=== subtree_dispatcher ===
==> subtree_dispatcher/layer_met3.png <==
(6 px per um) Cells faint in the background.
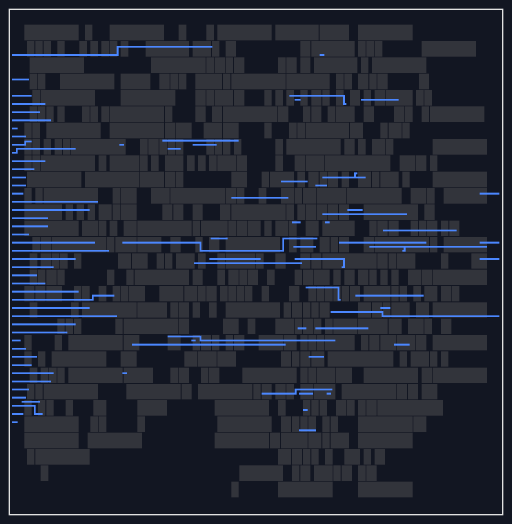

[src/rtl/subtree_dispatcher_pkg.sv]
// Shared types and constants for the subtree dispatcher and its per-child counters.
package subtree_dispatcher_pkg;

   localparam int NUM_CHILD_DEF = 5;
   localparam int TGT_W         = 3;

   typedef enum logic {
      ST_IDLE = 1'b0,
      ST_HOLD = 1'b1
   } state_e;

endpackage

[src/rtl/subtree_dispatcher_sat_counter.sv]
// Saturating up-counter with a synchronous clear that wins over increment.
module sat_counter #(
   parameter int CNT_W = 8
) (
   input  logic             clk,
   input  logic             rst,
   input  logic             inc,
   input  logic             clr,
   output logic [CNT_W-1:0] value
);

   logic [CNT_W-1:0] r_value;
   logic             w_at_max;

   assign w_at_max = (r_value == {CNT_W{1'b1}});

   always_ff @(posedge clk or posedge rst) begin
      if (rst) begin
         r_value <= '0;
      end else if (clr) begin
         r_value <= '0;
      end else if (inc && !w_at_max) begin
         r_value <= r_value + {{(CNT_W-1){1'b0}}, 1'b1};
      end
   end

   assign value = r_value;

endmodule

[src/rtl/subtree_dispatcher.sv]
// Routes one upstream command at a time to one of NUM_CHILD children and
// counts completed handshakes per child.
//
// state   | meaning
// ST_IDLE | nothing held, in_ready high
// ST_HOLD | command held on out_valid/out_data until the addressed child takes it
module subtree_dispatcher
   import subtree_dispatcher_pkg::*;
#(
   parameter int NUM_CHILD = NUM_CHILD_DEF,
   parameter int DATA_W    = 16,
   parameter int CNT_W     = 8
) (
   input  logic                 clk,
   input  logic                 rst,
   input  logic                 in_valid,
   output logic                 in_ready,
   input  logic [TGT_W-1:0]     in_target,
   input  logic [DATA_W-1:0]    in_data,
   output logic [NUM_CHILD-1:0] out_valid,
   input  logic [NUM_CHILD-1:0] out_ready,
   output logic [DATA_W-1:0]    out_data,
   output logic                 err_pulse,
   output logic                 busy,
   input  logic                 cnt_clr,
   input  logic [TGT_W-1:0]     cnt_sel,
   output logic [CNT_W-1:0]     cnt_value
);

   state_e               r_state;
   logic [NUM_CHILD-1:0] r_out_valid;
   logic [DATA_W-1:0]    r_data;
   logic                 r_err;

   logic                 w_held_ready;
   logic                 w_hs;
   logic                 w_legal;
   logic                 w_accept;
   logic                 w_load;
   logic [NUM_CHILD-1:0] w_onehot;
   logic [NUM_CHILD-1:0] w_inc;
   logic [CNT_W-1:0]     w_cnt [NUM_CHILD];
   logic [CNT_W-1:0]     w_cnt_value;

   // out_valid is one-hot at the held target, so masking with it ignores the
   // ready bits of every other child.
   assign w_held_ready = |(out_ready & r_out_valid);
   assign w_hs         = (r_state == ST_HOLD) && w_held_ready;
   assign in_ready     = (r_state == ST_IDLE) || w_hs;
   assign w_legal      = 32'(in_target) < 32'(NUM_CHILD);
   assign w_accept     = in_valid && in_ready;
   assign w_load       = w_accept && w_legal;
   assign w_onehot     = NUM_CHILD'(1) << in_target;
   assign w_inc        = w_hs ? r_out_valid : '0;

   always_ff @(posedge clk or posedge rst) begin
      if (rst) begin
         r_state     <= ST_IDLE;
         r_out_valid <= '0;
         r_data      <= '0;
         r_err       <= 1'b0;
      end else begin
         r_err <= w_accept && !w_legal;
         case (r_state)
            ST_IDLE: begin
               if (w_load) begin
                  r_state     <= ST_HOLD;
                  r_out_valid <= w_onehot;
                  r_data      <= in_data;
               end
            end
            ST_HOLD: begin
               // An accept in HOLD can only happen on the handshake cycle.
               if (w_load) begin
                  r_out_valid <= w_onehot;
                  r_data      <= in_data;
               end else if (w_hs) begin
                  r_state     <= ST_IDLE;
                  r_out_valid <= '0;
               end
            end
            default: begin
               r_state     <= ST_IDLE;
               r_out_valid <= '0;
            end
         endcase
      end
   end

   for (genvar g = 0; g < NUM_CHILD; g++) begin : g_cnt
      sat_counter #(
         .CNT_W (CNT_W)
      ) u_cnt (
         .clk   (clk),
         .rst   (rst),
         .inc   (w_inc[g]),
         .clr   (cnt_clr),
         .value (w_cnt[g])
      );
   end

   always_comb begin
      w_cnt_value = '0;
      for (int i = 0; i < NUM_CHILD; i++) begin
         if (32'(cnt_sel) == 32'(i)) begin
            w_cnt_value = w_cnt[i];
         end
      end
   end

   assign out_valid = r_out_valid;
   assign out_data  = r_data;
   assign err_pulse = r_err;
   assign busy      = (r_state == ST_HOLD);
   assign cnt_value = w_cnt_value;

endmodule

[config.mk]
export PLATFORM = sky130hd
export DESIGN_NAME = subtree_dispatcher
export DESIGN_NICKNAME = d
export VERILOG_FILES = /design/src/rtl/subtree_dispatcher_pkg.sv /design/src/rtl/subtree_dispatcher_sat_counter.sv /design/src/rtl/subtree_dispatcher.sv
export SDC_FILE = /design/constraint.sdc
export NUM_CORES = 1
export LEC_CHECK = 0
export ABC_AREA = 1
export CAP_MARGIN = 20
export CORE_AREA = 2 2 80 82
export CTS_CLUSTER_DIAMETER = 120
export DETAILED_ROUTE_END_ITERATION = 7
export DIE_AREA = 0 0 82 84
export DONT_BUFFER_PORTS = 1
export PLACE_DENSITY = 0.81
export SLEW_MARGIN = 10
export SYNTH_ARGS = -nofsm -noshare
export SYNTH_HDL_FRONTEND = slang
export SYNTH_SLANG_ARGS = --single-unit
[constraint.sdc]
create_clock -name clk -period 2.6 [get_ports clk]
set_input_delay 0.52 -clock clk [delete_from_list [all_inputs] [get_ports clk]]
set_output_delay 0.52 -clock clk [all_outputs]
set_load 0.1 [all_outputs]
=== sprinkler_zone_scheduler ===
===== src/rtl/sprinkler_pkg.sv =====
// Shared types and default constants for the sprinkler zone scheduler.
package sprinkler_pkg;

  typedef enum logic [2:0] {
    S_IDLE,
    S_OPEN,
    S_WATER,
    S_CLOSE,
    S_COOL,
    S_ALARM
  } state_e;

  localparam int DEF_NZONES   = 4;
  localparam int DEF_MAX_ON   = 16;
  localparam int DEF_COOLDOWN = 8;
  localparam int DEF_DEB_CYC  = 3;

endpackage


===== src/rtl/sprinkler_rr_arbiter.sv =====
// Combinational round-robin pick: first requesting zone strictly after the pointer, wrapping.
module sprinkler_rr_arbiter
  import sprinkler_pkg::*;
#(
  parameter int NZONES = DEF_NZONES
) (
  input  logic [NZONES-1:0]         req,
  input  logic [$clog2(NZONES)-1:0] ptr,
  output logic [$clog2(NZONES)-1:0] gnt_idx,
  output logic                      gnt_valid
);

  localparam int ZW = $clog2(NZONES);

  int            k;
  logic [ZW-1:0] cand;

  // Offset 1 is checked first so the zone just served comes last.
  always_comb begin
    gnt_idx   = '0;
    gnt_valid = 1'b0;
    k         = 0;
    cand      = '0;
    for (int i = 1; i <= NZONES; i++) begin
      k    = (int'(ptr) + i) % NZONES;
      cand = ZW'(k);
      if (!gnt_valid && req[cand]) begin
        gnt_idx   = cand;
        gnt_valid = 1'b1;
      end
    end
  end

endmodule


===== src/rtl/sprinkler_zone_scheduler.sv =====
// Shares one pump between NZONES soil zones: round-robin grants, valve-before-pump, run cap, cooldown, dry-tank alarm.
// Build option: define SPRINKLER_DEBOUNCE_EN to synchronise and debounce the dry inputs.
module sprinkler_zone_scheduler
  import sprinkler_pkg::*;
#(
  parameter int NZONES   = DEF_NZONES,
  parameter int MAX_ON   = DEF_MAX_ON,
  parameter int COOLDOWN = DEF_COOLDOWN,
  parameter int DEB_CYC  = DEF_DEB_CYC
) (
  input  logic                      clk,
  input  logic                      rst_n,
  input  logic [NZONES-1:0]         dry,
  input  logic                      water_ok,
  output logic                      relay,
  output logic [NZONES-1:0]         valve,
  output logic [$clog2(NZONES)-1:0] zone,
  output logic                      buzzer,
  output logic                      busy
);

  localparam int ZW = $clog2(NZONES);
  localparam int OW = $clog2(MAX_ON + 1);
  localparam int CW = $clog2(COOLDOWN + 1);

  logic [NZONES-1:0] dry_f;

`ifdef SPRINKLER_DEBOUNCE_EN
  localparam int DW = $clog2(DEB_CYC + 1);

  // A filtered bit flips only after DEB_CYC consecutive synchronised samples disagree with it.
  for (genvar i = 0; i < NZONES; i++) begin : g_deb
    logic          sync1_q, sync2_q;
    logic          filt_q, filt_d;
    logic [DW-1:0] deb_cnt_q, deb_cnt_d;

    always_comb begin
      filt_d    = filt_q;
      deb_cnt_d = '0;
      if (sync2_q != filt_q) begin
        if (deb_cnt_q == DW'(DEB_CYC - 1)) filt_d = sync2_q;
        else                               deb_cnt_d = deb_cnt_q + 1'b1;
      end
    end

    always_ff @(posedge clk or negedge rst_n) begin
      if (!rst_n) begin
        sync1_q   <= 1'b0;
        sync2_q   <= 1'b0;
        filt_q    <= 1'b0;
        deb_cnt_q <= '0;
      end else begin
        sync1_q   <= dry[i];
        sync2_q   <= sync1_q;
        filt_q    <= filt_d;
        deb_cnt_q <= deb_cnt_d;
      end
    end

    assign dry_f[i] = filt_q;
  end
`else
  // Without the filter DEB_CYC has no effect and the raw bits are used as-is.
  if (DEB_CYC > 0) begin : g_raw
    assign dry_f = dry;
  end else begin : g_raw_nodeb
    assign dry_f = dry;
  end
`endif

  state_e            state_q, state_d;
  logic [ZW-1:0]     ptr_q, ptr_d;
  logic [ZW-1:0]     grant_q, grant_d;
  logic [OW-1:0]     on_cnt_q, on_cnt_d;
  logic [CW-1:0]     cool_cnt_q, cool_cnt_d;
  logic              relay_q, relay_d;
  logic [NZONES-1:0] valve_q, valve_d;
  logic [ZW-1:0]     zone_q, zone_d;
  logic              buzzer_q, buzzer_d;
  logic              busy_q, busy_d;
  logic [ZW-1:0]     arb_idx;
  logic              arb_valid;

  sprinkler_rr_arbiter #(
    .NZONES (NZONES)
  ) u_arb (
    .req       (dry_f),
    .ptr       (ptr_q),
    .gnt_idx   (arb_idx),
    .gnt_valid (arb_valid)
  );

  always_comb begin
    state_d    = state_q;
    ptr_d      = ptr_q;
    grant_d    = grant_q;
    on_cnt_d   = on_cnt_q;
    cool_cnt_d = cool_cnt_q;

    unique case (state_q)
      S_IDLE: begin
        if (arb_valid) begin
          if (water_ok) begin
            state_d = S_OPEN;
            grant_d = arb_idx;
            ptr_d   = arb_idx;
          end else begin
            state_d = S_ALARM;
          end
        end
      end
      S_OPEN:  state_d = water_ok ? S_WATER : S_ALARM;
      S_WATER: begin
        if (!water_ok)                                                state_d = S_ALARM;
        else if (!dry_f[grant_q] || on_cnt_q == OW'(MAX_ON - 1))      state_d = S_CLOSE;
        else                                                          on_cnt_d = on_cnt_q + 1'b1;
      end
      S_CLOSE: state_d = S_COOL;
      S_COOL: begin
        if (cool_cnt_q == CW'(COOLDOWN)) state_d = S_IDLE;
        else                             cool_cnt_d = cool_cnt_q + 1'b1;
      end
      S_ALARM: if (water_ok) state_d = S_COOL;
      default: state_d = S_IDLE;
    endcase

    if (state_d != state_q) begin
      on_cnt_d   = '0;
      cool_cnt_d = '0;
    end

    // Outputs are decoded from the next state so they change on the same edge as the state.
    relay_d  = (state_d == S_WATER);
    buzzer_d = (state_d == S_ALARM);
    busy_d   = (state_d != S_IDLE);
    valve_d  = '0;
    zone_d   = '0;
    if (state_d inside {S_OPEN, S_WATER, S_CLOSE}) begin
      valve_d[grant_d] = 1'b1;
      zone_d           = grant_d;
    end
  end

  always_ff @(posedge clk or negedge rst_n) begin
    if (!rst_n) begin
      state_q    <= S_IDLE;
      ptr_q      <= ZW'(NZONES - 1);
      grant_q    <= '0;
      on_cnt_q   <= '0;
      cool_cnt_q <= '0;
      relay_q    <= 1'b0;
      valve_q    <= '0;
      zone_q     <= '0;
      buzzer_q   <= 1'b0;
      busy_q     <= 1'b0;
    end else begin
      state_q    <= state_d;
      ptr_q      <= ptr_d;
      grant_q    <= grant_d;
      on_cnt_q   <= on_cnt_d;
      cool_cnt_q <= cool_cnt_d;
      relay_q    <= relay_d;
      valve_q    <= valve_d;
      zone_q     <= zone_d;
      buzzer_q   <= buzzer_d;
      busy_q     <= busy_d;
    end
  end

  assign relay  = relay_q;
  assign valve  = valve_q;
  assign zone   = zone_q;
  assign buzzer = buzzer_q;
  assign busy   = busy_q;

endmodule

===== config.mk =====
export PLATFORM = sky130hd
export DESIGN_NAME = sprinkler_zone_scheduler
export DESIGN_NICKNAME = d
export VERILOG_FILES = /design/src/rtl/sprinkler_pkg.sv /design/src/rtl/sprinkler_rr_arbiter.sv /design/src/rtl/sprinkler_zone_scheduler.sv
export SDC_FILE = /design/constraint.sdc
export NUM_CORES = 1
export LEC_CHECK = 0
export CAP_MARGIN = 15
export CORE_AREA = 5 5 48 92
export DETAILED_ROUTE_END_ITERATION = 12
export DIE_AREA = 0 0 53 97
export GPL_ROUTABILITY_DRIVEN = 1
export GPL_TIMING_DRIVEN = 0
export HOLD_SLACK_MARGIN = 0.05
export PLACE_DENSITY = 0.69
export RECOVER_POWER = 100
export SLEW_MARGIN = 20
export SYNTH_ARGS = -nofsm -noshare
export SYNTH_HDL_FRONTEND = slang
export SYNTH_SLANG_ARGS = --single-unit

===== constraint.sdc =====
create_clock -name clk -period 2.9 [get_ports clk]
set_clock_uncertainty 0.1 [all_clocks]
set_input_delay 0.87 -clock clk [delete_from_list [all_inputs] [get_ports clk]]
set_output_delay 0.87 -clock clk [all_outputs]
set_load 0.05 [all_outputs]

=== des_round_ctrl ===
File: src/rtl/des_round_ctrl.sv
// Control sequencer for an iterative DES round datapath: host handshake, L/R + C/D load, per-round key schedule shifts.
// Optional DES_SBOX_PIPE_EN: each round gets a leading SBOX_WAIT phase for a registered S-box stage.
module des_round_ctrl #(
    parameter int ROUNDS = 16,
    parameter int IDX_W  = 4
) (
    input  logic             clk,
    input  logic             rst_n,
    input  logic             start_valid,
    output logic             start_ready,
    input  logic             decrypt,
    input  logic             abort,
    output logic             load,
    output logic             round_en,
    output logic [IDX_W-1:0] round_idx,
    output logic [1:0]       key_shift,
    output logic             key_dir,
    output logic             last_round,
    output logic             busy,
    output logic             done_valid,
    input  logic             done_ready
);

    localparam logic [2:0] S_IDLE  = 3'd0;
    localparam logic [2:0] S_LOAD  = 3'd1;
    localparam logic [2:0] S_ROUND = 3'd2;
`ifdef DES_SBOX_PIPE_EN
    localparam logic [2:0] S_WAIT  = 3'd3;
`endif
    localparam logic [2:0] S_DONE  = 3'd4;

    localparam logic [IDX_W-1:0] LAST_IDX = IDX_W'(ROUNDS - 1);

    logic [2:0]       r_state;
    logic [IDX_W-1:0] r_idx;
    logic             r_mode;
    logic [2:0]       w_state_nxt;
    logic [IDX_W-1:0] w_idx_nxt;
    logic             w_mode_nxt;
    logic             w_in_round;

    // Decrypt walks the schedule backwards, so its first subkey uses C/D as loaded (shift 0).
    function automatic logic [1:0] shift_amt(input logic [IDX_W-1:0] idx, input logic dec);
        int i;
        i = int'(idx);
        if (i == 0)
            return dec ? 2'd0 : 2'd1;
        if (i == 1 || i == 8 || i == 15)
            return 2'd1;
        return 2'd2;
    endfunction

    always_comb begin
        w_state_nxt = r_state;
        w_idx_nxt   = r_idx;
        w_mode_nxt  = r_mode;
        if (abort) begin
            w_state_nxt = S_IDLE;
            w_idx_nxt   = '0;
            w_mode_nxt  = 1'b0;
        end else begin
            case (r_state)
                S_IDLE: begin
                    if (start_valid) begin
                        w_state_nxt = S_LOAD;
                        w_mode_nxt  = decrypt;
                        w_idx_nxt   = '0;
                    end
                end
                S_LOAD: begin
                    w_idx_nxt = '0;
`ifdef DES_SBOX_PIPE_EN
                    w_state_nxt = S_WAIT;
`else
                    w_state_nxt = S_ROUND;
`endif
                end
                S_ROUND: begin
                    if (r_idx == LAST_IDX) begin
                        w_state_nxt = S_DONE;
                    end else begin
                        w_idx_nxt = r_idx + 1'b1;
`ifdef DES_SBOX_PIPE_EN
                        w_state_nxt = S_WAIT;
`else
                        w_state_nxt = S_ROUND;
`endif
                    end
                end
`ifdef DES_SBOX_PIPE_EN
                S_WAIT:  w_state_nxt = S_ROUND;
`endif
                S_DONE: begin
                    if (done_ready) begin
                        w_state_nxt = S_IDLE;
                        w_idx_nxt   = '0;
                    end
                end
                default: begin
                    w_state_nxt = S_IDLE;
                    w_idx_nxt   = '0;
                end
            endcase
        end
    end

    always_ff @(posedge clk or negedge rst_n) begin
        if (!rst_n) begin
            r_state <= S_IDLE;
            r_idx   <= '0;
            r_mode  <= 1'b0;
        end else begin
            r_state <= w_state_nxt;
            r_idx   <= w_idx_nxt;
            r_mode  <= w_mode_nxt;
        end
    end

    // Shift/direction are presented for the whole round, including its wait phase.
`ifdef DES_SBOX_PIPE_EN
    assign w_in_round = (r_state == S_ROUND) || (r_state == S_WAIT);
`else
    assign w_in_round = (r_state == S_ROUND);
`endif

    assign start_ready = (r_state == S_IDLE);
    assign load        = (r_state == S_LOAD);
    assign round_en    = (r_state == S_ROUND);
    assign round_idx   = r_idx;
    assign key_shift   = w_in_round ? shift_amt(r_idx, r_mode) : 2'd0;
    assign key_dir     = w_in_round & r_mode;
    assign last_round  = (r_state == S_ROUND) && (r_idx == LAST_IDX);
    assign busy        = (r_state != S_IDLE);
    assign done_valid  = (r_state == S_DONE);

endmodule

File: config.mk
export PLATFORM = sky130hd
export DESIGN_NAME = des_round_ctrl
export DESIGN_NICKNAME = d
export VERILOG_FILES = /design/src/rtl/des_round_ctrl.sv
export SDC_FILE = /design/constraint.sdc
export NUM_CORES = 1
export LEC_CHECK = 0
export CORE_MARGIN = 10
export CORE_UTILIZATION = 40
export DETAILED_ROUTE_END_ITERATION = 16
export MAX_ROUTING_LAYER = met4
export PLACE_DENSITY_LB_ADDON = 0.2
export SLEW_MARGIN = 30
export SYNTH_ARGS = -nofsm -noshare
export SYNTH_HDL_FRONTEND = slang
export SYNTH_SLANG_ARGS = --single-unit
export TNS_END_PERCENT = 10
File: constraint.sdc
create_clock -name clk -period 3.45 [get_ports clk]
set_input_delay 0.5175 -clock clk [delete_from_list [all_inputs] [get_ports clk]]
set_output_delay 0.5175 -clock clk [all_outputs]
set_load 0.03 [all_outputs]
=== gray_counter_param ===
$ cat src/rtl/gray_pkg.sv
// Purpose: shared Gray-code helpers for the gray counter slice.
// Latency: n/a (functions and constants only).
// Backpressure: n/a.
// Contents:
//   MAX_W      widest counter supported by the helpers (16)
//   MAX_VAL()  all-ones value for a given width
//   bin2gray() / gray2bin()  width-generic conversions on zero-extended data
package gray_pkg;

  localparam int MAX_W = 16;

  // All-ones value for a counter of width w, e.g. MAX_VAL(4) = 15.
  function automatic int unsigned MAX_VAL(input int unsigned w);
    return (32'd1 << w) - 32'd1;
  endfunction

  // Callers zero-extend their WIDTH-bit value to MAX_W bits. The zero upper
  // bits leave the low WIDTH bits of the result correct for any width.
  function automatic logic [MAX_W-1:0] bin2gray(input logic [MAX_W-1:0] b);
    return b ^ (b >> 1);
  endfunction

  // Prefix XOR running from the MSB down: b[i] = g[MSB] ^ ... ^ g[i].
  function automatic logic [MAX_W-1:0] gray2bin(input logic [MAX_W-1:0] g);
    logic [MAX_W-1:0] b;
    b[MAX_W-1] = g[MAX_W-1];
    for (int i = MAX_W - 2; i >= 0; i--) begin
      b[i] = b[i+1] ^ g[i];
    end
    return b;
  endfunction

endpackage

$ cat src/rtl/gray2bin_conv.sv
// Purpose: combinational Gray-to-binary converter, WIDTH bits.
// Latency: 0 cycles (pure combinational).
// Backpressure: none.
// Ports: gray_dat (Gray-coded input), bin_dat (binary equivalent).
module gray2bin_conv #(
  parameter int WIDTH = 4
) (
  input  logic [WIDTH-1:0] gray_dat,
  output logic [WIDTH-1:0] bin_dat
);
  import gray_pkg::*;

  assign bin_dat = WIDTH'(gray2bin(MAX_W'(gray_dat)));

endmodule

$ cat src/rtl/gray_counter_param.sv
// Purpose: parametrised up/down Gray counter with load and a wrap or saturate end mode.
// Latency: 1 cycle from any sampled input to q_gray/q_bin/term.
// Backpressure: none; a step is taken on every enabled edge.
// Ports: clk, reset_n (async, active low), en, up_dn, load, load_gray[WIDTH] in;
//        q_gray[WIDTH], q_bin[WIDTH], term (one-cycle end-of-range pulse) out.
module gray_counter_param #(
  parameter int WIDTH    = 4,
  parameter bit SATURATE = 1'b0
) (
  input  logic             clk,
  input  logic             reset_n,
  input  logic             en,
  input  logic             up_dn,
  input  logic             load,
  input  logic [WIDTH-1:0] load_gray,
  output logic [WIDTH-1:0] q_gray,
  output logic [WIDTH-1:0] q_bin,
  output logic             term
);
  import gray_pkg::*;

  localparam logic [WIDTH-1:0] MAX = WIDTH'(MAX_VAL(WIDTH));

  logic [WIDTH-1:0] b;
  logic [WIDTH-1:0] load_bin;
  logic [WIDTH-1:0] next_b;
  logic [WIDTH-1:0] next_gray;
  logic             next_term;

  gray2bin_conv #(.WIDTH(WIDTH)) u_load_conv (
    .gray_dat (load_gray),
    .bin_dat  (load_bin)
  );

  // Priority: load, then count, otherwise hold. q_gray is registered
  // alongside b, so it never glitches and can safely feed a CDC synchroniser.
  always_comb begin
    next_b    = b;
    next_gray = q_gray;
    next_term = 1'b0;
    if (load) begin
      next_b    = load_bin;
      next_gray = load_gray;
    end else if (en) begin
      if (up_dn) begin
        if (b == MAX) begin
          next_term = 1'b1;
          if (!SATURATE) next_b = '0;
        end else begin
          next_b = b + WIDTH'(1);
        end
      end else begin
        if (b == '0) begin
          next_term = 1'b1;
          if (!SATURATE) next_b = MAX;
        end else begin
          next_b = b - WIDTH'(1);
        end
      end
      next_gray = WIDTH'(bin2gray(MAX_W'(next_b)));
    end
  end

  always_ff @(posedge clk or negedge reset_n) begin
    if (!reset_n) begin
      b      <= '0;
      q_gray <= '0;
      term   <= 1'b0;
    end else begin
      b      <= next_b;
      q_gray <= next_gray;
      term   <= next_term;
    end
  end

  assign q_bin = b;

endmodule

$ cat config.mk
export PLATFORM = sky130hd
export DESIGN_NAME = gray_counter_param
export DESIGN_NICKNAME = d
export VERILOG_FILES = /design/src/rtl/gray_pkg.sv /design/src/rtl/gray2bin_conv.sv /design/src/rtl/gray_counter_param.sv
export SDC_FILE = /design/constraint.sdc
export NUM_CORES = 1
export LEC_CHECK = 0
export CAP_MARGIN = 20
export CORE_AREA = 4 4 41 43
export DETAILED_ROUTE_END_ITERATION = 10
export DIE_AREA = 0 0 45 47
export GPL_TIMING_DRIVEN = 0
export PLACE_DENSITY = 0.74
export SYNTH_ARGS = -nofsm -noshare
export SYNTH_HDL_FRONTEND = slang
export SYNTH_SLANG_ARGS = --single-unit
$ cat constraint.sdc
create_clock -name clk -period 3.3 [get_ports clk]
set_input_delay 0.495 -clock clk [delete_from_list [all_inputs] [get_ports clk]]
set_output_delay 0.495 -clock clk [all_outputs]
set_load 0.01 [all_outputs]
=== lfsr_seq ===
## src/rtl/lfsr_seq.sv

```systemverilog
`default_nettype none
// +--------------------------------------------------------------------------+
// | lfsr_seq : command sequencer driving an external 8-bit LFSR step block   |
// | Rev 1.0                                                                  |
// +--------------------------------------------------------------------------+
module lfsr_seq #(
  parameter logic [7:0] DEFAULT_TAPS = 8'hB8,
  parameter logic [7:0] DEFAULT_SEED = 8'h01
) (
  input  logic       clk,
  input  logic       rst,
  input  logic       cmd_valid,
  output logic       cmd_ready,
  input  logic [1:0] cmd_op,
  input  logic [7:0] cmd_data,
  output logic [7:0] state_out,
  output logic       done,
  output logic       err,
  output logic       wrap,
  output logic [7:0] lfsr_in,
  output logic       lfsr_np,
  output logic       lfsr_tap_en,
  output logic [7:0] lfsr_tap_data,
  input  logic [7:0] lfsr_out
);

  localparam logic [2:0] S_INIT = 3'd0;
  localparam logic [2:0] S_IDLE = 3'd1;
  localparam logic [2:0] S_TAPS = 3'd2;
  localparam logic [2:0] S_RUN  = 3'd3;
  localparam logic [2:0] S_DONE = 3'd4;

  localparam logic [1:0] OP_LOAD_SEED = 2'b00;
  localparam logic [1:0] OP_LOAD_TAPS = 2'b01;

  logic [2:0] r_fsm;
  logic [2:0] w_fsm_nxt;
  logic [7:0] r_state;
  logic [7:0] r_seed;
  logic [7:0] r_taps;
  logic [8:0] r_cnt;
  logic       r_dir;
  logic       r_err;
  logic       r_wrap;
  logic       w_accept;

  assign w_accept = cmd_valid && (r_fsm == S_IDLE);

  always_ff @(posedge clk or posedge rst) begin
    if (rst) begin
      r_fsm <= S_INIT;
    end else begin
      r_fsm <= w_fsm_nxt;
    end
  end

  always_comb begin
    w_fsm_nxt = r_fsm;
    case (r_fsm)
      S_INIT: w_fsm_nxt = S_IDLE;
      S_IDLE: begin
        if (cmd_valid) begin
          case (cmd_op)
            OP_LOAD_SEED: w_fsm_nxt = S_DONE;
            OP_LOAD_TAPS: w_fsm_nxt = S_TAPS;
            default:      w_fsm_nxt = (r_state == 8'h00) ? S_DONE : S_RUN;
          endcase
        end
      end
      S_TAPS: w_fsm_nxt = S_DONE;
      S_RUN:  w_fsm_nxt = (r_cnt == 9'd1) ? S_DONE : S_RUN;
      S_DONE: w_fsm_nxt = S_IDLE;
      default: w_fsm_nxt = S_INIT;
    endcase
  end

  always_comb begin
    cmd_ready     = 1'b0;
    done          = 1'b0;
    lfsr_tap_en   = 1'b0;
    lfsr_tap_data = r_taps;
    case (r_fsm)
      S_INIT: begin
        lfsr_tap_en   = 1'b1;
        lfsr_tap_data = DEFAULT_TAPS;
      end
      S_IDLE: cmd_ready   = 1'b1;
      S_TAPS: lfsr_tap_en = 1'b1;
      S_DONE: done        = 1'b1;
      default: ;
    endcase
  end

  // Datapath: err/wrap are sticky until the next accepted command.
  always_ff @(posedge clk or posedge rst) begin
    if (rst) begin
      r_state <= DEFAULT_SEED;
      r_seed  <= DEFAULT_SEED;
      r_taps  <= DEFAULT_TAPS;
      r_cnt   <= 9'd0;
      r_dir   <= 1'b1;
      r_err   <= 1'b0;
      r_wrap  <= 1'b0;
    end else if (w_accept) begin
      r_err  <= 1'b0;
      r_wrap <= 1'b0;
      case (cmd_op)
        OP_LOAD_SEED: begin
          r_state <= cmd_data;
          r_seed  <= cmd_data;
        end
        OP_LOAD_TAPS: r_taps <= cmd_data;
        default: begin
          if (r_state == 8'h00) begin
            r_err <= 1'b1;
          end else begin
            r_cnt <= (cmd_data == 8'h00) ? 9'd256 : {1'b0, cmd_data};
            r_dir <= ~cmd_op[0];
          end
        end
      endcase
    end else if (r_fsm == S_RUN) begin
      r_state <= lfsr_out;
      r_cnt   <= r_cnt - 9'd1;
      if (lfsr_out == r_seed) begin
        r_wrap <= 1'b1;
      end
    end
  end

  assign state_out = r_state;
  assign lfsr_in   = r_state;
  assign lfsr_np   = r_dir;
  assign err       = r_err;
  assign wrap      = r_wrap;

endmodule
`default_nettype wire

```

## config.mk

```make
export PLATFORM = sky130hd
export DESIGN_NAME = lfsr_seq
export DESIGN_NICKNAME = d
export VERILOG_FILES = /design/src/rtl/lfsr_seq.sv
export SDC_FILE = /design/constraint.sdc
export NUM_CORES = 1
export LEC_CHECK = 0
export ABC_CLOCK_PERIOD_IN_PS = 1800
export CORE_MARGIN = 4
export CORE_UTILIZATION = 45
export DETAILED_ROUTE_END_ITERATION = 16
export GPL_TIMING_DRIVEN = 0
export PLACE_DENSITY = 0.76
export SLEW_MARGIN = 10
export SYNTH_ARGS = -nofsm -noshare
export SYNTH_HDL_FRONTEND = slang
export SYNTH_SLANG_ARGS = --single-unit
```

## constraint.sdc

```tcl
create_clock -name clk -period 1.8 [get_ports clk]
set_clock_uncertainty 0.1 [all_clocks]
set_input_delay 0.54 -clock clk [delete_from_list [all_inputs] [get_ports clk]]
set_output_delay 0.54 -clock clk [all_outputs]
set_load 0.01 [all_outputs]
```


==> layout pictures side by side <==
Track usage over the die.
image #1
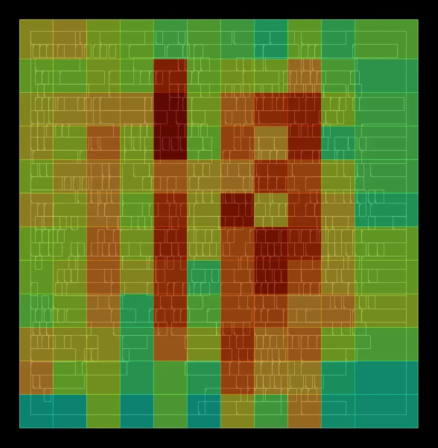
image #2
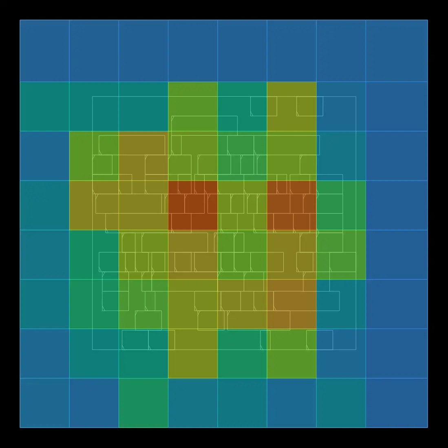
image #3
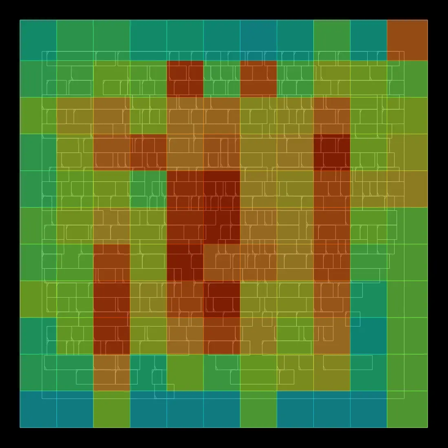
image #4
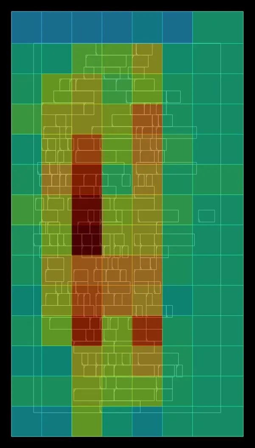
image #5
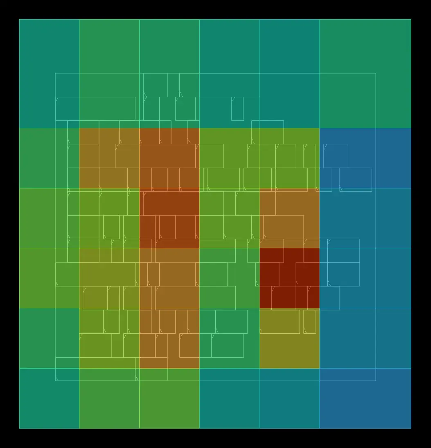
sprinkler_zone_scheduler is image #4.
lfsr_seq is image #3.
gray_counter_param is image #5.
subtree_dispatcher is image #1.
des_round_ctrl is image #2.

==> subtree_dispatcher/layer_met4.png <==
(4 px per um) Supply wires on this layer in gray. Cells faint in the background.
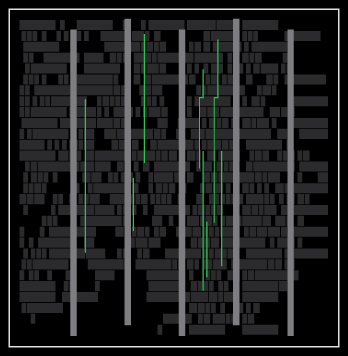
main direction: vertical
nets with wire on the layer: 7
longest straight run: 38.1 um

## Picture notes: subtree_dispatcher/layer_met3.png
share of all routed wire: 7.6%
main direction: horizontal
longest straight run: 25.3 um
nets with wire on the layer: 71
wire length on this layer: 643 um

==> flow_summary_export.csv, subtree_dispatcher <==
group,metric,value,unit
logic_synthesis,netlist_area,0.00364,sq mm
placement,gp_congestion,0.919,
cts,clockBufferDepth,2,
pwr,p_leak,2.16,nW
logic_synthesis,top_cells_by_count,"nand2_1, nand3_1, dfrtp_1",
worst_setup_path,cpMaxStageDelayCell,"dfrtp_1",
worst_setup_path,crit_family,"flip-flops",
die,io_pins,63,
final_timing,fin_tns_setup,0,ns
final_layout,clkbuf_count,13,
final_layout,layout_top_cells,"nand2_1, nand3_1, dfrtp_1",
final_layout,fin_nets,538,
run_status,status,"completed",
logic_synthesis,synth_chip_area,0.00364,sq mm
die,chip_area,0.00689,sq mm
logic_synthesis,ys_warn_count,0,
final_layout,largest_reg_flops,40,
[subtree_dispatcher: layer usage]
metal | vias to the layer above | GRT usage (%) | share of wire, %
met1 | 1546 | 33.4 | 41
met5 | - | 0 | 0
li1 | 1598 | - | -
met4 | 0 | 12.0 | 2.7
met3 | 20 | 7.36 | 7.6
met2 | 126 | 43.0 | 49
[subtree_dispatcher: per-stage QoR]
step | worst slack [ns] | cell area [sq um]
floorplan | 0.0771 | 3650
global placement | 0.595 | 3930
detailed placement | 0.531 | 3930
CTS | 0.518 | 4170
global route | 0.396 | 4170
finish | 0.515 | 4170
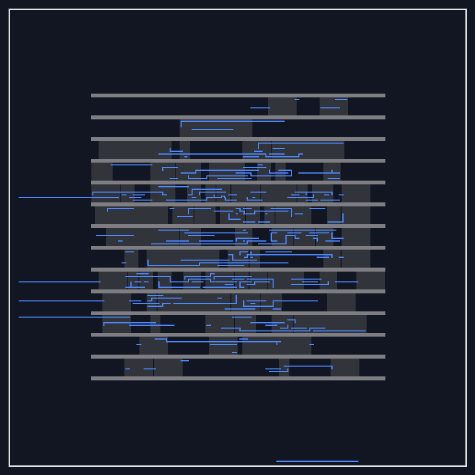
(des_round_ctrl/layer_met1.png)
(8 px per um) Supply wires on this layer in gray. Cells faint in the background.
longest straight run: 14.3 um
wire length on this layer: 576 um
share of all routed wire: 43%
main direction: horizontal
nets with wire on the layer: 75

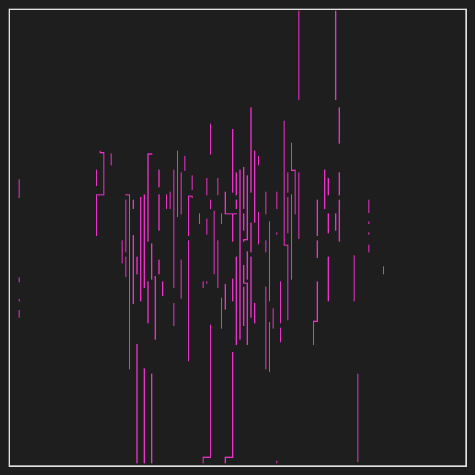
(des_round_ctrl/layer_met2.png)
(8 px per um)
main direction: vertical
longest straight run: 21.8 um

==> flow_summary_export.csv, des_round_ctrl <==
group,metric,value,unit
run_status,status,"completed",
cts,clockBufferDepth,2,
logic_synthesis,synth_top_flop_cell,"dfrtp_1",
final_timing,tightest_slew,0.409,ns
detailed_routing,wl_per_cell,14.6,um
logic_synthesis,netlist-cell-type-count,32,
cts,cts_sinks,8,
global_route,grt_usage,8.64,%
pwr,p_leak,0.345,nW
placement,dpl.hpwl,1.07,mm
final_layout,mostFrequentLayoutCell,"clkdlybuf4s50_1",
final_layout,drive_gt1_share,9.09,%
placement,dpl_worst_slack,1.18,ns
logic_synthesis,mux_share,1.83,%
cts,clock.latency.late_pin,0.27,ns
final_layout,flop_area,200,sq um
final_layout,n_all_buffers,18,
pwr,p_comb,90.2,uW
die,io_pins,19,
final_layout,fin_nets,88,
logic_synthesis,synth-async-reset-ratio,100,%
cts,postCtsSetupRepairBufs,0,
final_layout,instances_no_fill,92,
## des_round_ctrl: state kept, by name, indices dropped and copies added, names as in the netlist
register   cells
round_idx      4
r_state        3
r_mode         1
## des_round_ctrl: routing by layer
metal | vias up | track usage, % | part of all wire [%]
met2 | 20 | 12.1 | 45
met3 | 4 | 5.31 | 11
met4 | 0 | 3.02 | 1.3
li1 | 247 | - | -
met1 | 239 | 9.84 | 43
met5 | - | - | 0
## des_round_ctrl: worst max-delay path: stages, from the launching register on
cell,delay (ns)
dfrtp_1,0.44
ha_1,0.22
nor2b_1,0.12
o21bai_1,0.16
and3_1,0.17
clkdlybuf4s50_1,0.67
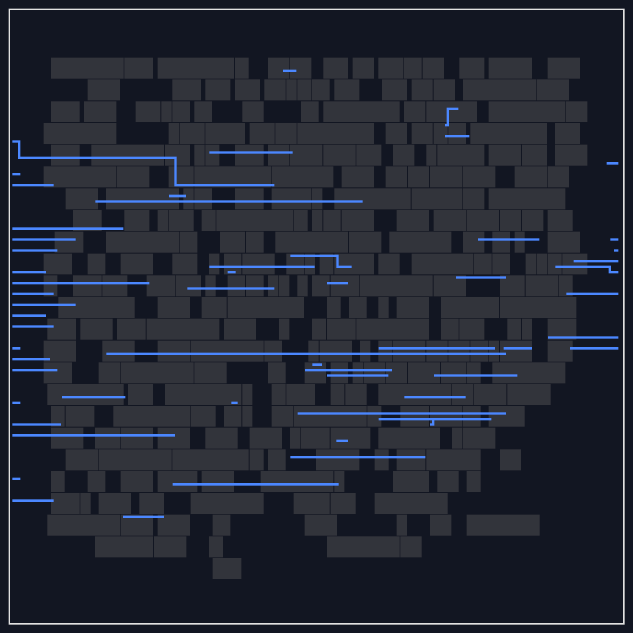
(lfsr_seq/layer_met3.png)
(8 px per um) Cells faint in the background.
wire length on this layer: 486 um
main direction: horizontal

==> flow_summary_export.csv, lfsr_seq <==
group,metric,value,unit
run_status,status,"complete, but fails checks",
run_status,violations,"setup timing",
worst_setup_path,reg2regPathDepth,8,
final_layout,synthToLayoutAreaGrowth,51.9,%
final_layout,buf_share,26.0,%
worst_setup_path,cp.arrival,1.53,ns
final_timing,tightest_slew,0.395,ns
pwr,pg_clk,579,uW
final_timing,setup_viol,17,
final_layout,comb_area,0.00121,sq mm
pwr,p_int,3.44,mW
final_layout,clock_area_share,2.60,%
logic_synthesis,netlist_area,0.00212,sq mm
final_timing,setup_slack,-0.370,ns
logic_synthesis,ys_warn_count,0,
final_layout,n_all_buffers,90,
==> lfsr_seq: timing repair <==
action / CTS / global route
resized: 119 / 56
endpoints found under the setup margin: 65 / 50
setup buffers: 22 / 3
cloned: 0 / 1
pin swaps: 14 / 10
==> lfsr_seq: per-layer routing <==
layer  part of all wire, %  global-route usage [%]
met2                    51                    38.1
met4                  0.91                    5.25
met1                    41                    28.0
met5                     0                       0
met3                   7.7                    4.96
==> lfsr_seq: registers in the layout, summed over array words and instances (netlist names) <==
register / cells
r_taps: 8
err: 1
lfsr_np: 1
r_cnt: 9
lfsr_in: 8
r_seed: 8
r_fsm: 3
wrap: 1
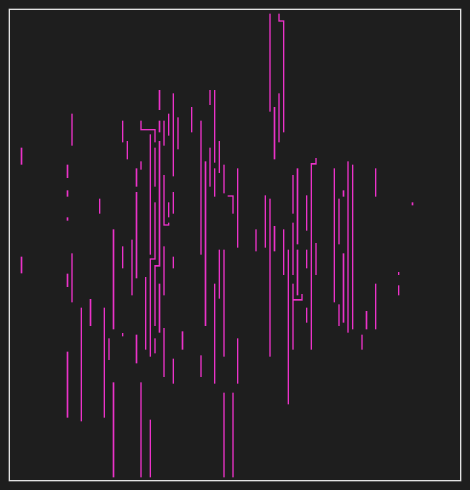
(gray_counter_param/layer_met2.png)
(10 px per um)
longest straight run: 18.5 um
nets with wire on the layer: 77
wire length on this layer: 534 um

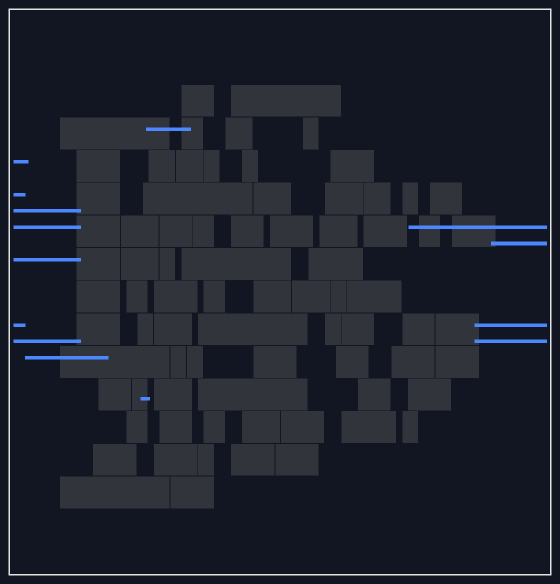
(gray_counter_param/layer_met3.png)
(12 px per um) Cells faint in the background.
main direction: horizontal
wire length on this layer: 61.0 um
longest straight run: 11.3 um
share of all routed wire: 5.3%

==> flow_summary_export.csv, gray_counter_param <==
group,metric,value,unit
placement,gp_congestion,0.739,
die,chip_area,0.00212,sq mm
global_route,grt_overflow,0,
placement,dpl_worst_slack,1.47,ns
run_status,status,"completed",
placement,dpl_cell_area,726,sq um
final_layout,mostFrequentLayoutCell,"clkdlybuf4s50_1",
final_layout,synthToLayoutAreaGrowth,34.4,%
final_timing,max_freq,528,MHz
final_layout,layout_top_cells,"clkdlybuf4s50_1, dfrtp_1, mux2i_1, xor2_1, o21ai_0",
cts,clockBufferDepth,2,
logic_synthesis,simple_gate_share,11.2,%
logic_synthesis,synth_chip_area,557,sq um
logic_synthesis,syn_avg_cell_area,9.44,sq um
pwr,p_comb,193,uW
die,coreArea,0.00130,sq mm
cts,clk_pin_slew_worst_paths,0.06,ns
-- gray_counter_param: routing by layer --
metal	wire length, um	GRT usage [%]
met2	533	21.8
met5	0	0
met3	60	2.68
met4	38	11.7
met1	524	16.7
-- gray_counter_param: layout make-up --
| class | count | area [sq um] |
|---|---|---|
| Inverter | 4 | 15.0 |
| Sequential cell | 8 | 200 |
| Multi-Input combinational cell | 43 | 322 |
| Clock buffer | 3 | 22.5 |
| Buffer | 4 | 20.0 |
| Timing Repair Buffer | 15 | 150 |
| Fill cell | 138 | 553 |
| Tap cell | 15 | 18.8 |
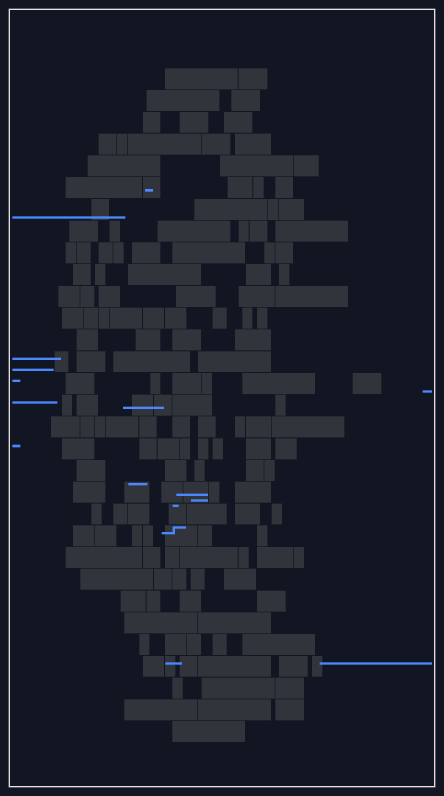
(sprinkler_zone_scheduler/layer_met3.png)
(8 px per um) Cells faint in the background.
main direction: horizontal
longest straight run: 13.8 um
share of all routed wire: 2.3%
wire length on this layer: 63.8 um
nets with wire on the layer: 13

==> flow_summary_export.csv, sprinkler_zone_scheduler <==
group,metric,value,unit
final_layout,fin_nets,169,
worst_setup_path,r2r_end,"on_cnt_q[4]$_DFFE_PN0P_",
run_status,status,"completed",
worst_setup_path,cpMaxStageDelayCell,"dlygate4sd3_1",
final_timing,period_used_share,97.0,%
pwr,p_per_area,806,mW/mm^2
logic_synthesis,top_cells_by_count,"dfrtp_1, nor2_1, nand2_1",
logic_synthesis,ys_sh_adder,3.55,%
detailed_routing,wl_met3,63,um
die,coreArea,0.00361,sq mm
cts,root_buffer,"clkbuf_8",
global_route,gr-usage-met1,12.4,%
cts,cts_resized,0,
global_route,grt_max_degree,26,
logic_synthesis,synth_top_flop_cell,"dfrtp_1",
logic_synthesis,mux_share,4.79,%
hold_path,min-delay-path-class,"flip-flop to flip-flop",
global_route,met2_usage,21.1,%
logic_synthesis,synthCells,140,
global_route,antenna_found_initial,0,
==> sprinkler_zone_scheduler: power by group <==
part	switching (mW)	internal, mW	total, mW
registers	0.0584	0.436	0.494
clock network	0.106	0.0960	0.202
logic	0.361	0.265	0.626
==> sprinkler_zone_scheduler: cell type report <==
class	count	area, sq um	share of cell area, %
multi-input combinational	100	704	42.9
clock inverter	1	5.00	0.305
inverter	6	22.5	1.37
buffer	9	55.1	3.35
clock buffer	3	41.3	2.52
timing repair buffer	13	124	7.55
tap	49	61.3	3.73
sequential	25	628	38.3

=== media_blocos_param_flat ===
==> media_blocos_param_flat/layer_met2.png <==
(3 px per um)
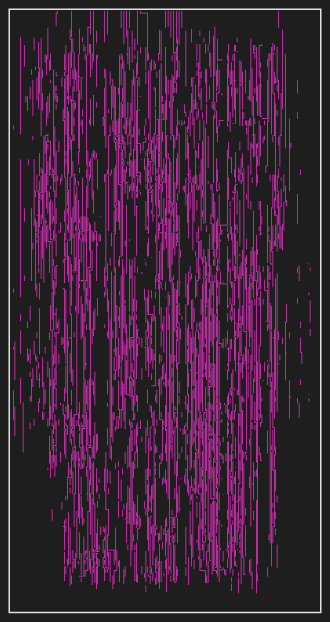

<file path="src/rtl/media_blocos_param_if.sv">
// Handshake bundle for the block-average engine: config/start, pixel input stream, mean output, status.
// The driver (sequencer side) uses the master modport; the engine uses the slave modport.
interface media_blocos_param_if #(
  parameter int PIXEL_W = 8,
  parameter int CNT_W   = 13
);
  logic               start;
  logic [CNT_W-1:0]   cfg_size;
  logic               cfg_round;
  logic               in_valid;
  logic               in_ready;
  logic [PIXEL_W-1:0] pixel_in;
  logic               out_valid;
  logic               out_ready;
  logic [PIXEL_W-1:0] pixel_out;
  logic               busy;
  logic               err_size;

  modport master (
    output start, cfg_size, cfg_round, in_valid, pixel_in, out_ready,
    input  in_ready, out_valid, pixel_out, busy, err_size
  );

  modport slave (
    input  start, cfg_size, cfg_round, in_valid, pixel_in, out_ready,
    output in_ready, out_valid, pixel_out, busy, err_size
  );
endinterface

</file>
<file path="src/rtl/media_blocos_param.sv">
// Block-average engine: sums cfg_size pixels, mean via shift (power-of-two size, 1 edge) or restoring divide (ACC_W+1 edges).
// in_ready never waits on out_ready; the mean is held in HOLD until out_valid & out_ready.
module media_blocos_param #(
  parameter int PIXEL_W = 8,
  parameter int CNT_W   = 13
) (
  input  logic                  clk,
  input  logic                  rst,
  media_blocos_param_if.slave   bus
);

  localparam int ACC_W  = PIXEL_W + CNT_W;
  localparam int SH_W   = $clog2(CNT_W);
  localparam int STEP_W = $clog2(ACC_W + 1);

  typedef enum logic [1:0] {IDLE, ACCUM, DIV, HOLD} state_t;

  state_t             state;
  logic [CNT_W-1:0]   size_q;
  logic               round_q;
  logic [CNT_W-1:0]   cnt;
  logic [ACC_W-1:0]   acc;
  logic               div_run;
  logic [ACC_W-1:0]   dvd;
  logic [CNT_W-1:0]   rem;
  logic [STEP_W-1:0]  step;

  logic               in_ready_q;
  logic               out_valid_q;
  logic [PIXEL_W-1:0] pixel_out_q;
  logic               busy_q;
  logic               err_size_q;

  logic [ACC_W-1:0]   operand;
  logic               pow2;
  logic [SH_W-1:0]    sh;
  logic [ACC_W-1:0]   shifted;
  logic [CNT_W:0]     rem_sh;
  logic [CNT_W:0]     rem_diff;
  logic               q_bit;
  logic [CNT_W-1:0]   rem_nx;
  logic [ACC_W-1:0]   dvd_nx;

  assign operand = acc + (round_q ? ACC_W'(size_q >> 1) : '0);
  assign pow2    = ((size_q & (size_q - 1'b1)) == '0);

  always_comb begin
    sh = '0;
    for (int i = 0; i < CNT_W; i++) begin
      if (size_q[i]) sh = SH_W'(i);
    end
  end

  assign shifted = operand >> sh;

  // One restoring-division step; the borrow out of the trial subtraction is the inverted quotient bit.
  assign rem_sh   = {rem, dvd[ACC_W-1]};
  assign rem_diff = rem_sh - {1'b0, size_q};
  assign q_bit    = ~rem_diff[CNT_W];
  assign rem_nx   = q_bit ? rem_diff[CNT_W-1:0] : rem_sh[CNT_W-1:0];
  assign dvd_nx   = {dvd[ACC_W-2:0], q_bit};

  always_ff @(posedge clk or posedge rst) begin
    if (rst) begin
      state       <= IDLE;
      size_q      <= '0;
      round_q     <= 1'b0;
      cnt         <= '0;
      acc         <= '0;
      div_run     <= 1'b0;
      dvd         <= '0;
      rem         <= '0;
      step        <= '0;
      in_ready_q  <= 1'b0;
      out_valid_q <= 1'b0;
      pixel_out_q <= '0;
      busy_q      <= 1'b0;
      err_size_q  <= 1'b0;
    end else begin
      err_size_q <= 1'b0;
      case (state)
        IDLE: begin
          if (bus.start) begin
            if (bus.cfg_size == '0) begin
              err_size_q <= 1'b1;
            end else begin
              size_q     <= bus.cfg_size;
              round_q    <= bus.cfg_round;
              acc        <= '0;
              cnt        <= '0;
              in_ready_q <= 1'b1;
              busy_q     <= 1'b1;
              state      <= ACCUM;
            end
          end
        end

        ACCUM: begin
          // A zero-size restart cannot be honoured, so the current block carries on.
          if (bus.start) begin
            if (bus.cfg_size == '0) begin
              err_size_q <= 1'b1;
            end else begin
              size_q  <= bus.cfg_size;
              round_q <= bus.cfg_round;
              acc     <= '0;
              cnt     <= '0;
            end
          end else if (bus.in_valid && in_ready_q) begin
            acc <= acc + ACC_W'(bus.pixel_in);
            cnt <= cnt + 1'b1;
            if (cnt == size_q - 1'b1) begin
              in_ready_q <= 1'b0;
              div_run    <= 1'b0;
              state      <= DIV;
            end
          end
        end

        DIV: begin
          if (!div_run) begin
            if (pow2) begin
              dvd         <= shifted;
              pixel_out_q <= shifted[PIXEL_W-1:0];
              out_valid_q <= 1'b1;
              state       <= HOLD;
            end else begin
              dvd     <= operand;
              rem     <= '0;
              step    <= '0;
              div_run <= 1'b1;
            end
          end else begin
            dvd  <= dvd_nx;
            rem  <= rem_nx;
            step <= step + 1'b1;
            if (step == STEP_W'(ACC_W - 1)) begin
              pixel_out_q <= dvd_nx[PIXEL_W-1:0];
              out_valid_q <= 1'b1;
              div_run     <= 1'b0;
              state       <= HOLD;
            end
          end
        end

        HOLD: begin
          if (bus.out_ready) begin
            out_valid_q <= 1'b0;
            if (bus.start && bus.cfg_size != '0) begin
              size_q     <= bus.cfg_size;
              round_q    <= bus.cfg_round;
              acc        <= '0;
              cnt        <= '0;
              in_ready_q <= 1'b1;
              state      <= ACCUM;
            end else begin
              err_size_q <= bus.start;
              busy_q     <= 1'b0;
              state      <= IDLE;
            end
          end
        end

        default: state <= IDLE;
      endcase
    end
  end

  // The full-width quotient stays in dvd; only its low PIXEL_W bits may be non-zero.
  assert property (@(posedge clk) disable iff (rst)
    (state == HOLD) |-> (dvd[ACC_W-1:PIXEL_W] == '0));

  assign bus.in_ready  = in_ready_q;
  assign bus.out_valid = out_valid_q;
  assign bus.pixel_out = pixel_out_q;
  assign bus.busy      = busy_q;
  assign bus.err_size  = err_size_q;

endmodule

</file>
<file path="src/flat_wrapper.sv">
// flat-port wrapper written by rule: the top's interface ports become plain ports
module media_blocos_param_flat 
#(
  parameter int PIXEL_W = 8,
  parameter int CNT_W   = 13
)
  (clk, rst, bus_start, bus_cfg_size, bus_cfg_round, bus_in_valid, bus_pixel_in, bus_out_ready, bus_in_ready, bus_out_valid, bus_pixel_out, bus_busy, bus_err_size);
  media_blocos_param_if #(.PIXEL_W(PIXEL_W), .CNT_W(CNT_W)) bus_i ();
  input  logic clk;
  input  logic rst;
  input wire logic [$bits(bus_i.start)-1:0] bus_start;
  input wire logic [$bits(bus_i.cfg_size)-1:0] bus_cfg_size;
  input wire logic [$bits(bus_i.cfg_round)-1:0] bus_cfg_round;
  input wire logic [$bits(bus_i.in_valid)-1:0] bus_in_valid;
  input wire logic [$bits(bus_i.pixel_in)-1:0] bus_pixel_in;
  input wire logic [$bits(bus_i.out_ready)-1:0] bus_out_ready;
  output wire logic [$bits(bus_i.in_ready)-1:0] bus_in_ready;
  output wire logic [$bits(bus_i.out_valid)-1:0] bus_out_valid;
  output wire logic [$bits(bus_i.pixel_out)-1:0] bus_pixel_out;
  output wire logic [$bits(bus_i.busy)-1:0] bus_busy;
  output wire logic [$bits(bus_i.err_size)-1:0] bus_err_size;
  assign bus_i.start = bus_start;
  assign bus_i.cfg_size = bus_cfg_size;
  assign bus_i.cfg_round = bus_cfg_round;
  assign bus_i.in_valid = bus_in_valid;
  assign bus_i.pixel_in = bus_pixel_in;
  assign bus_i.out_ready = bus_out_ready;
  assign bus_in_ready = bus_i.in_ready;
  assign bus_out_valid = bus_i.out_valid;
  assign bus_pixel_out = bus_i.pixel_out;
  assign bus_busy = bus_i.busy;
  assign bus_err_size = bus_i.err_size;
  media_blocos_param #(.PIXEL_W(PIXEL_W), .CNT_W(CNT_W)) u_core (.clk(clk), .rst(rst), .bus(bus_i));
endmodule
</file>
<file path="config.mk">
export PLATFORM = sky130hd
export DESIGN_NAME = media_blocos_param_flat
export DESIGN_NICKNAME = d
export VERILOG_FILES = /design/src/rtl/media_blocos_param_if.sv /design/src/rtl/media_blocos_param.sv /design/src/flat_wrapper.sv
export SDC_FILE = /design/constraint.sdc
export NUM_CORES = 1
export LEC_CHECK = 0
export CORE_ASPECT_RATIO = 2
export CORE_MARGIN = 3
export CORE_UTILIZATION = 45
export DETAILED_ROUTE_END_ITERATION = 16
export REMOVE_ABC_BUFFERS = 1
export SLEW_MARGIN = 15
export SYNTH_ARGS = -nofsm -noshare
export SYNTH_HDL_FRONTEND = slang
export SYNTH_SLANG_ARGS = --single-unit
export TNS_END_PERCENT = 1
</file>
<file path="constraint.sdc">
create_clock -name clk -period 3.53 [get_ports clk]
set_input_delay 0.706 -clock clk [delete_from_list [all_inputs] [get_ports clk]]
set_output_delay 0.706 -clock clk [all_outputs]
set_load 0.02 [all_outputs]
</file>
=== tile_scanner ===
[src/rtl/tile_scanner.sv]
// ---------------------------------------------------------------------------
// tile_scanner
//   Tile-selection sequencer for the board highlight. A reload divider paces
//   advances; each advance moves location_out to the next unmasked tile in
//   the current direction (wrapping), or bouncing at the ends when the
//   optional bounce feature is built in.
//
//   Optional feature macro: TILE_SCAN_BOUNCE_EN
//     defined   -> adds input `bounce` and the bounce direction register;
//                  dir_out reports that register.
//     undefined -> wrap-around only; dir_out follows dir.
//
// Ports
//   clk           in   system clock, rising edge
//   reset         in   synchronous active-high reset
//   enable        in   run the scanner; low holds the divider at reload
//   pause         in   freeze divider and location
//   period        in   advance interval minus one (sampled at reload)
//   dir           in   0 = ascending, 1 = descending
//   skip_mask     in   bit i set removes tile i from the sequence
//   load          in   one-cycle strobe forcing location to load_loc
//   load_loc      in   location to load (out-of-range loads give 0)
//   bounce        in   bounce mode select (TILE_SCAN_BOUNCE_EN only)
//   location_out  out  current tile index, registered
//   tick          out  one-cycle pulse on every advance
//   wrap          out  one-cycle pulse when an advance wraps past the end
//   dir_out       out  effective direction in use
// ---------------------------------------------------------------------------
module tile_scanner #(
    parameter int NUM_TILES = 9,
    parameter int LOC_W     = 4,
    parameter int DIV_W     = 7
) (
    input  logic                 clk,
    input  logic                 reset,
    input  logic                 enable,
    input  logic                 pause,
    input  logic [DIV_W-1:0]     period,
    input  logic                 dir,
    input  logic [NUM_TILES-1:0] skip_mask,
    input  logic                 load,
    input  logic [LOC_W-1:0]     load_loc,
`ifdef TILE_SCAN_BOUNCE_EN
    input  logic                 bounce,
`endif
    output logic [LOC_W-1:0]     location_out,
    output logic                 tick,
    output logic                 wrap,
    output logic                 dir_out
);

    // Search for the nearest unmasked tile other than `loc`, stepping in
    // direction `desc`. With `nowrap` set the search stops at the board
    // edge instead of folding modulo NUM_TILES. Returns {found, index}.
    function automatic logic [LOC_W:0] scan(
        input logic [LOC_W-1:0]     loc,
        input logic [NUM_TILES-1:0] mask,
        input logic                 desc,
        input logic                 nowrap
    );
        logic             found;
        logic [LOC_W-1:0] idx;
        int               t;
        found = 1'b0;
        idx   = loc;
        for (int k = 1; k < NUM_TILES; k++) begin
            t = desc ? int'(loc) - k : int'(loc) + k;
            if (!nowrap) begin
                if (t >= NUM_TILES)
                    t = t - NUM_TILES;
                else if (t < 0)
                    t = t + NUM_TILES;
            end
            if (!found && t >= 0 && t < NUM_TILES) begin
                if ((mask & (NUM_TILES'(1) << t)) == '0) begin
                    found = 1'b1;
                    idx   = LOC_W'(t);
                end
            end
        end
        return {found, idx};
    endfunction

    logic [DIV_W-1:0] cnt;
    logic             adv;        // advance fires on this edge
    logic             eff_dir;    // direction used for the wrap search
    logic [LOC_W:0]   r_wrapscan;
    logic [LOC_W-1:0] nxt_loc;
    logic             nxt_wrap;
    logic             load_ok;
`ifdef TILE_SCAN_BOUNCE_EN
    logic             bdir;
    logic             bdir_flip;
    logic [LOC_W:0]   r_fwd;
    logic [LOC_W:0]   r_back;
`endif

    // Load wins over the advance, and pause/!enable suppress it.
    assign adv     = enable && !pause && !load && (cnt == '0);
    assign load_ok = ({1'b0, load_loc} < (LOC_W+1)'(NUM_TILES));

    // ---------------------------------------------------------------
    // Next location selection
    // ---------------------------------------------------------------
    always_comb begin
`ifdef TILE_SCAN_BOUNCE_EN
        eff_dir    = bounce ? bdir : dir;
`else
        eff_dir    = dir;
`endif
        r_wrapscan = scan(location_out, skip_mask, eff_dir, 1'b0);
        nxt_loc    = location_out;
        nxt_wrap   = 1'b0;
`ifdef TILE_SCAN_BOUNCE_EN
        r_fwd      = scan(location_out, skip_mask, bdir, 1'b1);
        r_back     = scan(location_out, skip_mask, ~bdir, 1'b1);
        bdir_flip  = 1'b0;
        if (bounce) begin
            // Nothing left ahead: turn around and take the nearest tile
            // behind. If nothing is there either, stay put. Never wraps.
            if (r_fwd[LOC_W]) begin
                nxt_loc = r_fwd[LOC_W-1:0];
            end else begin
                bdir_flip = 1'b1;
                if (r_back[LOC_W])
                    nxt_loc = r_back[LOC_W-1:0];
            end
        end else
`endif
        if (r_wrapscan[LOC_W]) begin
            nxt_loc  = r_wrapscan[LOC_W-1:0];
            nxt_wrap = eff_dir ? (r_wrapscan[LOC_W-1:0] > location_out)
                               : (r_wrapscan[LOC_W-1:0] < location_out);
        end
    end

    // ---------------------------------------------------------------
    // Divider, location and pulse registers
    // ---------------------------------------------------------------
    always_ff @(posedge clk) begin
        if (reset) begin
            cnt          <= period;
            location_out <= '0;
            tick         <= 1'b0;
            wrap         <= 1'b0;
        end else begin
            tick <= 1'b0;
            wrap <= 1'b0;
            if (load) begin
                cnt          <= period;
                location_out <= load_ok ? load_loc : '0;
            end else if (!enable) begin
                cnt <= period;
            end else if (pause) begin
                cnt <= cnt;
            end else if (cnt == '0) begin
                // period is only picked up here, so a change lands after
                // the interval already in flight.
                cnt          <= period;
                location_out <= nxt_loc;
                tick         <= 1'b1;
                wrap         <= nxt_wrap;
            end else begin
                cnt <= cnt - DIV_W'(1);
            end
        end
    end

`ifdef TILE_SCAN_BOUNCE_EN
    // Bounce direction tracks dir except while bouncing, where it only
    // changes when an advance hits the end of the reachable tiles.
    always_ff @(posedge clk) begin
        if (reset || load || !bounce)
            bdir <= dir;
        else if (adv && bdir_flip)
            bdir <= ~bdir;
    end

    assign dir_out = bdir;
`else
    assign dir_out = dir;
`endif

endmodule

[config.mk]
export PLATFORM = sky130hd
export DESIGN_NAME = tile_scanner
export DESIGN_NICKNAME = d
export VERILOG_FILES = /design/src/rtl/tile_scanner.sv
export SDC_FILE = /design/constraint.sdc
export NUM_CORES = 1
export LEC_CHECK = 0
export ABC_AREA = 1
export CORE_ASPECT_RATIO = 1.5
export CORE_MARGIN = 2
export CORE_UTILIZATION = 35
export DETAILED_ROUTE_END_ITERATION = 10
export PLACE_DENSITY_LB_ADDON = 0.3
export SYNTH_ARGS = -nofsm -noshare
export SYNTH_HDL_FRONTEND = slang
export SYNTH_SLANG_ARGS = --single-unit
[constraint.sdc]
create_clock -name clk -period 5.9 [get_ports clk]
set_input_delay 1.77 -clock clk [delete_from_list [all_inputs] [get_ports clk]]
set_output_delay 1.77 -clock clk [all_outputs]
set_load 0.05 [all_outputs]
=== video_timing_gen ===
[src/rtl/video_pkg.sv]
// rtl/video_pkg.sv - mode constants, timing helpers and colour-bar table for video_timing_gen
package video_pkg;

    typedef struct packed {
        int unsigned h_active;
        int unsigned h_fp;
        int unsigned h_sync;
        int unsigned h_bp;
        int unsigned v_active;
        int unsigned v_fp;
        int unsigned v_sync;
        int unsigned v_bp;
    } mode_t;

    localparam mode_t MODE_480P60 = '{640, 16, 96, 48, 480, 10, 2, 33};
    localparam mode_t MODE_600P60 = '{800, 40, 128, 88, 600, 1, 4, 23};
    localparam mode_t MODE_720P60 = '{1280, 110, 40, 220, 720, 5, 5, 20};

    function automatic int unsigned line_total(int unsigned act, int unsigned fp,
                                               int unsigned sync, int unsigned bp);
        return act + fp + sync + bp;
    endfunction

    // Bar index -> {B,G,R} channel enables
    localparam logic [2:0] BAR_RGB [8] = '{3'd0, 3'd1, 3'd2, 3'd3, 3'd4, 3'd5, 3'd6, 3'd7};

endpackage

[src/rtl/sync_delay.sv]
// rtl/sync_delay.sv - reset-to-value shift register; DEPTH=0 is a plain wire bypass
module sync_delay #(
    parameter int         W       = 1,
    parameter int         DEPTH   = 1,
    parameter logic [W-1:0] RST_VAL = '0
) (
    input  logic         i_clk,
    input  logic         i_resetn,
    input  logic [W-1:0] i_d,
    output logic [W-1:0] o_q
);

    generate
        if (DEPTH == 0) begin : g_bypass
            logic w_unused_clk;
            assign w_unused_clk = i_clk ^ i_resetn;
            assign o_q = i_d;
        end else begin : g_shift
            logic [W-1:0] r_stage [DEPTH];

            always_ff @(posedge i_clk or negedge i_resetn) begin
                if (!i_resetn) begin
                    for (int i = 0; i < DEPTH; i++) r_stage[i] <= RST_VAL;
                end else begin
                    r_stage[0] <= i_d;
                    for (int i = 1; i < DEPTH; i++) r_stage[i] <= r_stage[i-1];
                end
            end

            assign o_q = r_stage[DEPTH-1];
        end
    endgenerate

endmodule

[src/rtl/video_timing_gen.sv]
// rtl/video_timing_gen.sv - parametrised raster timing, pipeline-aligned sync/DE and VGA output register
module video_timing_gen
    import video_pkg::*;
#(
    parameter int unsigned H_ACTIVE = MODE_480P60.h_active,
    parameter int unsigned H_FP     = MODE_480P60.h_fp,
    parameter int unsigned H_SYNC   = MODE_480P60.h_sync,
    parameter int unsigned H_BP     = MODE_480P60.h_bp,
    parameter int unsigned V_ACTIVE = MODE_480P60.v_active,
    parameter int unsigned V_FP     = MODE_480P60.v_fp,
    parameter int unsigned V_SYNC   = MODE_480P60.v_sync,
    parameter int unsigned V_BP     = MODE_480P60.v_bp,
    parameter bit          H_POL    = 1'b0,
    parameter bit          V_POL    = 1'b0,
    parameter int          CW       = 10,
    parameter int          BPC      = 4,
    parameter int          PIPE_LAT = 2
) (
    input  logic           clk_pix,
    input  logic           resetn,
    input  logic           pattern_en,
    output logic [CW-1:0]  x,
    output logic [CW-1:0]  y,
    output logic           active,
    output logic           frame_start,
    output logic           line_start,
    input  logic [BPC-1:0] pix_r,
    input  logic [BPC-1:0] pix_g,
    input  logic [BPC-1:0] pix_b,
    output logic [BPC-1:0] vga_r,
    output logic [BPC-1:0] vga_g,
    output logic [BPC-1:0] vga_b,
    output logic           vga_hsync,
    output logic           vga_vsync,
    output logic           vga_de
);

    localparam int unsigned H_TOTAL  = line_total(H_ACTIVE, H_FP, H_SYNC, H_BP);
    localparam int unsigned V_TOTAL  = line_total(V_ACTIVE, V_FP, V_SYNC, V_BP);
    localparam int unsigned HS_START = H_ACTIVE + H_FP;
    localparam int unsigned HS_END   = HS_START + H_SYNC;
    localparam int unsigned VS_START = V_ACTIVE + V_FP;
    localparam int unsigned VS_END   = VS_START + V_SYNC;
    localparam logic [CW-1:0] H_LAST = CW'(H_TOTAL - 1);
    localparam logic [CW-1:0] V_LAST = CW'(V_TOTAL - 1);
    localparam int DW = CW + 3;

    generate
        if (H_TOTAL > 2**CW || V_TOTAL > 2**CW) begin : g_cw_check
            $error("video_timing_gen: CW too narrow for H_TOTAL/V_TOTAL");
        end
    endgenerate

    logic [CW-1:0]  r_h;
    logic [CW-1:0]  r_v;
    logic           r_pat;
    logic [31:0]    w_h32;
    logic [31:0]    w_v32;
    logic           w_hs_int;
    logic           w_vs_int;
    logic [DW-1:0]  w_dl_in;
    logic [DW-1:0]  w_dl_out;
    logic [CW-1:0]  w_hd;
    logic           w_hs_d;
    logic           w_vs_d;
    logic           w_act_d;
    logic [2:0]     w_bar_idx;
    logic [2:0]     w_bar_rgb;
    logic [BPC-1:0] w_r;
    logic [BPC-1:0] w_g;
    logic [BPC-1:0] w_b;

    always_ff @(posedge clk_pix or negedge resetn) begin
        if (!resetn) begin
            r_h <= '0;
            r_v <= '0;
        end else if (r_h == H_LAST) begin
            r_h <= '0;
            r_v <= (r_v == V_LAST) ? '0 : r_v + 1'b1;
        end else begin
            r_h <= r_h + 1'b1;
        end
    end

    // Compare at 32 bits so a sync end equal to 2**CW cannot wrap
    assign w_h32       = 32'(r_h);
    assign w_v32       = 32'(r_v);
    assign x           = r_h;
    assign y           = r_v;
    assign active      = (w_h32 < H_ACTIVE) && (w_v32 < V_ACTIVE);
    assign line_start  = (r_h == '0);
    assign frame_start = (r_h == '0) && (r_v == '0);
    assign w_hs_int    = (w_h32 >= HS_START) && (w_h32 < HS_END);
    assign w_vs_int    = (w_v32 >= VS_START) && (w_v32 < VS_END);

    always_ff @(posedge clk_pix or negedge resetn) begin
        if (!resetn)          r_pat <= 1'b0;
        else if (frame_start) r_pat <= pattern_en;
    end

    assign w_dl_in = {w_hs_int, w_vs_int, active, r_h};

    sync_delay #(
        .W       (DW),
        .DEPTH   (PIPE_LAT),
        .RST_VAL ('0)
    ) u_sync_delay (
        .i_clk    (clk_pix),
        .i_resetn (resetn),
        .i_d      (w_dl_in),
        .o_q      (w_dl_out)
    );

    assign {w_hs_d, w_vs_d, w_act_d, w_hd} = w_dl_out;
    assign w_bar_idx = 3'((32'(w_hd) * 32'd8) / H_ACTIVE);
    assign w_bar_rgb = BAR_RGB[w_bar_idx];

    always_comb begin
        w_r = '0;
        w_g = '0;
        w_b = '0;
        if (w_act_d) begin
            if (r_pat) begin
                w_r = {BPC{w_bar_rgb[0]}};
                w_g = {BPC{w_bar_rgb[1]}};
                w_b = {BPC{w_bar_rgb[2]}};
            end else begin
                w_r = pix_r;
                w_g = pix_g;
                w_b = pix_b;
            end
        end
    end

    always_ff @(posedge clk_pix or negedge resetn) begin
        if (!resetn) begin
            vga_r     <= '0;
            vga_g     <= '0;
            vga_b     <= '0;
            vga_de    <= 1'b0;
            vga_hsync <= ~H_POL;
            vga_vsync <= ~V_POL;
        end else begin
            vga_r     <= w_r;
            vga_g     <= w_g;
            vga_b     <= w_b;
            vga_de    <= w_act_d;
            vga_hsync <= w_hs_d ? H_POL : ~H_POL;
            vga_vsync <= w_vs_d ? V_POL : ~V_POL;
        end
    end

endmodule

[config.mk]
export PLATFORM = sky130hd
export DESIGN_NAME = video_timing_gen
export DESIGN_NICKNAME = d
export VERILOG_FILES = /design/src/rtl/video_pkg.sv /design/src/rtl/sync_delay.sv /design/src/rtl/video_timing_gen.sv
export SDC_FILE = /design/constraint.sdc
export NUM_CORES = 1
export LEC_CHECK = 0
export ABC_CLOCK_PERIOD_IN_PS = 2500
export CAP_MARGIN = 20
export CORE_AREA = 2 2 85 87
export DETAILED_ROUTE_END_ITERATION = 7
export DIE_AREA = 0 0 87 89
export PLACE_DENSITY = 0.64
export SYNTH_ARGS = -nofsm -noshare
export SYNTH_HDL_FRONTEND = slang
export SYNTH_SLANG_ARGS = --single-unit
[constraint.sdc]
create_clock -name clk_pix -period 2.5 [get_ports clk_pix]
set_input_delay 0.25 -clock clk_pix [delete_from_list [all_inputs] [get_ports clk_pix]]
set_output_delay 0.25 -clock clk_pix [all_outputs]
set_load 0.03 [all_outputs]
=== pc_fetch_flat ===
===== src/rtl/cpu_types_pkg.sv =====
// Shared types for the fetch stage: machine word, fetch FSM states, word size.
package cpu_types_pkg;

  typedef logic [31:0] word_t;

  typedef enum logic [1:0] {
    FETCH  = 2'd0,
    DRAIN  = 2'd1,
    HALTED = 2'd2
  } fetch_state_t;

  localparam int unsigned WORD_BYTES = 4;

endpackage


===== src/rtl/pc_fetch_if.sv =====
// Instruction-memory request/response bus between fetch and imem.
interface pc_fetch_if;
  import cpu_types_pkg::*;

  logic  iREN;
  word_t iaddr;
  logic  ihit;
  word_t imemload;

  modport master (output iREN, output iaddr, input ihit, input imemload);
  modport slave  (input iREN, input iaddr, output ihit, output imemload);

endinterface


===== src/rtl/pc_fetch.sv =====
// Instruction fetch: owns the PC, issues imem reads, applies halt/redirect/stall
// and registers each accepted word with its PC+4 for the IF/ID register.
//
// state  | meaning
// FETCH  | normal fetching from pc
// DRAIN  | request at old pc still outstanding; redirect target parked in pend_pc
// HALTED | fetch stopped until reset
module pc_fetch
  import cpu_types_pkg::*;
#(
  parameter word_t PC_INIT = 32'h0000_0000
) (
  input  logic                CLK,
  input  logic                RST,
  pc_fetch_if.master          imem,
  input  logic                stall,
  input  logic                redirect,
  input  word_t               redirect_pc,
  input  logic                halt,
  output logic                fetch_valid,
  output word_t               instr_out,
  output word_t               pcp4_out,
  output logic                halted
);

  fetch_state_t state, state_n;
  word_t        pc, pc_n;
  word_t        pend_pc, pend_pc_n;
  word_t        instr_n, pcp4_n;
  logic         valid_n, halted_n;
  word_t        pc_plus4;

  assign pc_plus4 = pc + WORD_BYTES;

  // All fetch-stage registers; reset returns to a clean FETCH at PC_INIT.
  always_ff @(posedge CLK or posedge RST) begin
    if (RST) begin
      state       <= FETCH;
      pc          <= PC_INIT;
      pend_pc     <= '0;
      fetch_valid <= 1'b0;
      instr_out   <= '0;
      pcp4_out    <= '0;
      halted      <= 1'b0;
    end else begin
      state       <= state_n;
      pc          <= pc_n;
      pend_pc     <= pend_pc_n;
      fetch_valid <= valid_n;
      instr_out   <= instr_n;
      pcp4_out    <= pcp4_n;
      halted      <= halted_n;
    end
  end

  // Next state and next pc, priority halt > redirect > stall > normal.
  always_comb begin
    state_n   = state;
    pc_n      = pc;
    pend_pc_n = pend_pc;
    valid_n   = 1'b0;
    instr_n   = instr_out;
    pcp4_n    = pcp4_out;
    halted_n  = halted;
    case (state)
      FETCH: begin
        if (halt) begin
          state_n  = HALTED;
          halted_n = 1'b1;
        end else if (redirect) begin
          if (imem.ihit) begin
            pc_n = redirect_pc;
          end else begin
            pend_pc_n = redirect_pc;
            state_n   = DRAIN;
          end
        end else if (!stall && imem.ihit) begin
          instr_n = imem.imemload;
          pcp4_n  = pc_plus4;
          valid_n = 1'b1;
          pc_n    = pc_plus4;
        end
      end
      DRAIN: begin
        if (halt) begin
          state_n  = HALTED;
          halted_n = 1'b1;
        end else begin
          // A redirect arriving with the hit is newer than the parked target.
          if (redirect) pend_pc_n = redirect_pc;
          if (imem.ihit) begin
            pc_n    = redirect ? redirect_pc : pend_pc;
            state_n = FETCH;
          end
        end
      end
      HALTED: begin
        halted_n = 1'b1;
      end
      default: begin
        state_n = FETCH;
      end
    endcase
  end

  // Bus request: address always tracks pc, which is frozen while DRAIN waits.
  always_comb begin
    imem.iREN  = !RST && (state != HALTED);
    imem.iaddr = pc;
  end

endmodule


===== src/flat_wrapper.sv =====
// flat-port wrapper written by rule: the top's interface ports become plain ports
module pc_fetch_flat import cpu_types_pkg::*;
#(
  parameter word_t PC_INIT = 32'h0000_0000
)
  (CLK, RST, stall, redirect, redirect_pc, halt, fetch_valid, instr_out, pcp4_out, halted, imem_iREN, imem_iaddr, imem_ihit, imem_imemload);
  pc_fetch_if imem_i ();
  input  logic CLK;
  input  logic RST;
  input  logic stall;
  input  logic redirect;
  input  word_t redirect_pc;
  input  logic halt;
  output logic fetch_valid;
  output word_t instr_out;
  output word_t pcp4_out;
  output logic halted;
  output wire logic [$bits(imem_i.iREN)-1:0] imem_iREN;
  output wire logic [$bits(imem_i.iaddr)-1:0] imem_iaddr;
  input wire logic [$bits(imem_i.ihit)-1:0] imem_ihit;
  input wire logic [$bits(imem_i.imemload)-1:0] imem_imemload;
  assign imem_iREN = imem_i.iREN;
  assign imem_iaddr = imem_i.iaddr;
  assign imem_i.ihit = imem_ihit;
  assign imem_i.imemload = imem_imemload;
  pc_fetch #(.PC_INIT(PC_INIT)) u_core (.CLK(CLK), .RST(RST), .imem(imem_i), .stall(stall), .redirect(redirect), .redirect_pc(redirect_pc), .halt(halt), .fetch_valid(fetch_valid), .instr_out(instr_out), .pcp4_out(pcp4_out), .halted(halted));
endmodule

===== config.mk =====
export PLATFORM = sky130hd
export DESIGN_NAME = pc_fetch_flat
export DESIGN_NICKNAME = d
export VERILOG_FILES = /design/src/rtl/cpu_types_pkg.sv /design/src/rtl/pc_fetch_if.sv /design/src/rtl/pc_fetch.sv /design/src/flat_wrapper.sv
export SDC_FILE = /design/constraint.sdc
export NUM_CORES = 1
export LEC_CHECK = 0
export CAP_MARGIN = 10
export CORE_ASPECT_RATIO = 0.8
export CORE_UTILIZATION = 25
export DETAILED_ROUTE_END_ITERATION = 8
export PLACE_DENSITY_LB_ADDON = 0.15
export SLEW_MARGIN = 20
export SYNTH_ARGS = -nofsm -noshare
export SYNTH_HDL_FRONTEND = slang
export SYNTH_SLANG_ARGS = --single-unit

===== constraint.sdc =====
create_clock -name CLK -period 4.03 [get_ports CLK]
set_clock_uncertainty 0.05 [all_clocks]
set_input_delay 0.806 -clock CLK [delete_from_list [all_inputs] [get_ports CLK]]
set_output_delay 0.806 -clock CLK [all_outputs]
set_load 0.01 [all_outputs]


## Gallery

Track usage over the die.
picture 1
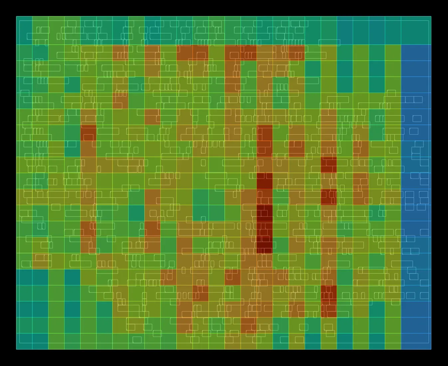
picture 2
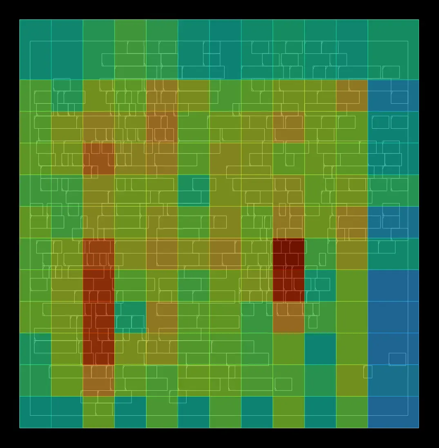
picture 3
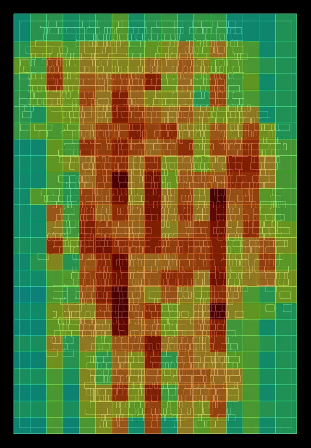
The one with the most wire per cell is picture 1.
The one with the lowest utilization is picture 1.
pc_fetch_flat -> picture 1
video_timing_gen -> picture 2
tile_scanner -> picture 3

==> pc_fetch_flat/layer_met3.png <==
(3 px per um) Cells faint in the background.
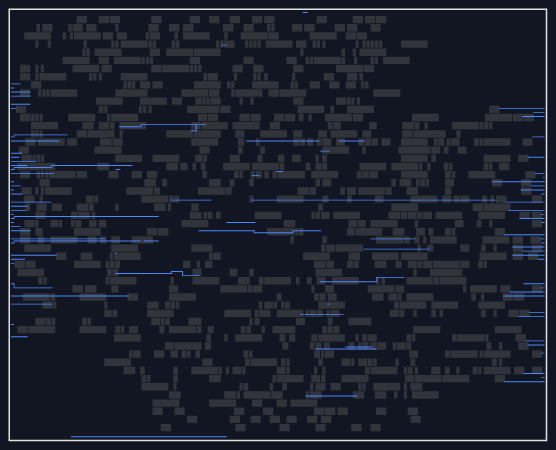
main direction: horizontal
nets with wire on the layer: 86
wire length on this layer: 1050 um
longest straight run: 81.4 um
share of all routed wire: 5.4%

==> flow_summary_export.csv, pc_fetch_flat <==
group,metric,value,unit
run_status,status,"completed",
pwr,switchingPower,2.01,mW
logic_synthesis,netlist_area,0.00624,sq mm
cts,htreeDepth,4,
pwr,power,6.20,mW
final_layout,finish.utilization,36.3,%
logic_synthesis,synthCells,666,
detailed_routing,ant_nets,0,
global_route,grt_pass1_wl,31.0,mm
placement,dp.cells,1116,
worst_setup_path,regToRegStartpoint,"u_core.imem.iaddr[2]$_DFFE_PP0P_",
logic_synthesis,ys.flops,132,
pwr,ir_drop,0.238,mV
detailed_routing,wl_per_cell,17.1,um
logic_synthesis,mappedNetlistNets,737,
die,std_cell_rows,51,
logic_synthesis,synth_top_flop_cell,"dfrtp_1",
final_layout,comb_area,0.00269,sq mm
detailed_routing,drc_errors,0,
logic_synthesis,mux_share,6.28,%
detailed_routing,vias,5242,
logic_synthesis,netlist-cell-type-count,47,
global_route,grt_max_degree,56,
die,die-width,179,um
cts,clockBufferDepth,2,
logic_synthesis,most_common_cell,"nand2_1",
worst_setup_path,critPathCapture,"u_core.pcp4_out[28]$_DFFE_PP0P_",
final_layout,fin_area,0.00887,sq mm
logic_synthesis,yosys_cells,666,
final_timing,setup_viol,0,
final_timing,fin_crit,2.90,ns
final_timing,tightest_slew,1.10,ns
final_timing,maxSlewHeadroom,26.2,%
pwr,clockPowerShare,28.3,%
logic_synthesis,ys_sh_xor,3.51,%
worst_setup_path,cp-startpoint,"imem_ihit",
placement,dpl_worst_slack,0.713,ns
pwr,top_power_group,"registers",
final_timing,maxSlewViolCount,0,
worst_setup_path,cp_max_fo,55,
detailed_routing,routed_via_density,4.57,
worst_setup_path,path_class,"input pin to flip-flop",
hold_path,min-delay-path-class,"flip-flop to flip-flop",
pwr,p_comb,2.03,mW
-- pc_fetch_flat: layout make-up --
class                      instances  share of cell area [%]
sequential                       132                    37.2
multi-input combinational        476                    30.3
timing repair buffer             179                    20.1
clock buffer                      18                    4.84
tap                              318                    4.48
clock inverter                    14                    2.54
inverter                          11                   0.508
-- pc_fetch_flat: routing by layer --
metal | global-route usage, % | vias to the layer above | part of all wire (%)
li1 | - | 2611 | -
met1 | 23.8 | 2502 | 50
met2 | 23.0 | 113 | 43
met3 | 4.07 | 14 | 5.4
met4 | 4.42 | 2 | 0.88
met5 | 0 | - | 0.061
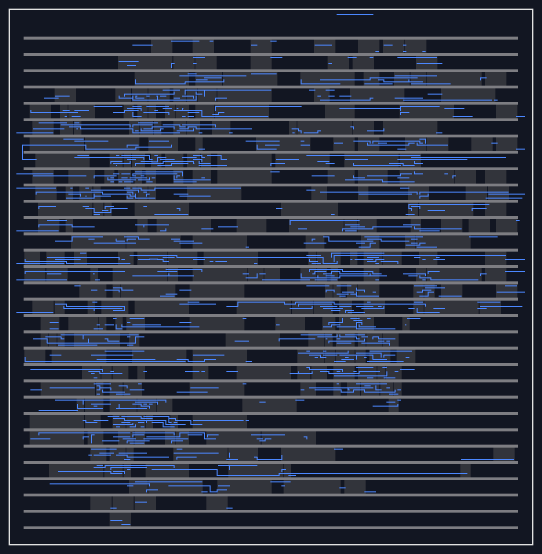
(video_timing_gen/layer_met1.png)
(6 px per um) Supply wires on this layer in gray. Cells faint in the background.
wire length on this layer: 2380 um
longest straight run: 31.3 um
nets with wire on the layer: 278
main direction: horizontal

==> flow_summary_export.csv, video_timing_gen <==
group,metric,value,unit
run_status,status,"completed",
detailed_routing,ant_nets,0,
worst_setup_path,path_class,"flip-flop to flip-flop",
worst_setup_path,cp_max_fo,5,
logic_synthesis,synthCells,225,
worst_setup_path,cpPeakStageDelay,0.37,ns
final_layout,n_all_inverters,13,
detailed_routing,drc_errors,0,
logic_synthesis,ys.flops,62,
final_layout,clock_area_share,4.51,%
cts,cts_tree,"yes",
die,die.size.y,89,um
cts,cts_sinks,62,
detailed_routing,dr.max_layer_used,"met4",
die,initCoreUtil,39.3,%
pwr,clockPowerShare,38.4,%
global_route,gr-max-usage-layer,"met2",
detailed_routing,vias,1877,
worst_setup_path,cp.arrival,2.61,ns
final_timing,setup_slack,0.159,ns
placement,dpl.hpwl,3.56,mm
global_route,grt_pass1_vias,1909,
cts,htreeDepth,3,
pwr,pg_clk,708,uW
detailed_routing,wl_met2,2.40,mm
global_route,gr-usage-met1,19.5,%
detailed_routing,wl_per_cell,13.8,um
final_layout,seq_share,45.2,%
pwr,p_sw_share,23.2,%
logic_synthesis,synth-async-reset-ratio,100,%
die,coreArea,0.00672,sq mm
logic_synthesis,netlist-cell-type-count,54,
final_layout,fin_area,0.00344,sq mm
video_timing_gen: worst paths after layout:
kind	to	slack, ns	cells after the start
max	vga_g[1]$_DFF_PN0_	0.16	7
min	u_sync_delay.o_q[4]$_DFF_PN0_	0.34	0
max reg2reg	vga_g[1]$_DFF_PN0_	0.16	7
min reg2reg	u_sync_delay.o_q[4]$_DFF_PN0_	0.34	0
max in group asynchronous	vga_hsync$_DFF_PN1_	1.38	3
min in group asynchronous	vga_r[0]$_DFF_PN0_	0.47	2
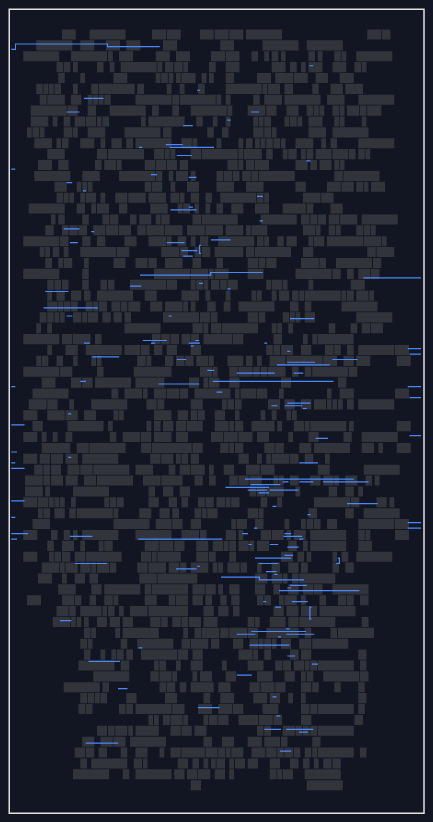
(media_blocos_param_flat/layer_met3.png)
(4 px per um) Cells faint in the background.
main direction: horizontal
longest straight run: 29.9 um
wire length on this layer: 625 um
share of all routed wire: 2.4%
nets with wire on the layer: 87

About media_blocos_param_flat/layer_met2.png:
share of all routed wire: 53%
longest straight run: 76.8 um

==> flow_summary_export.csv, media_blocos_param_flat <==
group,metric,value,unit
run_status,status,"completed",
cts,clk_pin_slew_worst_paths,0.08,ns
cts,cts_resized,1,
pwr,p_leak,4.31,nW
global_route,grt_usage,25.8,%
final_layout,comb_share,56.2,%
placement,dpl.hpwl,20.6,mm
final_layout,n_all_inverters,47,
logic_synthesis,synthTopCellsByArea,"dfrtp_1, ha_1, o21ai_0",
final_layout,top_regs,"u_core.acc (21), u_core.dvd (21)",
worst_setup_path,path_class,"flip-flop to flip-flop",
final_layout,layout_top_cells,"nand2_1, o21ai_0, dfrtp_1",
run,maxCapViolCount,0,
final_layout,synthToLayoutAreaGrowth,18.2,%
die,initCoreUtil,46.1,%
pwr,ir_drop,0.608,mV
logic_synthesis,simple_gate_share,20.4,%
final_timing,hold_violations,0,
-- media_blocos_param_flat: worst max-delay path, stage by stage (launching register included) --
cell and delay [ns]:
dfrtp_2 0.44, and2_1 0.20, ha_2 0.32, a2111o_1 0.45, nor3b_2 0.19, a2111oi_4 0.35, o21ai_1 0.14, nor3b_2 0.18
a211oi_2 0.25, or2_1 0.20, nor2_1 0.07, a2111o_1 0.38, a22o_1 0.18
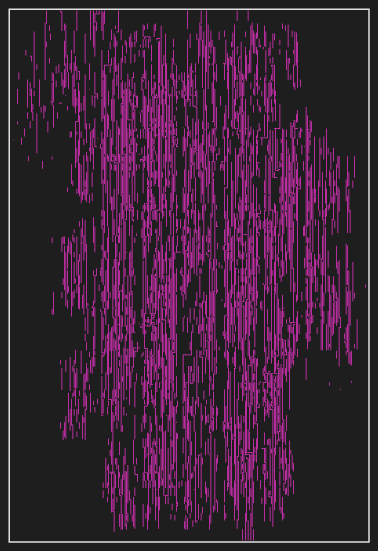
(tile_scanner/layer_met2.png)
(3 px per um)
longest straight run: 53.7 um
main direction: vertical

==> flow_summary_export.csv, tile_scanner <==
group,metric,value,unit
run_status,status,"completed",
logic_synthesis,netlist_area,0.00699,sq mm
worst_setup_path,regToRegStartpoint,"location_out[1]$_SDFFE_PP0P_",
global_route,grt_overflow,0,
final_layout,top_regs,"cnt (7), location_out (4)",
placement,dpl.hpwl,20.1,mm
final_layout,drive_gt1_share,28.8,%
final_timing,maxSlewHeadroom,58.7,%
hold_path,min_path_cells,2,
logic_synthesis,top_cells_by_count,"nand2_1, inv_1, nand3_1",
placement,dpl_worst_slack,-0.805,ns
global_route,antenna_found_initial,0,
worst_setup_path,end_kind,"flip-flop",
cts,cts_hold_buf,0,
final_timing,period_used_share,96.1,%
cts,clock.latency.late_pin,0.24,ns
final_layout,n_all_buffers,266,
global_route,grt_pass1_wl,39.5,mm
## tile_scanner: power groups by stage
| stage | Clock, mW | Combinational [mW] | Sequential, mW |
|---|---|---|---|
| 3_3_place_gp | 0 | 3.16 | 0.116 |
| 4_1_cts | 0.134 | 3.32 | 0.115 |
| 5_1_grt | 0.140 | 3.97 | 0.117 |
| 2_1_floorplan | 0 | 1.88 | 0.134 |
| 3_5_place_dp | 0 | 3.19 | 0.117 |
| 6_report | 0.134 | 3.59 | 0.115 |

=== wb_regfile ===
==> wb_regfile/layer_met1.png <==
(3 px per um) Supply wires on this layer in gray. Cells faint in the background.
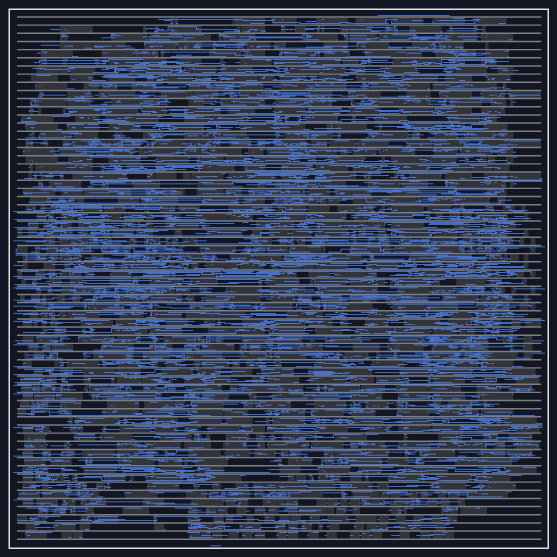

===== src/rtl/cpu_pkg.sv =====
// Shared pipeline constants: the hardwired-zero register address and the
// writeback source encoding, also consumed by the hazard/forwarding unit.
package cpu_pkg;

  localparam int unsigned REG_ZERO = 0;

  localparam logic [1:0] WB_SEL_ALU = 2'd0;
  localparam logic [1:0] WB_SEL_MEM = 2'd1;
  localparam logic [1:0] WB_SEL_JAL = 2'd2;

  // JAL link value outranks a load, which outranks the ALU result.
  function automatic logic [1:0] wb_sel_encode(input logic is_jal,
                                               input logic mem_to_reg);
    if (is_jal)          return WB_SEL_JAL;
    else if (mem_to_reg) return WB_SEL_MEM;
    else                 return WB_SEL_ALU;
  endfunction

endpackage


===== src/rtl/wb_data_sel.sv =====
// Writeback source mux: picks the value the WB stage commits to the register file.
module wb_data_sel
  import cpu_pkg::*;
#(
  parameter int DATA_WIDTH = 16
) (
  input  logic                  i_is_jal,
  input  logic                  i_mem_to_reg,
  input  logic [DATA_WIDTH-1:0] i_read_data,
  input  logic [DATA_WIDTH-1:0] i_alu_result,
  input  logic [DATA_WIDTH-1:0] i_jal_link_value,
  output logic [DATA_WIDTH-1:0] o_wr_data
);

  logic [1:0] w_sel;

  assign w_sel = wb_sel_encode(i_is_jal, i_mem_to_reg);

  always_comb begin
    o_wr_data = i_alu_result;
    case (w_sel)
      WB_SEL_JAL: o_wr_data = i_jal_link_value;
      WB_SEL_MEM: o_wr_data = i_read_data;
      default:    o_wr_data = i_alu_result;
    endcase
  end

endmodule


===== src/rtl/wb_regfile.sv =====
// Writeback stage fused with the architectural register file: commit, two
// bypassed combinational read ports, EX forwarding export and a commit counter.
module wb_regfile
  import cpu_pkg::*;
#(
  parameter int DATA_WIDTH    = 16,
  parameter int REGADDR_WIDTH = 4,
  parameter int CNT_WIDTH     = 16
) (
  input  logic                     clk,
  input  logic                     reset,
  input  logic                     wb_reg_write,
  input  logic                     wb_mem_to_reg,
  input  logic                     wb_is_jal,
  input  logic [DATA_WIDTH-1:0]    wb_read_data,
  input  logic [DATA_WIDTH-1:0]    wb_alu_result,
  input  logic [DATA_WIDTH-1:0]    wb_jal_link_value,
  input  logic [REGADDR_WIDTH-1:0] wb_rd,
  input  logic [REGADDR_WIDTH-1:0] rs1_addr,
  input  logic [REGADDR_WIDTH-1:0] rs2_addr,
  output logic [DATA_WIDTH-1:0]    rs1_data,
  output logic [DATA_WIDTH-1:0]    rs2_data,
  output logic                     wb_fwd_en,
  output logic [REGADDR_WIDTH-1:0] wb_fwd_rd,
  output logic [DATA_WIDTH-1:0]    wb_fwd_data,
  output logic [CNT_WIDTH-1:0]     wr_count
);

  localparam int NUM_REGS = 2 ** REGADDR_WIDTH;
  localparam logic [REGADDR_WIDTH-1:0] ZERO_ADDR = REGADDR_WIDTH'(REG_ZERO);

  // r0 has no storage; index range starts at 1.
  logic [DATA_WIDTH-1:0] r_regs [1:NUM_REGS-1];
  logic [CNT_WIDTH-1:0]  r_wr_count;
  logic [DATA_WIDTH-1:0] w_wr_data;
  logic                  w_commit;

  wb_data_sel #(
    .DATA_WIDTH(DATA_WIDTH)
  ) u_wb_data_sel (
    .i_is_jal        (wb_is_jal),
    .i_mem_to_reg    (wb_mem_to_reg),
    .i_read_data     (wb_read_data),
    .i_alu_result    (wb_alu_result),
    .i_jal_link_value(wb_jal_link_value),
    .o_wr_data       (w_wr_data)
  );

  assign w_commit = wb_reg_write & (wb_rd != ZERO_ADDR) & ~reset;

  always_ff @(posedge clk) begin
    if (reset) begin
      for (int i = 1; i < NUM_REGS; i++) r_regs[i] <= '0;
      r_wr_count <= '0;
    end else if (w_commit) begin
      r_regs[wb_rd] <= w_wr_data;
      r_wr_count    <= r_wr_count + 1'b1;
    end
  end

  // Same-cycle bypass lets decode see the value being committed this cycle.
  always_comb begin
    rs1_data = '0;
    if (!reset && rs1_addr != ZERO_ADDR) begin
      if (w_commit && rs1_addr == wb_rd) rs1_data = w_wr_data;
      else                               rs1_data = r_regs[rs1_addr];
    end
  end

  always_comb begin
    rs2_data = '0;
    if (!reset && rs2_addr != ZERO_ADDR) begin
      if (w_commit && rs2_addr == wb_rd) rs2_data = w_wr_data;
      else                               rs2_data = r_regs[rs2_addr];
    end
  end

  assign wb_fwd_en   = w_commit;
  assign wb_fwd_rd   = reset ? '0 : wb_rd;
  assign wb_fwd_data = reset ? '0 : w_wr_data;
  assign wr_count    = r_wr_count;

endmodule


===== config.mk =====
export PLATFORM = sky130hd
export DESIGN_NAME = wb_regfile
export DESIGN_NICKNAME = d
export VERILOG_FILES = /design/src/rtl/cpu_pkg.sv /design/src/rtl/wb_data_sel.sv /design/src/rtl/wb_regfile.sv
export SDC_FILE = /design/constraint.sdc
export NUM_CORES = 1
export LEC_CHECK = 0
export CELL_PAD_IN_SITES_DETAIL_PLACEMENT = 0
export CELL_PAD_IN_SITES_GLOBAL_PLACEMENT = 1
export CORE_MARGIN = 2
export CORE_UTILIZATION = 48
export CTS_CLUSTER_DIAMETER = 150
export CTS_CLUSTER_SIZE = 8
export DETAILED_ROUTE_END_ITERATION = 10
export GPL_ROUTABILITY_DRIVEN = 0
export HOLD_SLACK_MARGIN = 0.02
export PLACE_DENSITY_LB_ADDON = 0.05
export SYNTH_ARGS = -nofsm -noshare
export SYNTH_HDL_FRONTEND = slang
export SYNTH_SLANG_ARGS = --single-unit

===== constraint.sdc =====
create_clock -name clk -period 2.45 [get_ports clk]
set_input_delay 0.49 -clock clk [delete_from_list [all_inputs] [get_ports clk]]
set_output_delay 0.49 -clock clk [all_outputs]
set_load 0.01 [all_outputs]

=== pipe_stall_ctrl ===
--- src/rtl/pipe_stall_ctrl.sv ---
// pipe_stall_ctrl: freeze/bubble/flush arbitration for a five-stage pipeline.
// Consumes the hazard unit's stall pulse, branch flush requests, cache miss
// levels and the WB halt indication; produces per-stage write enables,
// bubble/flush controls, a sticky halted flag and a miss watchdog error.
// Stall/flush pulses arriving while the pipeline is frozen are held in
// pending latches because the hazard unit never repeats a pulse.
// Optional: define PIPE_STALL_PERF_EN to add saturating performance counters.
module pipe_stall_ctrl #(
  parameter int unsigned MISS_TIMEOUT = 255,
  parameter int unsigned TO_W         = 8
`ifdef PIPE_STALL_PERF_EN
  ,
  parameter int unsigned CNT_W        = 16
`endif
) (
  input  logic             clk,
  input  logic             rst_n,
  input  logic             stall_req,
  input  logic             branch_taken,
  input  logic             icache_miss,
  input  logic             dcache_miss,
  input  logic             hlt_wb,
  output logic             pc_we,
  output logic             if_id_we,
  output logic             if_id_flush,
  output logic             id_ex_bubble,
  output logic             ex_mem_we,
  output logic             mem_wb_we,
  output logic             halted,
  output logic             miss_err
`ifdef PIPE_STALL_PERF_EN
  ,
  output logic [CNT_W-1:0] perf_cycles,
  output logic [CNT_W-1:0] perf_stall,
  output logic [CNT_W-1:0] perf_bubble,
  output logic [CNT_W-1:0] perf_flush
`endif
);

  typedef enum logic [1:0] {
    RUN   = 2'd0,
    IMISS = 2'd1,
    DMISS = 2'd2,
    HALT  = 2'd3
  } state_t;

  state_t          state;
  state_t          state_eff;
  state_t          state_nxt;
  logic            pend_stall;
  logic            pend_flush;
  logic [TO_W-1:0] to_cnt;
  logic [TO_W-1:0] to_cnt_nxt;

  logic eff_stall;
  logic eff_flush;
  logic c_halt;
  logic c_dmiss;
  logic c_stall;
  logic c_imiss;
  logic c_flush;
  logic miss_hold;

  // Priority arbitration of the enables; while rst_n is low the registered
  // state and pending latches are masked so the reset cycle sees RUN defaults.
  always_comb begin
    state_eff = rst_n ? state : RUN;
    eff_stall = stall_req    | (pend_stall & rst_n);
    eff_flush = branch_taken | (pend_flush & rst_n);

    c_halt  = (state_eff == HALT) | hlt_wb;
    c_dmiss = ~c_halt & dcache_miss;
    c_stall = ~c_halt & ~c_dmiss & eff_stall;
    c_imiss = ~c_halt & ~c_dmiss & ~eff_stall & icache_miss;
    c_flush = ~c_halt & ~c_dmiss & ~eff_stall & ~icache_miss & eff_flush;

    pc_we        = 1'b1;
    if_id_we     = 1'b1;
    if_id_flush  = 1'b0;
    id_ex_bubble = 1'b0;
    ex_mem_we    = 1'b1;
    mem_wb_we    = 1'b1;

    if (c_halt || c_dmiss) begin
      pc_we     = 1'b0;
      if_id_we  = 1'b0;
      ex_mem_we = 1'b0;
      mem_wb_we = 1'b0;
    end else if (c_stall) begin
      pc_we        = 1'b0;
      if_id_we     = 1'b0;
      id_ex_bubble = 1'b1;
    end else if (c_imiss) begin
      pc_we       = 1'b0;
      if_id_flush = 1'b1;
    end else if (c_flush) begin
      if_id_flush = 1'b1;
    end
  end

  // Next state and saturating watchdog count.
  always_comb begin
    if (hlt_wb || state == HALT) begin
      state_nxt = HALT;
    end else if (dcache_miss) begin
      state_nxt = DMISS;
    end else if (icache_miss) begin
      state_nxt = IMISS;
    end else begin
      state_nxt = RUN;
    end

    miss_hold = ((state == IMISS) && icache_miss) ||
                ((state == DMISS) && dcache_miss);
    if (!miss_hold) begin
      to_cnt_nxt = '0;
    end else if (to_cnt == '1) begin
      to_cnt_nxt = to_cnt;
    end else begin
      to_cnt_nxt = to_cnt + 1'b1;
    end
  end

  // State, pending request latches, watchdog counter and sticky error.
  // miss_err is set on the same edge that loads to_cnt with MISS_TIMEOUT so
  // the flag is visible together with the matching count.
  always_ff @(posedge clk) begin
    if (!rst_n) begin
      state      <= RUN;
      pend_stall <= 1'b0;
      pend_flush <= 1'b0;
      to_cnt     <= '0;
      miss_err   <= 1'b0;
    end else begin
      state  <= state_nxt;
      to_cnt <= to_cnt_nxt;
      if (to_cnt_nxt == TO_W'(MISS_TIMEOUT)) begin
        miss_err <= 1'b1;
      end

      if (c_stall) begin
        pend_stall <= 1'b0;
      end else if (stall_req && (c_halt || c_dmiss)) begin
        pend_stall <= 1'b1;
      end

      if (c_imiss || c_flush) begin
        pend_flush <= 1'b0;
      end else if (branch_taken && (c_halt || c_dmiss || c_stall)) begin
        pend_flush <= 1'b1;
      end
    end
  end

  assign halted = (state == HALT);

`ifdef PIPE_STALL_PERF_EN
  // Saturating performance counters.
  always_ff @(posedge clk) begin
    if (!rst_n) begin
      perf_cycles <= '0;
      perf_stall  <= '0;
      perf_bubble <= '0;
      perf_flush  <= '0;
    end else begin
      if (state != HALT && perf_cycles != '1) begin
        perf_cycles <= perf_cycles + 1'b1;
      end
      if (state != HALT && !pc_we && perf_stall != '1) begin
        perf_stall <= perf_stall + 1'b1;
      end
      if (id_ex_bubble && perf_bubble != '1) begin
        perf_bubble <= perf_bubble + 1'b1;
      end
      if (if_id_flush && perf_flush != '1) begin
        perf_flush <= perf_flush + 1'b1;
      end
    end
  end
`endif

endmodule

--- config.mk ---
export PLATFORM = sky130hd
export DESIGN_NAME = pipe_stall_ctrl
export DESIGN_NICKNAME = d
export VERILOG_FILES = /design/src/rtl/pipe_stall_ctrl.sv
export SDC_FILE = /design/constraint.sdc
export NUM_CORES = 1
export LEC_CHECK = 0
export ABC_AREA = 1
export CELL_PAD_IN_SITES_DETAIL_PLACEMENT = 2
export CELL_PAD_IN_SITES_GLOBAL_PLACEMENT = 2
export CORE_MARGIN = 5
export CORE_UTILIZATION = 28
export CTS_CLUSTER_DIAMETER = 150
export DETAILED_ROUTE_END_ITERATION = 8
export PLACE_DENSITY_LB_ADDON = 0.1
export SYNTH_ARGS = -nofsm -noshare
export SYNTH_HDL_FRONTEND = slang
export SYNTH_SLANG_ARGS = --single-unit
--- constraint.sdc ---
create_clock -name clk -period 3.5 [get_ports clk]
set_clock_uncertainty 0.2 [all_clocks]
set_input_delay 0.875 -clock clk [delete_from_list [all_inputs] [get_ports clk]]
set_output_delay 0.875 -clock clk [all_outputs]
set_load 0.01 [all_outputs]

## Gallery

Metal 3.
shot_01.png
(3 px per um) Cells faint in the background.
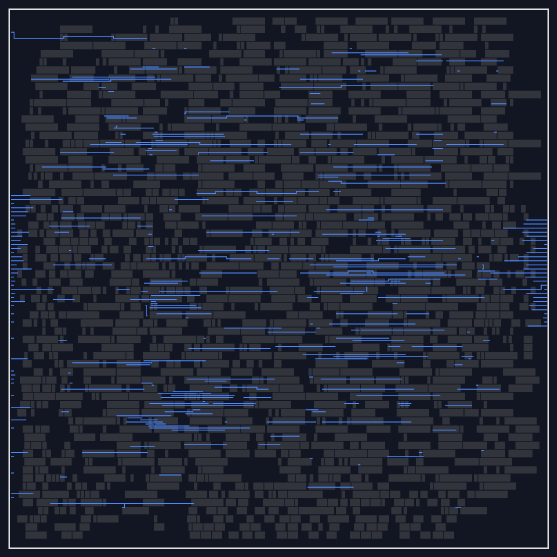
shot_02.png
(10 px per um) Cells faint in the background.
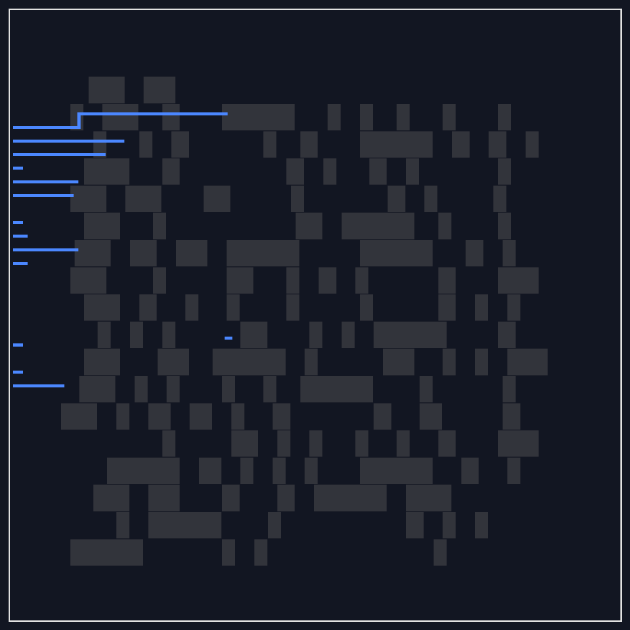
- largest die: shot_01.png
For wb_regfile, see shot_01.png.
For pipe_stall_ctrl, see shot_02.png.

Key to shot_02.png:
share of all routed wire: 3.6%
longest straight run: 14.7 um
wire length on this layer: 70.6 um
main direction: horizontal

==> wb_regfile/layer_met2.png <==
(3 px per um)
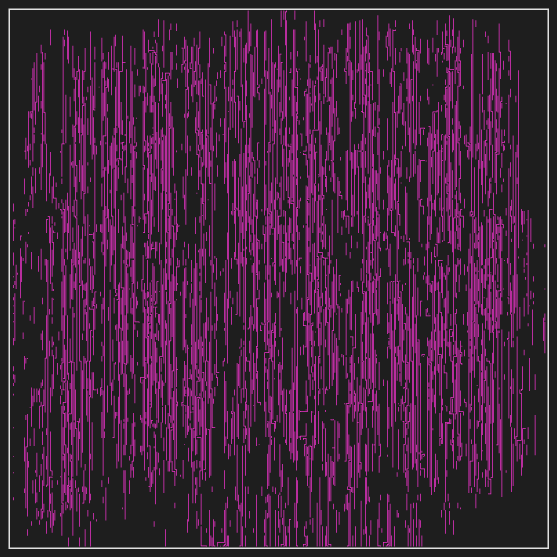
nets with wire on the layer: 1286
longest straight run: 87.0 um

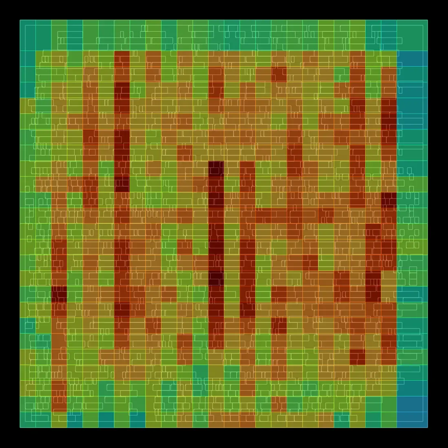
(wb_regfile/congestion.png)
met1 GRT Util: 39.3%
Util after Layout: 66.2%
met2 Use GR: 48.4%
wire per inst: 24.9 um

## Picture notes: wb_regfile/layer_met1.png
nets with wire on the layer: 1383
longest straight run: 56.1 um
share of all routed wire: 40%
main direction: horizontal

==> flow_summary_export.csv, wb_regfile <==
group,metric,value,unit
hold_path,min-delay-start,"reset",
final_timing,setup_viol,32,
run_status,status,"complete, but fails checks",
final_layout,antenna_cells,0,
worst_setup_path,cp_max_fo,2,
pwr,p_per_area,633,mW/mm^2
global_route,grt_overflow,0,
run_status,violations,"setup timing",
logic_synthesis,largest_area_cell,"edfxtp_1",
placement,dpl.hpwl,30.5,mm
final_timing,hold_violations,0,
final_layout,nFillCells,2304,
cts,clockBufferDepth,3,
global_route,grt_pass1_vias,10884,
pwr,ir_drop,0.513,mV
cts,cts_sinks,272,
die,die.size.y,179,um
final_timing,setup_slack,-0.141,ns
detailed_routing,dr.pass1.iters,5,
## wb_regfile: kinds of logic after synthesis
logic type,count (synthesis)
AND/OR/NAND/NOR,404
flip-flops,272
multiplexers,210
buffers and inverters,118
AND-OR/OR-AND,88
XOR/XNOR,17
adder cells (fa/ha/maj),1
other,1
## wb_regfile: sequential cells by signal, summed over array words and instances, names as in the netlist
| register | flops |
|---|---|
| wr_count | 16 |
| r_regs | 256 |
## wb_regfile: metal layers
layer  GRT usage (%)  part of all wire [%]
met2            48.4                    50
met1            39.3                    40
met3            3.71                   7.3
met4            9.14                   3.1
met5               0                     0
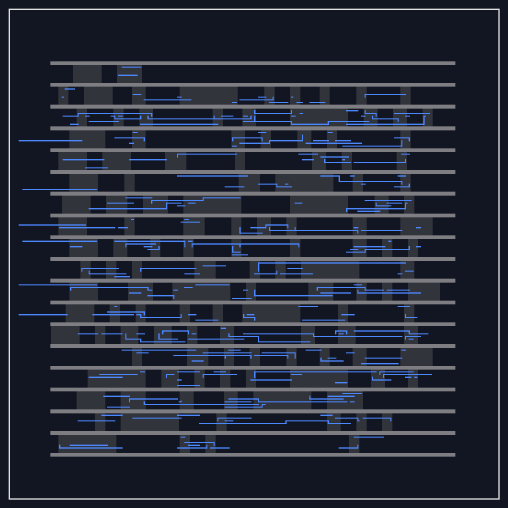
(pipe_stall_ctrl/layer_met1.png)
(8 px per um) Supply wires on this layer in gray. Cells faint in the background.
share of all routed wire: 46%
main direction: horizontal
wire length on this layer: 904 um

==> flow_summary_export.csv, pipe_stall_ctrl <==
group,metric,value,unit
run_status,status,"completed",
logic_synthesis,netlist-cell-type-count,20,
cts,htreeDepth,1,
cts,clock.latency.late_pin,0.27,ns
worst_setup_path,crit_family,"buffers and inverters",
detailed_routing,wl_met2,949,um
final_timing,fin_crit,3.35,ns
logic_synthesis,ys.flops,13,
detailed_routing,wl_met3,70,um
logic_synthesis,syn_avg_cell_area,6.57,sq um
logic_synthesis,simple_gate_share,41.5,%
final_layout,seq_cells,13,
die,chip_area,0.00373,sq mm
detailed_routing,vias,742,
run,maxCapViolCount,0,
global_route,grt_pass1_vias,841,
worst_setup_path,r2r_setup_slack,1.63,ns
worst_setup_path,cpMaxStageDelayCell,"clkdlybuf4s50_1",
final_layout,clock_area_share,2.81,%
final_timing,maxSlewViolCount,0,
final_layout,n_all_buffers,16,
global_route,met2_usage,22.4,%
final_timing,holdWs,0.270,ns
worst_setup_path,crit_required,2.42,ns
final_layout,buf_share,16.7,%
detailed_routing,drt-initial-drc-count,31,
logic_synthesis,ys_sh_xor,1.20,%
final_timing,hold_violations,0,
final_layout,n_all_inverters,16,
worst_setup_path,cpPeakStageDelay,0.53,ns
cts,cts_tree,"yes",
logic_synthesis,edf_count,0,
logic_synthesis,most_common_cell,"nand2_1",
-- pipe_stall_ctrl: report_power, final --
part / internal, mW / total [mW] / switching (mW)
clock: 0.0441 / 0.0929 / 0.0488
sequential: 0.153 / 0.156 / 0.00316
combinational: 0.0197 / 0.0409 / 0.0213
-- pipe_stall_ctrl: state kept, by name (all words and copies together), names as in the netlist --
name	count
miss_err	1
pend_flush	1
pend_stall	1
state	2
to_cnt	8
-- pipe_stall_ctrl: what timing repair did --
action | in CTS | in global routing
setup buffers | 0 | 0
pin swaps | 0 | 0
setup endpoints to repair | 1 | 1
resized | 2 | 1

=== nec_ir_transmitter_flat ===
## config.mk

```make
export PLATFORM = sky130hd
export DESIGN_NAME = nec_ir_transmitter_flat
export DESIGN_NICKNAME = d
export VERILOG_FILES = /design/src/rtl/nec_ir_transmitter_pkg.sv /design/src/rtl/nec_ir_transmitter_if.sv /design/src/rtl/nec_ir_transmitter_carrier_gen.sv /design/src/rtl/nec_ir_transmitter.sv /design/src/flat_wrapper.sv
export SDC_FILE = /design/constraint.sdc
export NUM_CORES = 1
export LEC_CHECK = 0
export CAP_MARGIN = 30
export CORE_UTILIZATION = 28
export DETAILED_ROUTE_END_ITERATION = 6
export DONT_BUFFER_PORTS = 1
export PLACE_DENSITY = 0.39
export SLEW_MARGIN = 25
export SYNTH_ARGS = -nofsm -noshare
export SYNTH_HDL_FRONTEND = slang
export SYNTH_SLANG_ARGS = --single-unit
```

## constraint.sdc

```tcl
create_clock -name clkIN -period 6.2 [get_ports clkIN]
set_input_delay 0.93 -clock clkIN [delete_from_list [all_inputs] [get_ports clkIN]]
set_output_delay 0.93 -clock clkIN [all_outputs]
set_load 0.005 [all_outputs]
```

## src/rtl/nec_ir_transmitter_pkg.sv

```systemverilog
// Shared NEC IR definitions: segment lengths in timing units, the transmit
// FSM state type and clock-derived timing helpers. The receiver can share these.
package nec_pkg;

    // Segment lengths in 562.5 us timing units
    localparam int LEAD_MARK_U  = 16;
    localparam int LEAD_SPACE_U = 8;
    localparam int REP_SPACE_U  = 4;
    localparam int ONE_SPACE_U  = 3;
    localparam int BIT_U        = 1;
    localparam int FRAME_BITS   = 32;

    typedef enum logic [2:0] {
        ST_IDLE       = 3'd0,
        ST_LEAD_MARK  = 3'd1,
        ST_LEAD_SPACE = 3'd2,
        ST_BIT_MARK   = 3'd3,
        ST_BIT_SPACE  = 3'd4,
        ST_STOP_MARK  = 3'd5,
        ST_GAP        = 3'd6
    } nec_tx_state_t;

    // Clock cycles per 562.5 us unit (9/16000 s)
    function automatic int unit_cycles(input longint clock_speed);
        longint c;
        c = (clock_speed * 64'd9) / 64'd16000;
        return int'(c);
    endfunction

    // Clock cycles per carrier half-period, never below one
    function automatic int half_cycles(input longint clock_speed, input longint carrier_hz);
        longint h;
        h = clock_speed / (64'd2 * carrier_hz);
        if (h < 64'd1) h = 64'd1;
        return int'(h);
    endfunction

    // True for the states in which the IR envelope is a mark
    function automatic logic is_mark_state(input nec_tx_state_t s);
        return (s == ST_LEAD_MARK) || (s == ST_BIT_MARK) || (s == ST_STOP_MARK);
    endfunction

endpackage

```

## src/rtl/nec_ir_transmitter_if.sv

```systemverilog
// Command/status bundle of the NEC IR transmitter.
// Handshake: startIN / repeatIN are single-cycle strobes, accepted only while
// busyOUT is low (start wins if both are high); strobes seen while busyOUT is
// high are dropped. dataIN is sampled only on an accepted startIN. busyOUT
// rises the cycle after acceptance and falls the cycle after the doneOUT pulse.
interface nec_ir_transmitter_if;
    logic        startIN;
    logic        repeatIN;
    logic [31:0] dataIN;
    logic        busyOUT;
    logic        doneOUT;
    logic        markOUT;
    logic        txOUT;

    modport master (
        output startIN, repeatIN, dataIN,
        input  busyOUT, doneOUT, markOUT, txOUT
    );

    modport slave (
        input  startIN, repeatIN, dataIN,
        output busyOUT, doneOUT, markOUT, txOUT
    );
endinterface

```

## src/rtl/nec_ir_transmitter_carrier_gen.sv

```systemverilog
// Carrier square-wave generator. restart forces the phase high and clears the
// divider so every mark opens with a full high half-period; while gate is low
// the phase is parked at 0.
module nec_carrier_gen #(
    parameter int HALF = 657
) (
    input  logic clk,
    input  logic rst,
    input  logic restart,
    input  logic gate,
    output logic phase
);
    localparam int DIV_W = (HALF > 1) ? $clog2(HALF) : 1;
    localparam logic [DIV_W-1:0] DIV_LAST = DIV_W'(HALF - 1);

    logic [DIV_W-1:0] div_q, div_d;
    logic             phase_q, phase_d;

    // Next divider count and phase
    always_comb begin
        div_d   = div_q;
        phase_d = phase_q;
        if (restart) begin
            div_d   = '0;
            phase_d = 1'b1;
        end else if (!gate) begin
            div_d   = '0;
            phase_d = 1'b0;
        end else if (div_q == DIV_LAST) begin
            div_d   = '0;
            phase_d = ~phase_q;
        end else begin
            div_d = div_q + DIV_W'(1);
        end
    end

    // Divider and phase registers
    always_ff @(posedge clk) begin
        if (rst) begin
            div_q   <= '0;
            phase_q <= 1'b0;
        end else begin
            div_q   <= div_d;
            phase_q <= phase_d;
        end
    end

    assign phase = phase_q;

endmodule

```

## src/rtl/nec_ir_transmitter.sv

```systemverilog
// NEC IR frame encoder: leader, 32 MSB-first data bits and a stop mark (or the
// short repeat frame), followed by an idle gap. Every segment is a whole number
// of 562.5 us units; the unit counter restarts on each state entry.
module nec_ir_transmitter
    import nec_pkg::*;
#(
    parameter int CLOCK_SPEED = 50_000_000,
    parameter int CARRIER_HZ  = 38_000,
    parameter bit CARRIER_EN  = 1'b1,
    parameter int GAP_UNITS   = 72
) (
    input  logic                 clkIN,
    input  logic                 resetIN,
    nec_ir_transmitter_if.slave  bus,
    output nec_tx_state_t        state_dbg
);
    localparam int UNIT_CYCLES = unit_cycles(CLOCK_SPEED);
    localparam int HALF        = half_cycles(CLOCK_SPEED, CARRIER_HZ);
    localparam int UNIT_W      = (UNIT_CYCLES > 1) ? $clog2(UNIT_CYCLES) : 1;
    localparam int SEG_MAX     = (GAP_UNITS > LEAD_MARK_U) ? GAP_UNITS : LEAD_MARK_U;
    localparam int SEG_W       = $clog2(SEG_MAX + 1);
    localparam logic [UNIT_W-1:0] UNIT_LAST = UNIT_W'(UNIT_CYCLES - 1);

    nec_tx_state_t     state_q, state_d;
    logic [UNIT_W-1:0] unit_cnt_q, unit_cnt_d;
    logic [SEG_W-1:0]  seg_cnt_q, seg_cnt_d;
    logic [31:0]       shift_q, shift_d;
    logic [5:0]        bit_cnt_q, bit_cnt_d;
    logic              is_rep_q, is_rep_d;

    logic [SEG_W-1:0]  seg_len;
    logic              unit_end;
    logic              seg_end;
    logic              mark_now;
    logic              mark_next;
    logic              carrier;

    // Length in units of the segment the FSM is currently in
    always_comb begin
        seg_len = SEG_W'(BIT_U);
        case (state_q)
            ST_LEAD_MARK:  seg_len = SEG_W'(LEAD_MARK_U);
            ST_LEAD_SPACE: seg_len = is_rep_q ? SEG_W'(REP_SPACE_U) : SEG_W'(LEAD_SPACE_U);
            ST_BIT_SPACE:  seg_len = shift_q[31] ? SEG_W'(ONE_SPACE_U) : SEG_W'(BIT_U);
            ST_GAP:        seg_len = SEG_W'(GAP_UNITS);
            default:       seg_len = SEG_W'(BIT_U);
        endcase
    end

    assign unit_end = (unit_cnt_q == UNIT_LAST);
    assign seg_end  = unit_end && (seg_cnt_q == (seg_len - SEG_W'(1)));

    // Next state, timing counters and frame payload
    always_comb begin
        state_d    = state_q;
        unit_cnt_d = unit_cnt_q;
        seg_cnt_d  = seg_cnt_q;
        shift_d    = shift_q;
        bit_cnt_d  = bit_cnt_q;
        is_rep_d   = is_rep_q;

        if (state_q != ST_IDLE) begin
            if (unit_end) begin
                unit_cnt_d = '0;
                seg_cnt_d  = seg_cnt_q + SEG_W'(1);
            end else begin
                unit_cnt_d = unit_cnt_q + UNIT_W'(1);
            end
        end

        case (state_q)
            ST_IDLE: begin
                if (bus.startIN) begin
                    state_d   = ST_LEAD_MARK;
                    shift_d   = bus.dataIN;
                    bit_cnt_d = '0;
                    is_rep_d  = 1'b0;
                end else if (bus.repeatIN) begin
                    state_d   = ST_LEAD_MARK;
                    bit_cnt_d = '0;
                    is_rep_d  = 1'b1;
                end
            end
            ST_LEAD_MARK: begin
                if (seg_end) state_d = ST_LEAD_SPACE;
            end
            ST_LEAD_SPACE: begin
                if (seg_end) state_d = is_rep_q ? ST_STOP_MARK : ST_BIT_MARK;
            end
            ST_BIT_MARK: begin
                if (seg_end) state_d = ST_BIT_SPACE;
            end
            ST_BIT_SPACE: begin
                if (seg_end) begin
                    shift_d   = {shift_q[30:0], 1'b0};
                    bit_cnt_d = bit_cnt_q + 6'd1;
                    state_d   = (bit_cnt_q == 6'(FRAME_BITS - 1)) ? ST_STOP_MARK : ST_BIT_MARK;
                end
            end
            ST_STOP_MARK: begin
                if (seg_end) state_d = ST_GAP;
            end
            ST_GAP: begin
                if (seg_end) state_d = ST_IDLE;
            end
            default: state_d = ST_IDLE;
        endcase

        // Every state entry starts a fresh whole-unit segment
        if (state_d != state_q) begin
            unit_cnt_d = '0;
            seg_cnt_d  = '0;
        end
    end

    // FSM and datapath registers
    always_ff @(posedge clkIN) begin
        if (resetIN) begin
            state_q    <= ST_IDLE;
            unit_cnt_q <= '0;
            seg_cnt_q  <= '0;
            shift_q    <= '0;
            bit_cnt_q  <= '0;
            is_rep_q   <= 1'b0;
        end else begin
            state_q    <= state_d;
            unit_cnt_q <= unit_cnt_d;
            seg_cnt_q  <= seg_cnt_d;
            shift_q    <= shift_d;
            bit_cnt_q  <= bit_cnt_d;
            is_rep_q   <= is_rep_d;
        end
    end

    assign mark_now  = is_mark_state(state_q);
    assign mark_next = is_mark_state(state_d);

    // Restart the carrier on the edge that opens a mark, so the phase is
    // already high in the first mark cycle.
    nec_carrier_gen #(
        .HALF (HALF)
    ) u_carrier (
        .clk     (clkIN),
        .rst     (resetIN),
        .restart (mark_next && !mark_now),
        .gate    (mark_next),
        .phase   (carrier)
    );

    assign bus.busyOUT = (state_q != ST_IDLE);
    assign bus.doneOUT = (state_q == ST_GAP) && seg_end;
    assign bus.markOUT = mark_now;
    assign bus.txOUT   = CARRIER_EN ? (mark_now && carrier) : mark_now;
    assign state_dbg   = state_q;

endmodule

```

## src/flat_wrapper.sv

```systemverilog
// flat-port wrapper written by rule: the top's interface ports become plain ports
module nec_ir_transmitter_flat import nec_pkg::*;
#(
    parameter int CLOCK_SPEED = 50_000_000,
    parameter int CARRIER_HZ  = 38_000,
    parameter bit CARRIER_EN  = 1'b1,
    parameter int GAP_UNITS   = 72
)
  (clkIN, resetIN, state_dbg, bus_startIN, bus_repeatIN, bus_dataIN, bus_busyOUT, bus_doneOUT, bus_markOUT, bus_txOUT);
  nec_ir_transmitter_if bus_i ();
  input  logic clkIN;
  input  logic resetIN;
  output nec_tx_state_t state_dbg;
  input wire logic [$bits(bus_i.startIN)-1:0] bus_startIN;
  input wire logic [$bits(bus_i.repeatIN)-1:0] bus_repeatIN;
  input wire logic [$bits(bus_i.dataIN)-1:0] bus_dataIN;
  output wire logic [$bits(bus_i.busyOUT)-1:0] bus_busyOUT;
  output wire logic [$bits(bus_i.doneOUT)-1:0] bus_doneOUT;
  output wire logic [$bits(bus_i.markOUT)-1:0] bus_markOUT;
  output wire logic [$bits(bus_i.txOUT)-1:0] bus_txOUT;
  assign bus_i.startIN = bus_startIN;
  assign bus_i.repeatIN = bus_repeatIN;
  assign bus_i.dataIN = bus_dataIN;
  assign bus_busyOUT = bus_i.busyOUT;
  assign bus_doneOUT = bus_i.doneOUT;
  assign bus_markOUT = bus_i.markOUT;
  assign bus_txOUT = bus_i.txOUT;
  nec_ir_transmitter #(.CLOCK_SPEED(CLOCK_SPEED), .CARRIER_HZ(CARRIER_HZ), .CARRIER_EN(CARRIER_EN), .GAP_UNITS(GAP_UNITS)) u_core (.clkIN(clkIN), .resetIN(resetIN), .bus(bus_i), .state_dbg(state_dbg));
endmodule
```

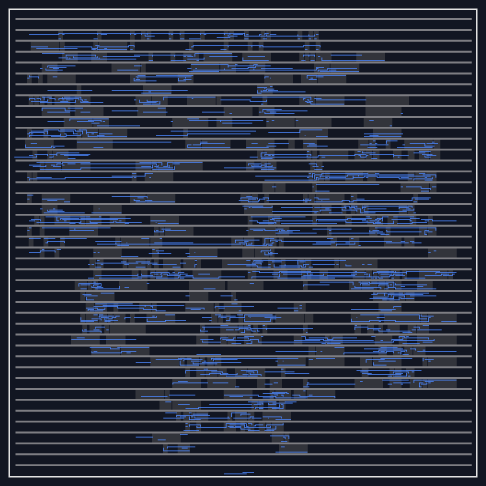
(nec_ir_transmitter_flat/layer_met1.png)
(4 px per um) Supply wires on this layer in gray. Cells faint in the background.
wire length on this layer: 3990 um
share of all routed wire: 49%
nets with wire on the layer: 416
main direction: horizontal

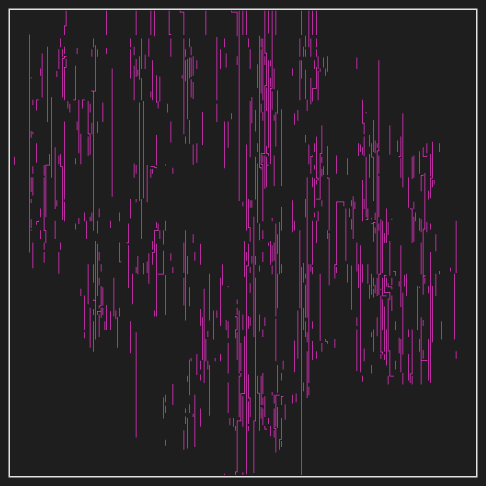
(nec_ir_transmitter_flat/layer_met2.png)
(4 px per um)
longest straight run: 54.4 um
main direction: vertical

==> flow_summary_export.csv <==
group,metric,value,unit
final_layout,largest_class,"multi-input combinational cells",
global_route,grt_usage,13.3,%
worst_setup_path,cp-startpoint,"u_core.state_dbg[1]$_SDFF_PP0_",
logic_synthesis,simple_gate_share,25.2,%
cts,postCtsSetupRepairBufs,0,
final_timing,max_freq,280,MHz
worst_setup_path,crit_required,5.27,ns
final_timing,hold_violations,0,
pwr,p_per_area,273,mW/mm^2
final_layout,nFillCells,1412,
cts,htreeDepth,3,
logic_synthesis,ys_sh_adder,2.04,%
worst_setup_path,reg2regPathDepth,6,
worst_setup_path,r2r_setup_slack,3.07,ns
run,maxCapViolCount,0,
worst_setup_path,worstPathCellList,"inv_1 -> a311o_1 -> a21boi_2 -> o2111ai_1 -> nor2_1",
final_layout,flop_area,0.00150,sq mm
pwr,p_leak,1.38,nW
final_layout,fin_area,0.00406,sq mm
logic_synthesis,yosys_cells,427,
run,warning_count,28,
hold_path,min-delay-start,"u_core.u_carrier.div_q[0]$_SDFF_PP0_",
final_layout,layout_top_cells,"nor2_1, dfxtp_1, o221a_1",
logic_synthesis,syn_avg_cell_area,8.60,sq um
hold_path,min-delay-path-class,"flip-flop to flip-flop",
final_timing,rsz0062_at_grt,"no",
die,die-width,117,um
worst_setup_path,crit_buf_inv,1,
run_status,status,"completed",
die,die.size.y,117,um
final_layout,comb_area,0.00198,sq mm
final_timing,maxSlewViolCount,0,
logic_synthesis,ys_sh_aoi,19.4,%
worst_setup_path,cp.arrival,2.65,ns
final_layout,drive_gt1_share,7.16,%
pwr,ir_drop,0.135,mV
final_layout,finish.utilization,31.9,%
worst_setup_path,end_kind,"output pin",
==> registers in the layout (all words and copies together) (netlist names) <==
name                    count
u_core.u_carrier.phase      1
u_core.bit_cnt_q            6
u_core.shift_q             32
u_core.state_dbg            3
u_core.seg_cnt_q            7
u_core.u_carrier.div_q     10
u_core.unit_cnt_q          15
u_core.is_rep_q             1
==> power by group <==
part	switching [mW]	internal, mW
sequential	0.0137	0.500
clock	0.202	0.333
combinational	0.0335	0.0260


## Gallery

Metal 3.
panel A
(6 px per um) Cells faint in the background.
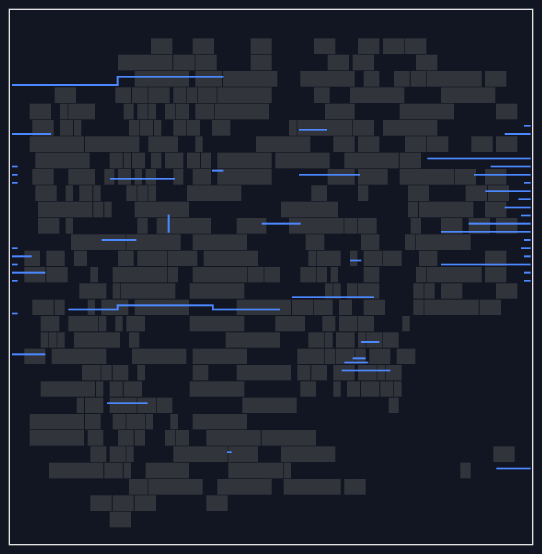
panel B
(4 px per um) Cells faint in the background.
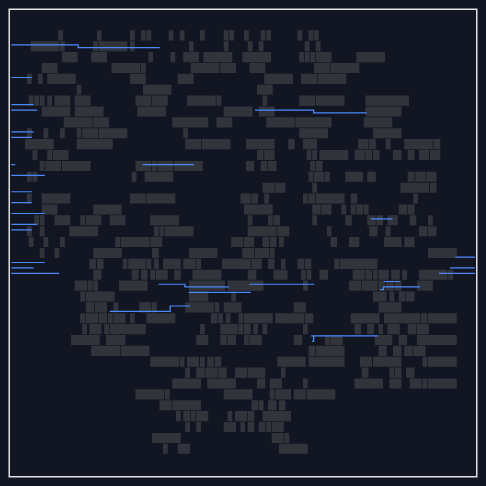
panel C
(10 px per um) Cells faint in the background.
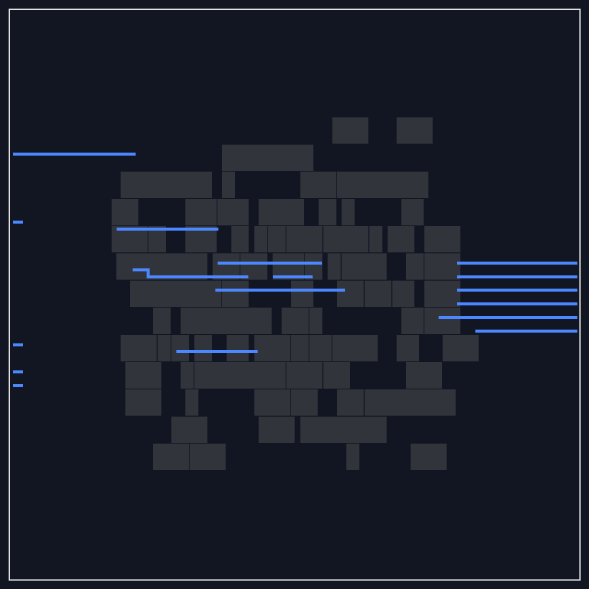
panel D
(3 px per um) Cells faint in the background.
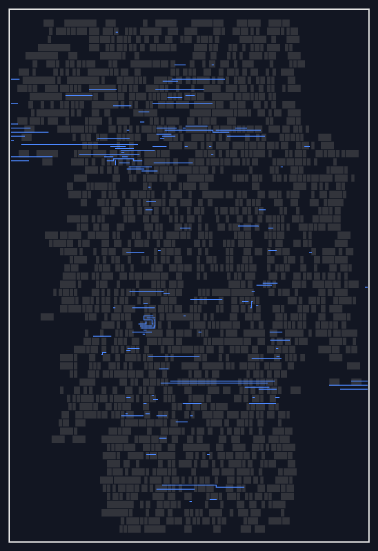
For video_timing_gen, see panel A.
For des_round_ctrl, see panel C.
For nec_ir_transmitter_flat, see panel B.
For tile_scanner, see panel D.
- smallest die: panel C
- largest die: panel D

Key to panel B:
wire length on this layer: 293 um
nets with wire on the layer: 24
longest straight run: 20.2 um


## Gallery

Clock network drawn from the DEF.
Plate I
(4 px per um)
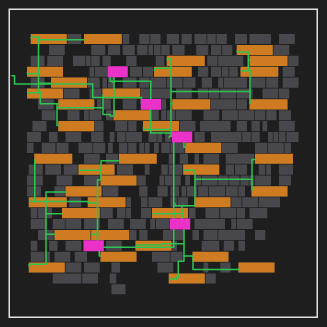
Plate II
(4 px per um)
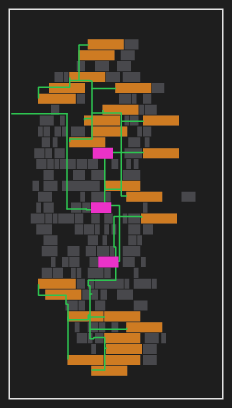
Plate III
(3 px per um)
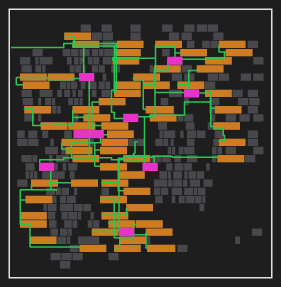
Plate IV
(2 px per um)
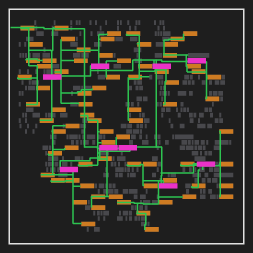
Plate V
(4 px per um)
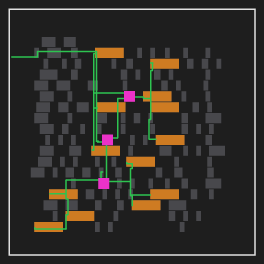
Plate VI
(4 px per um)
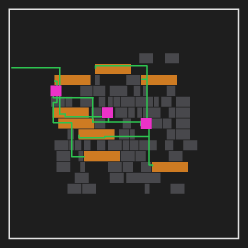
video_timing_gen -> Plate III
sprinkler_zone_scheduler -> Plate II
nec_ir_transmitter_flat -> Plate IV
lfsr_seq -> Plate I
des_round_ctrl -> Plate VI
pipe_stall_ctrl -> Plate V
The one with the largest die is Plate IV.

Power figures rest on the tool's default switching activity, not on a simulated workload.
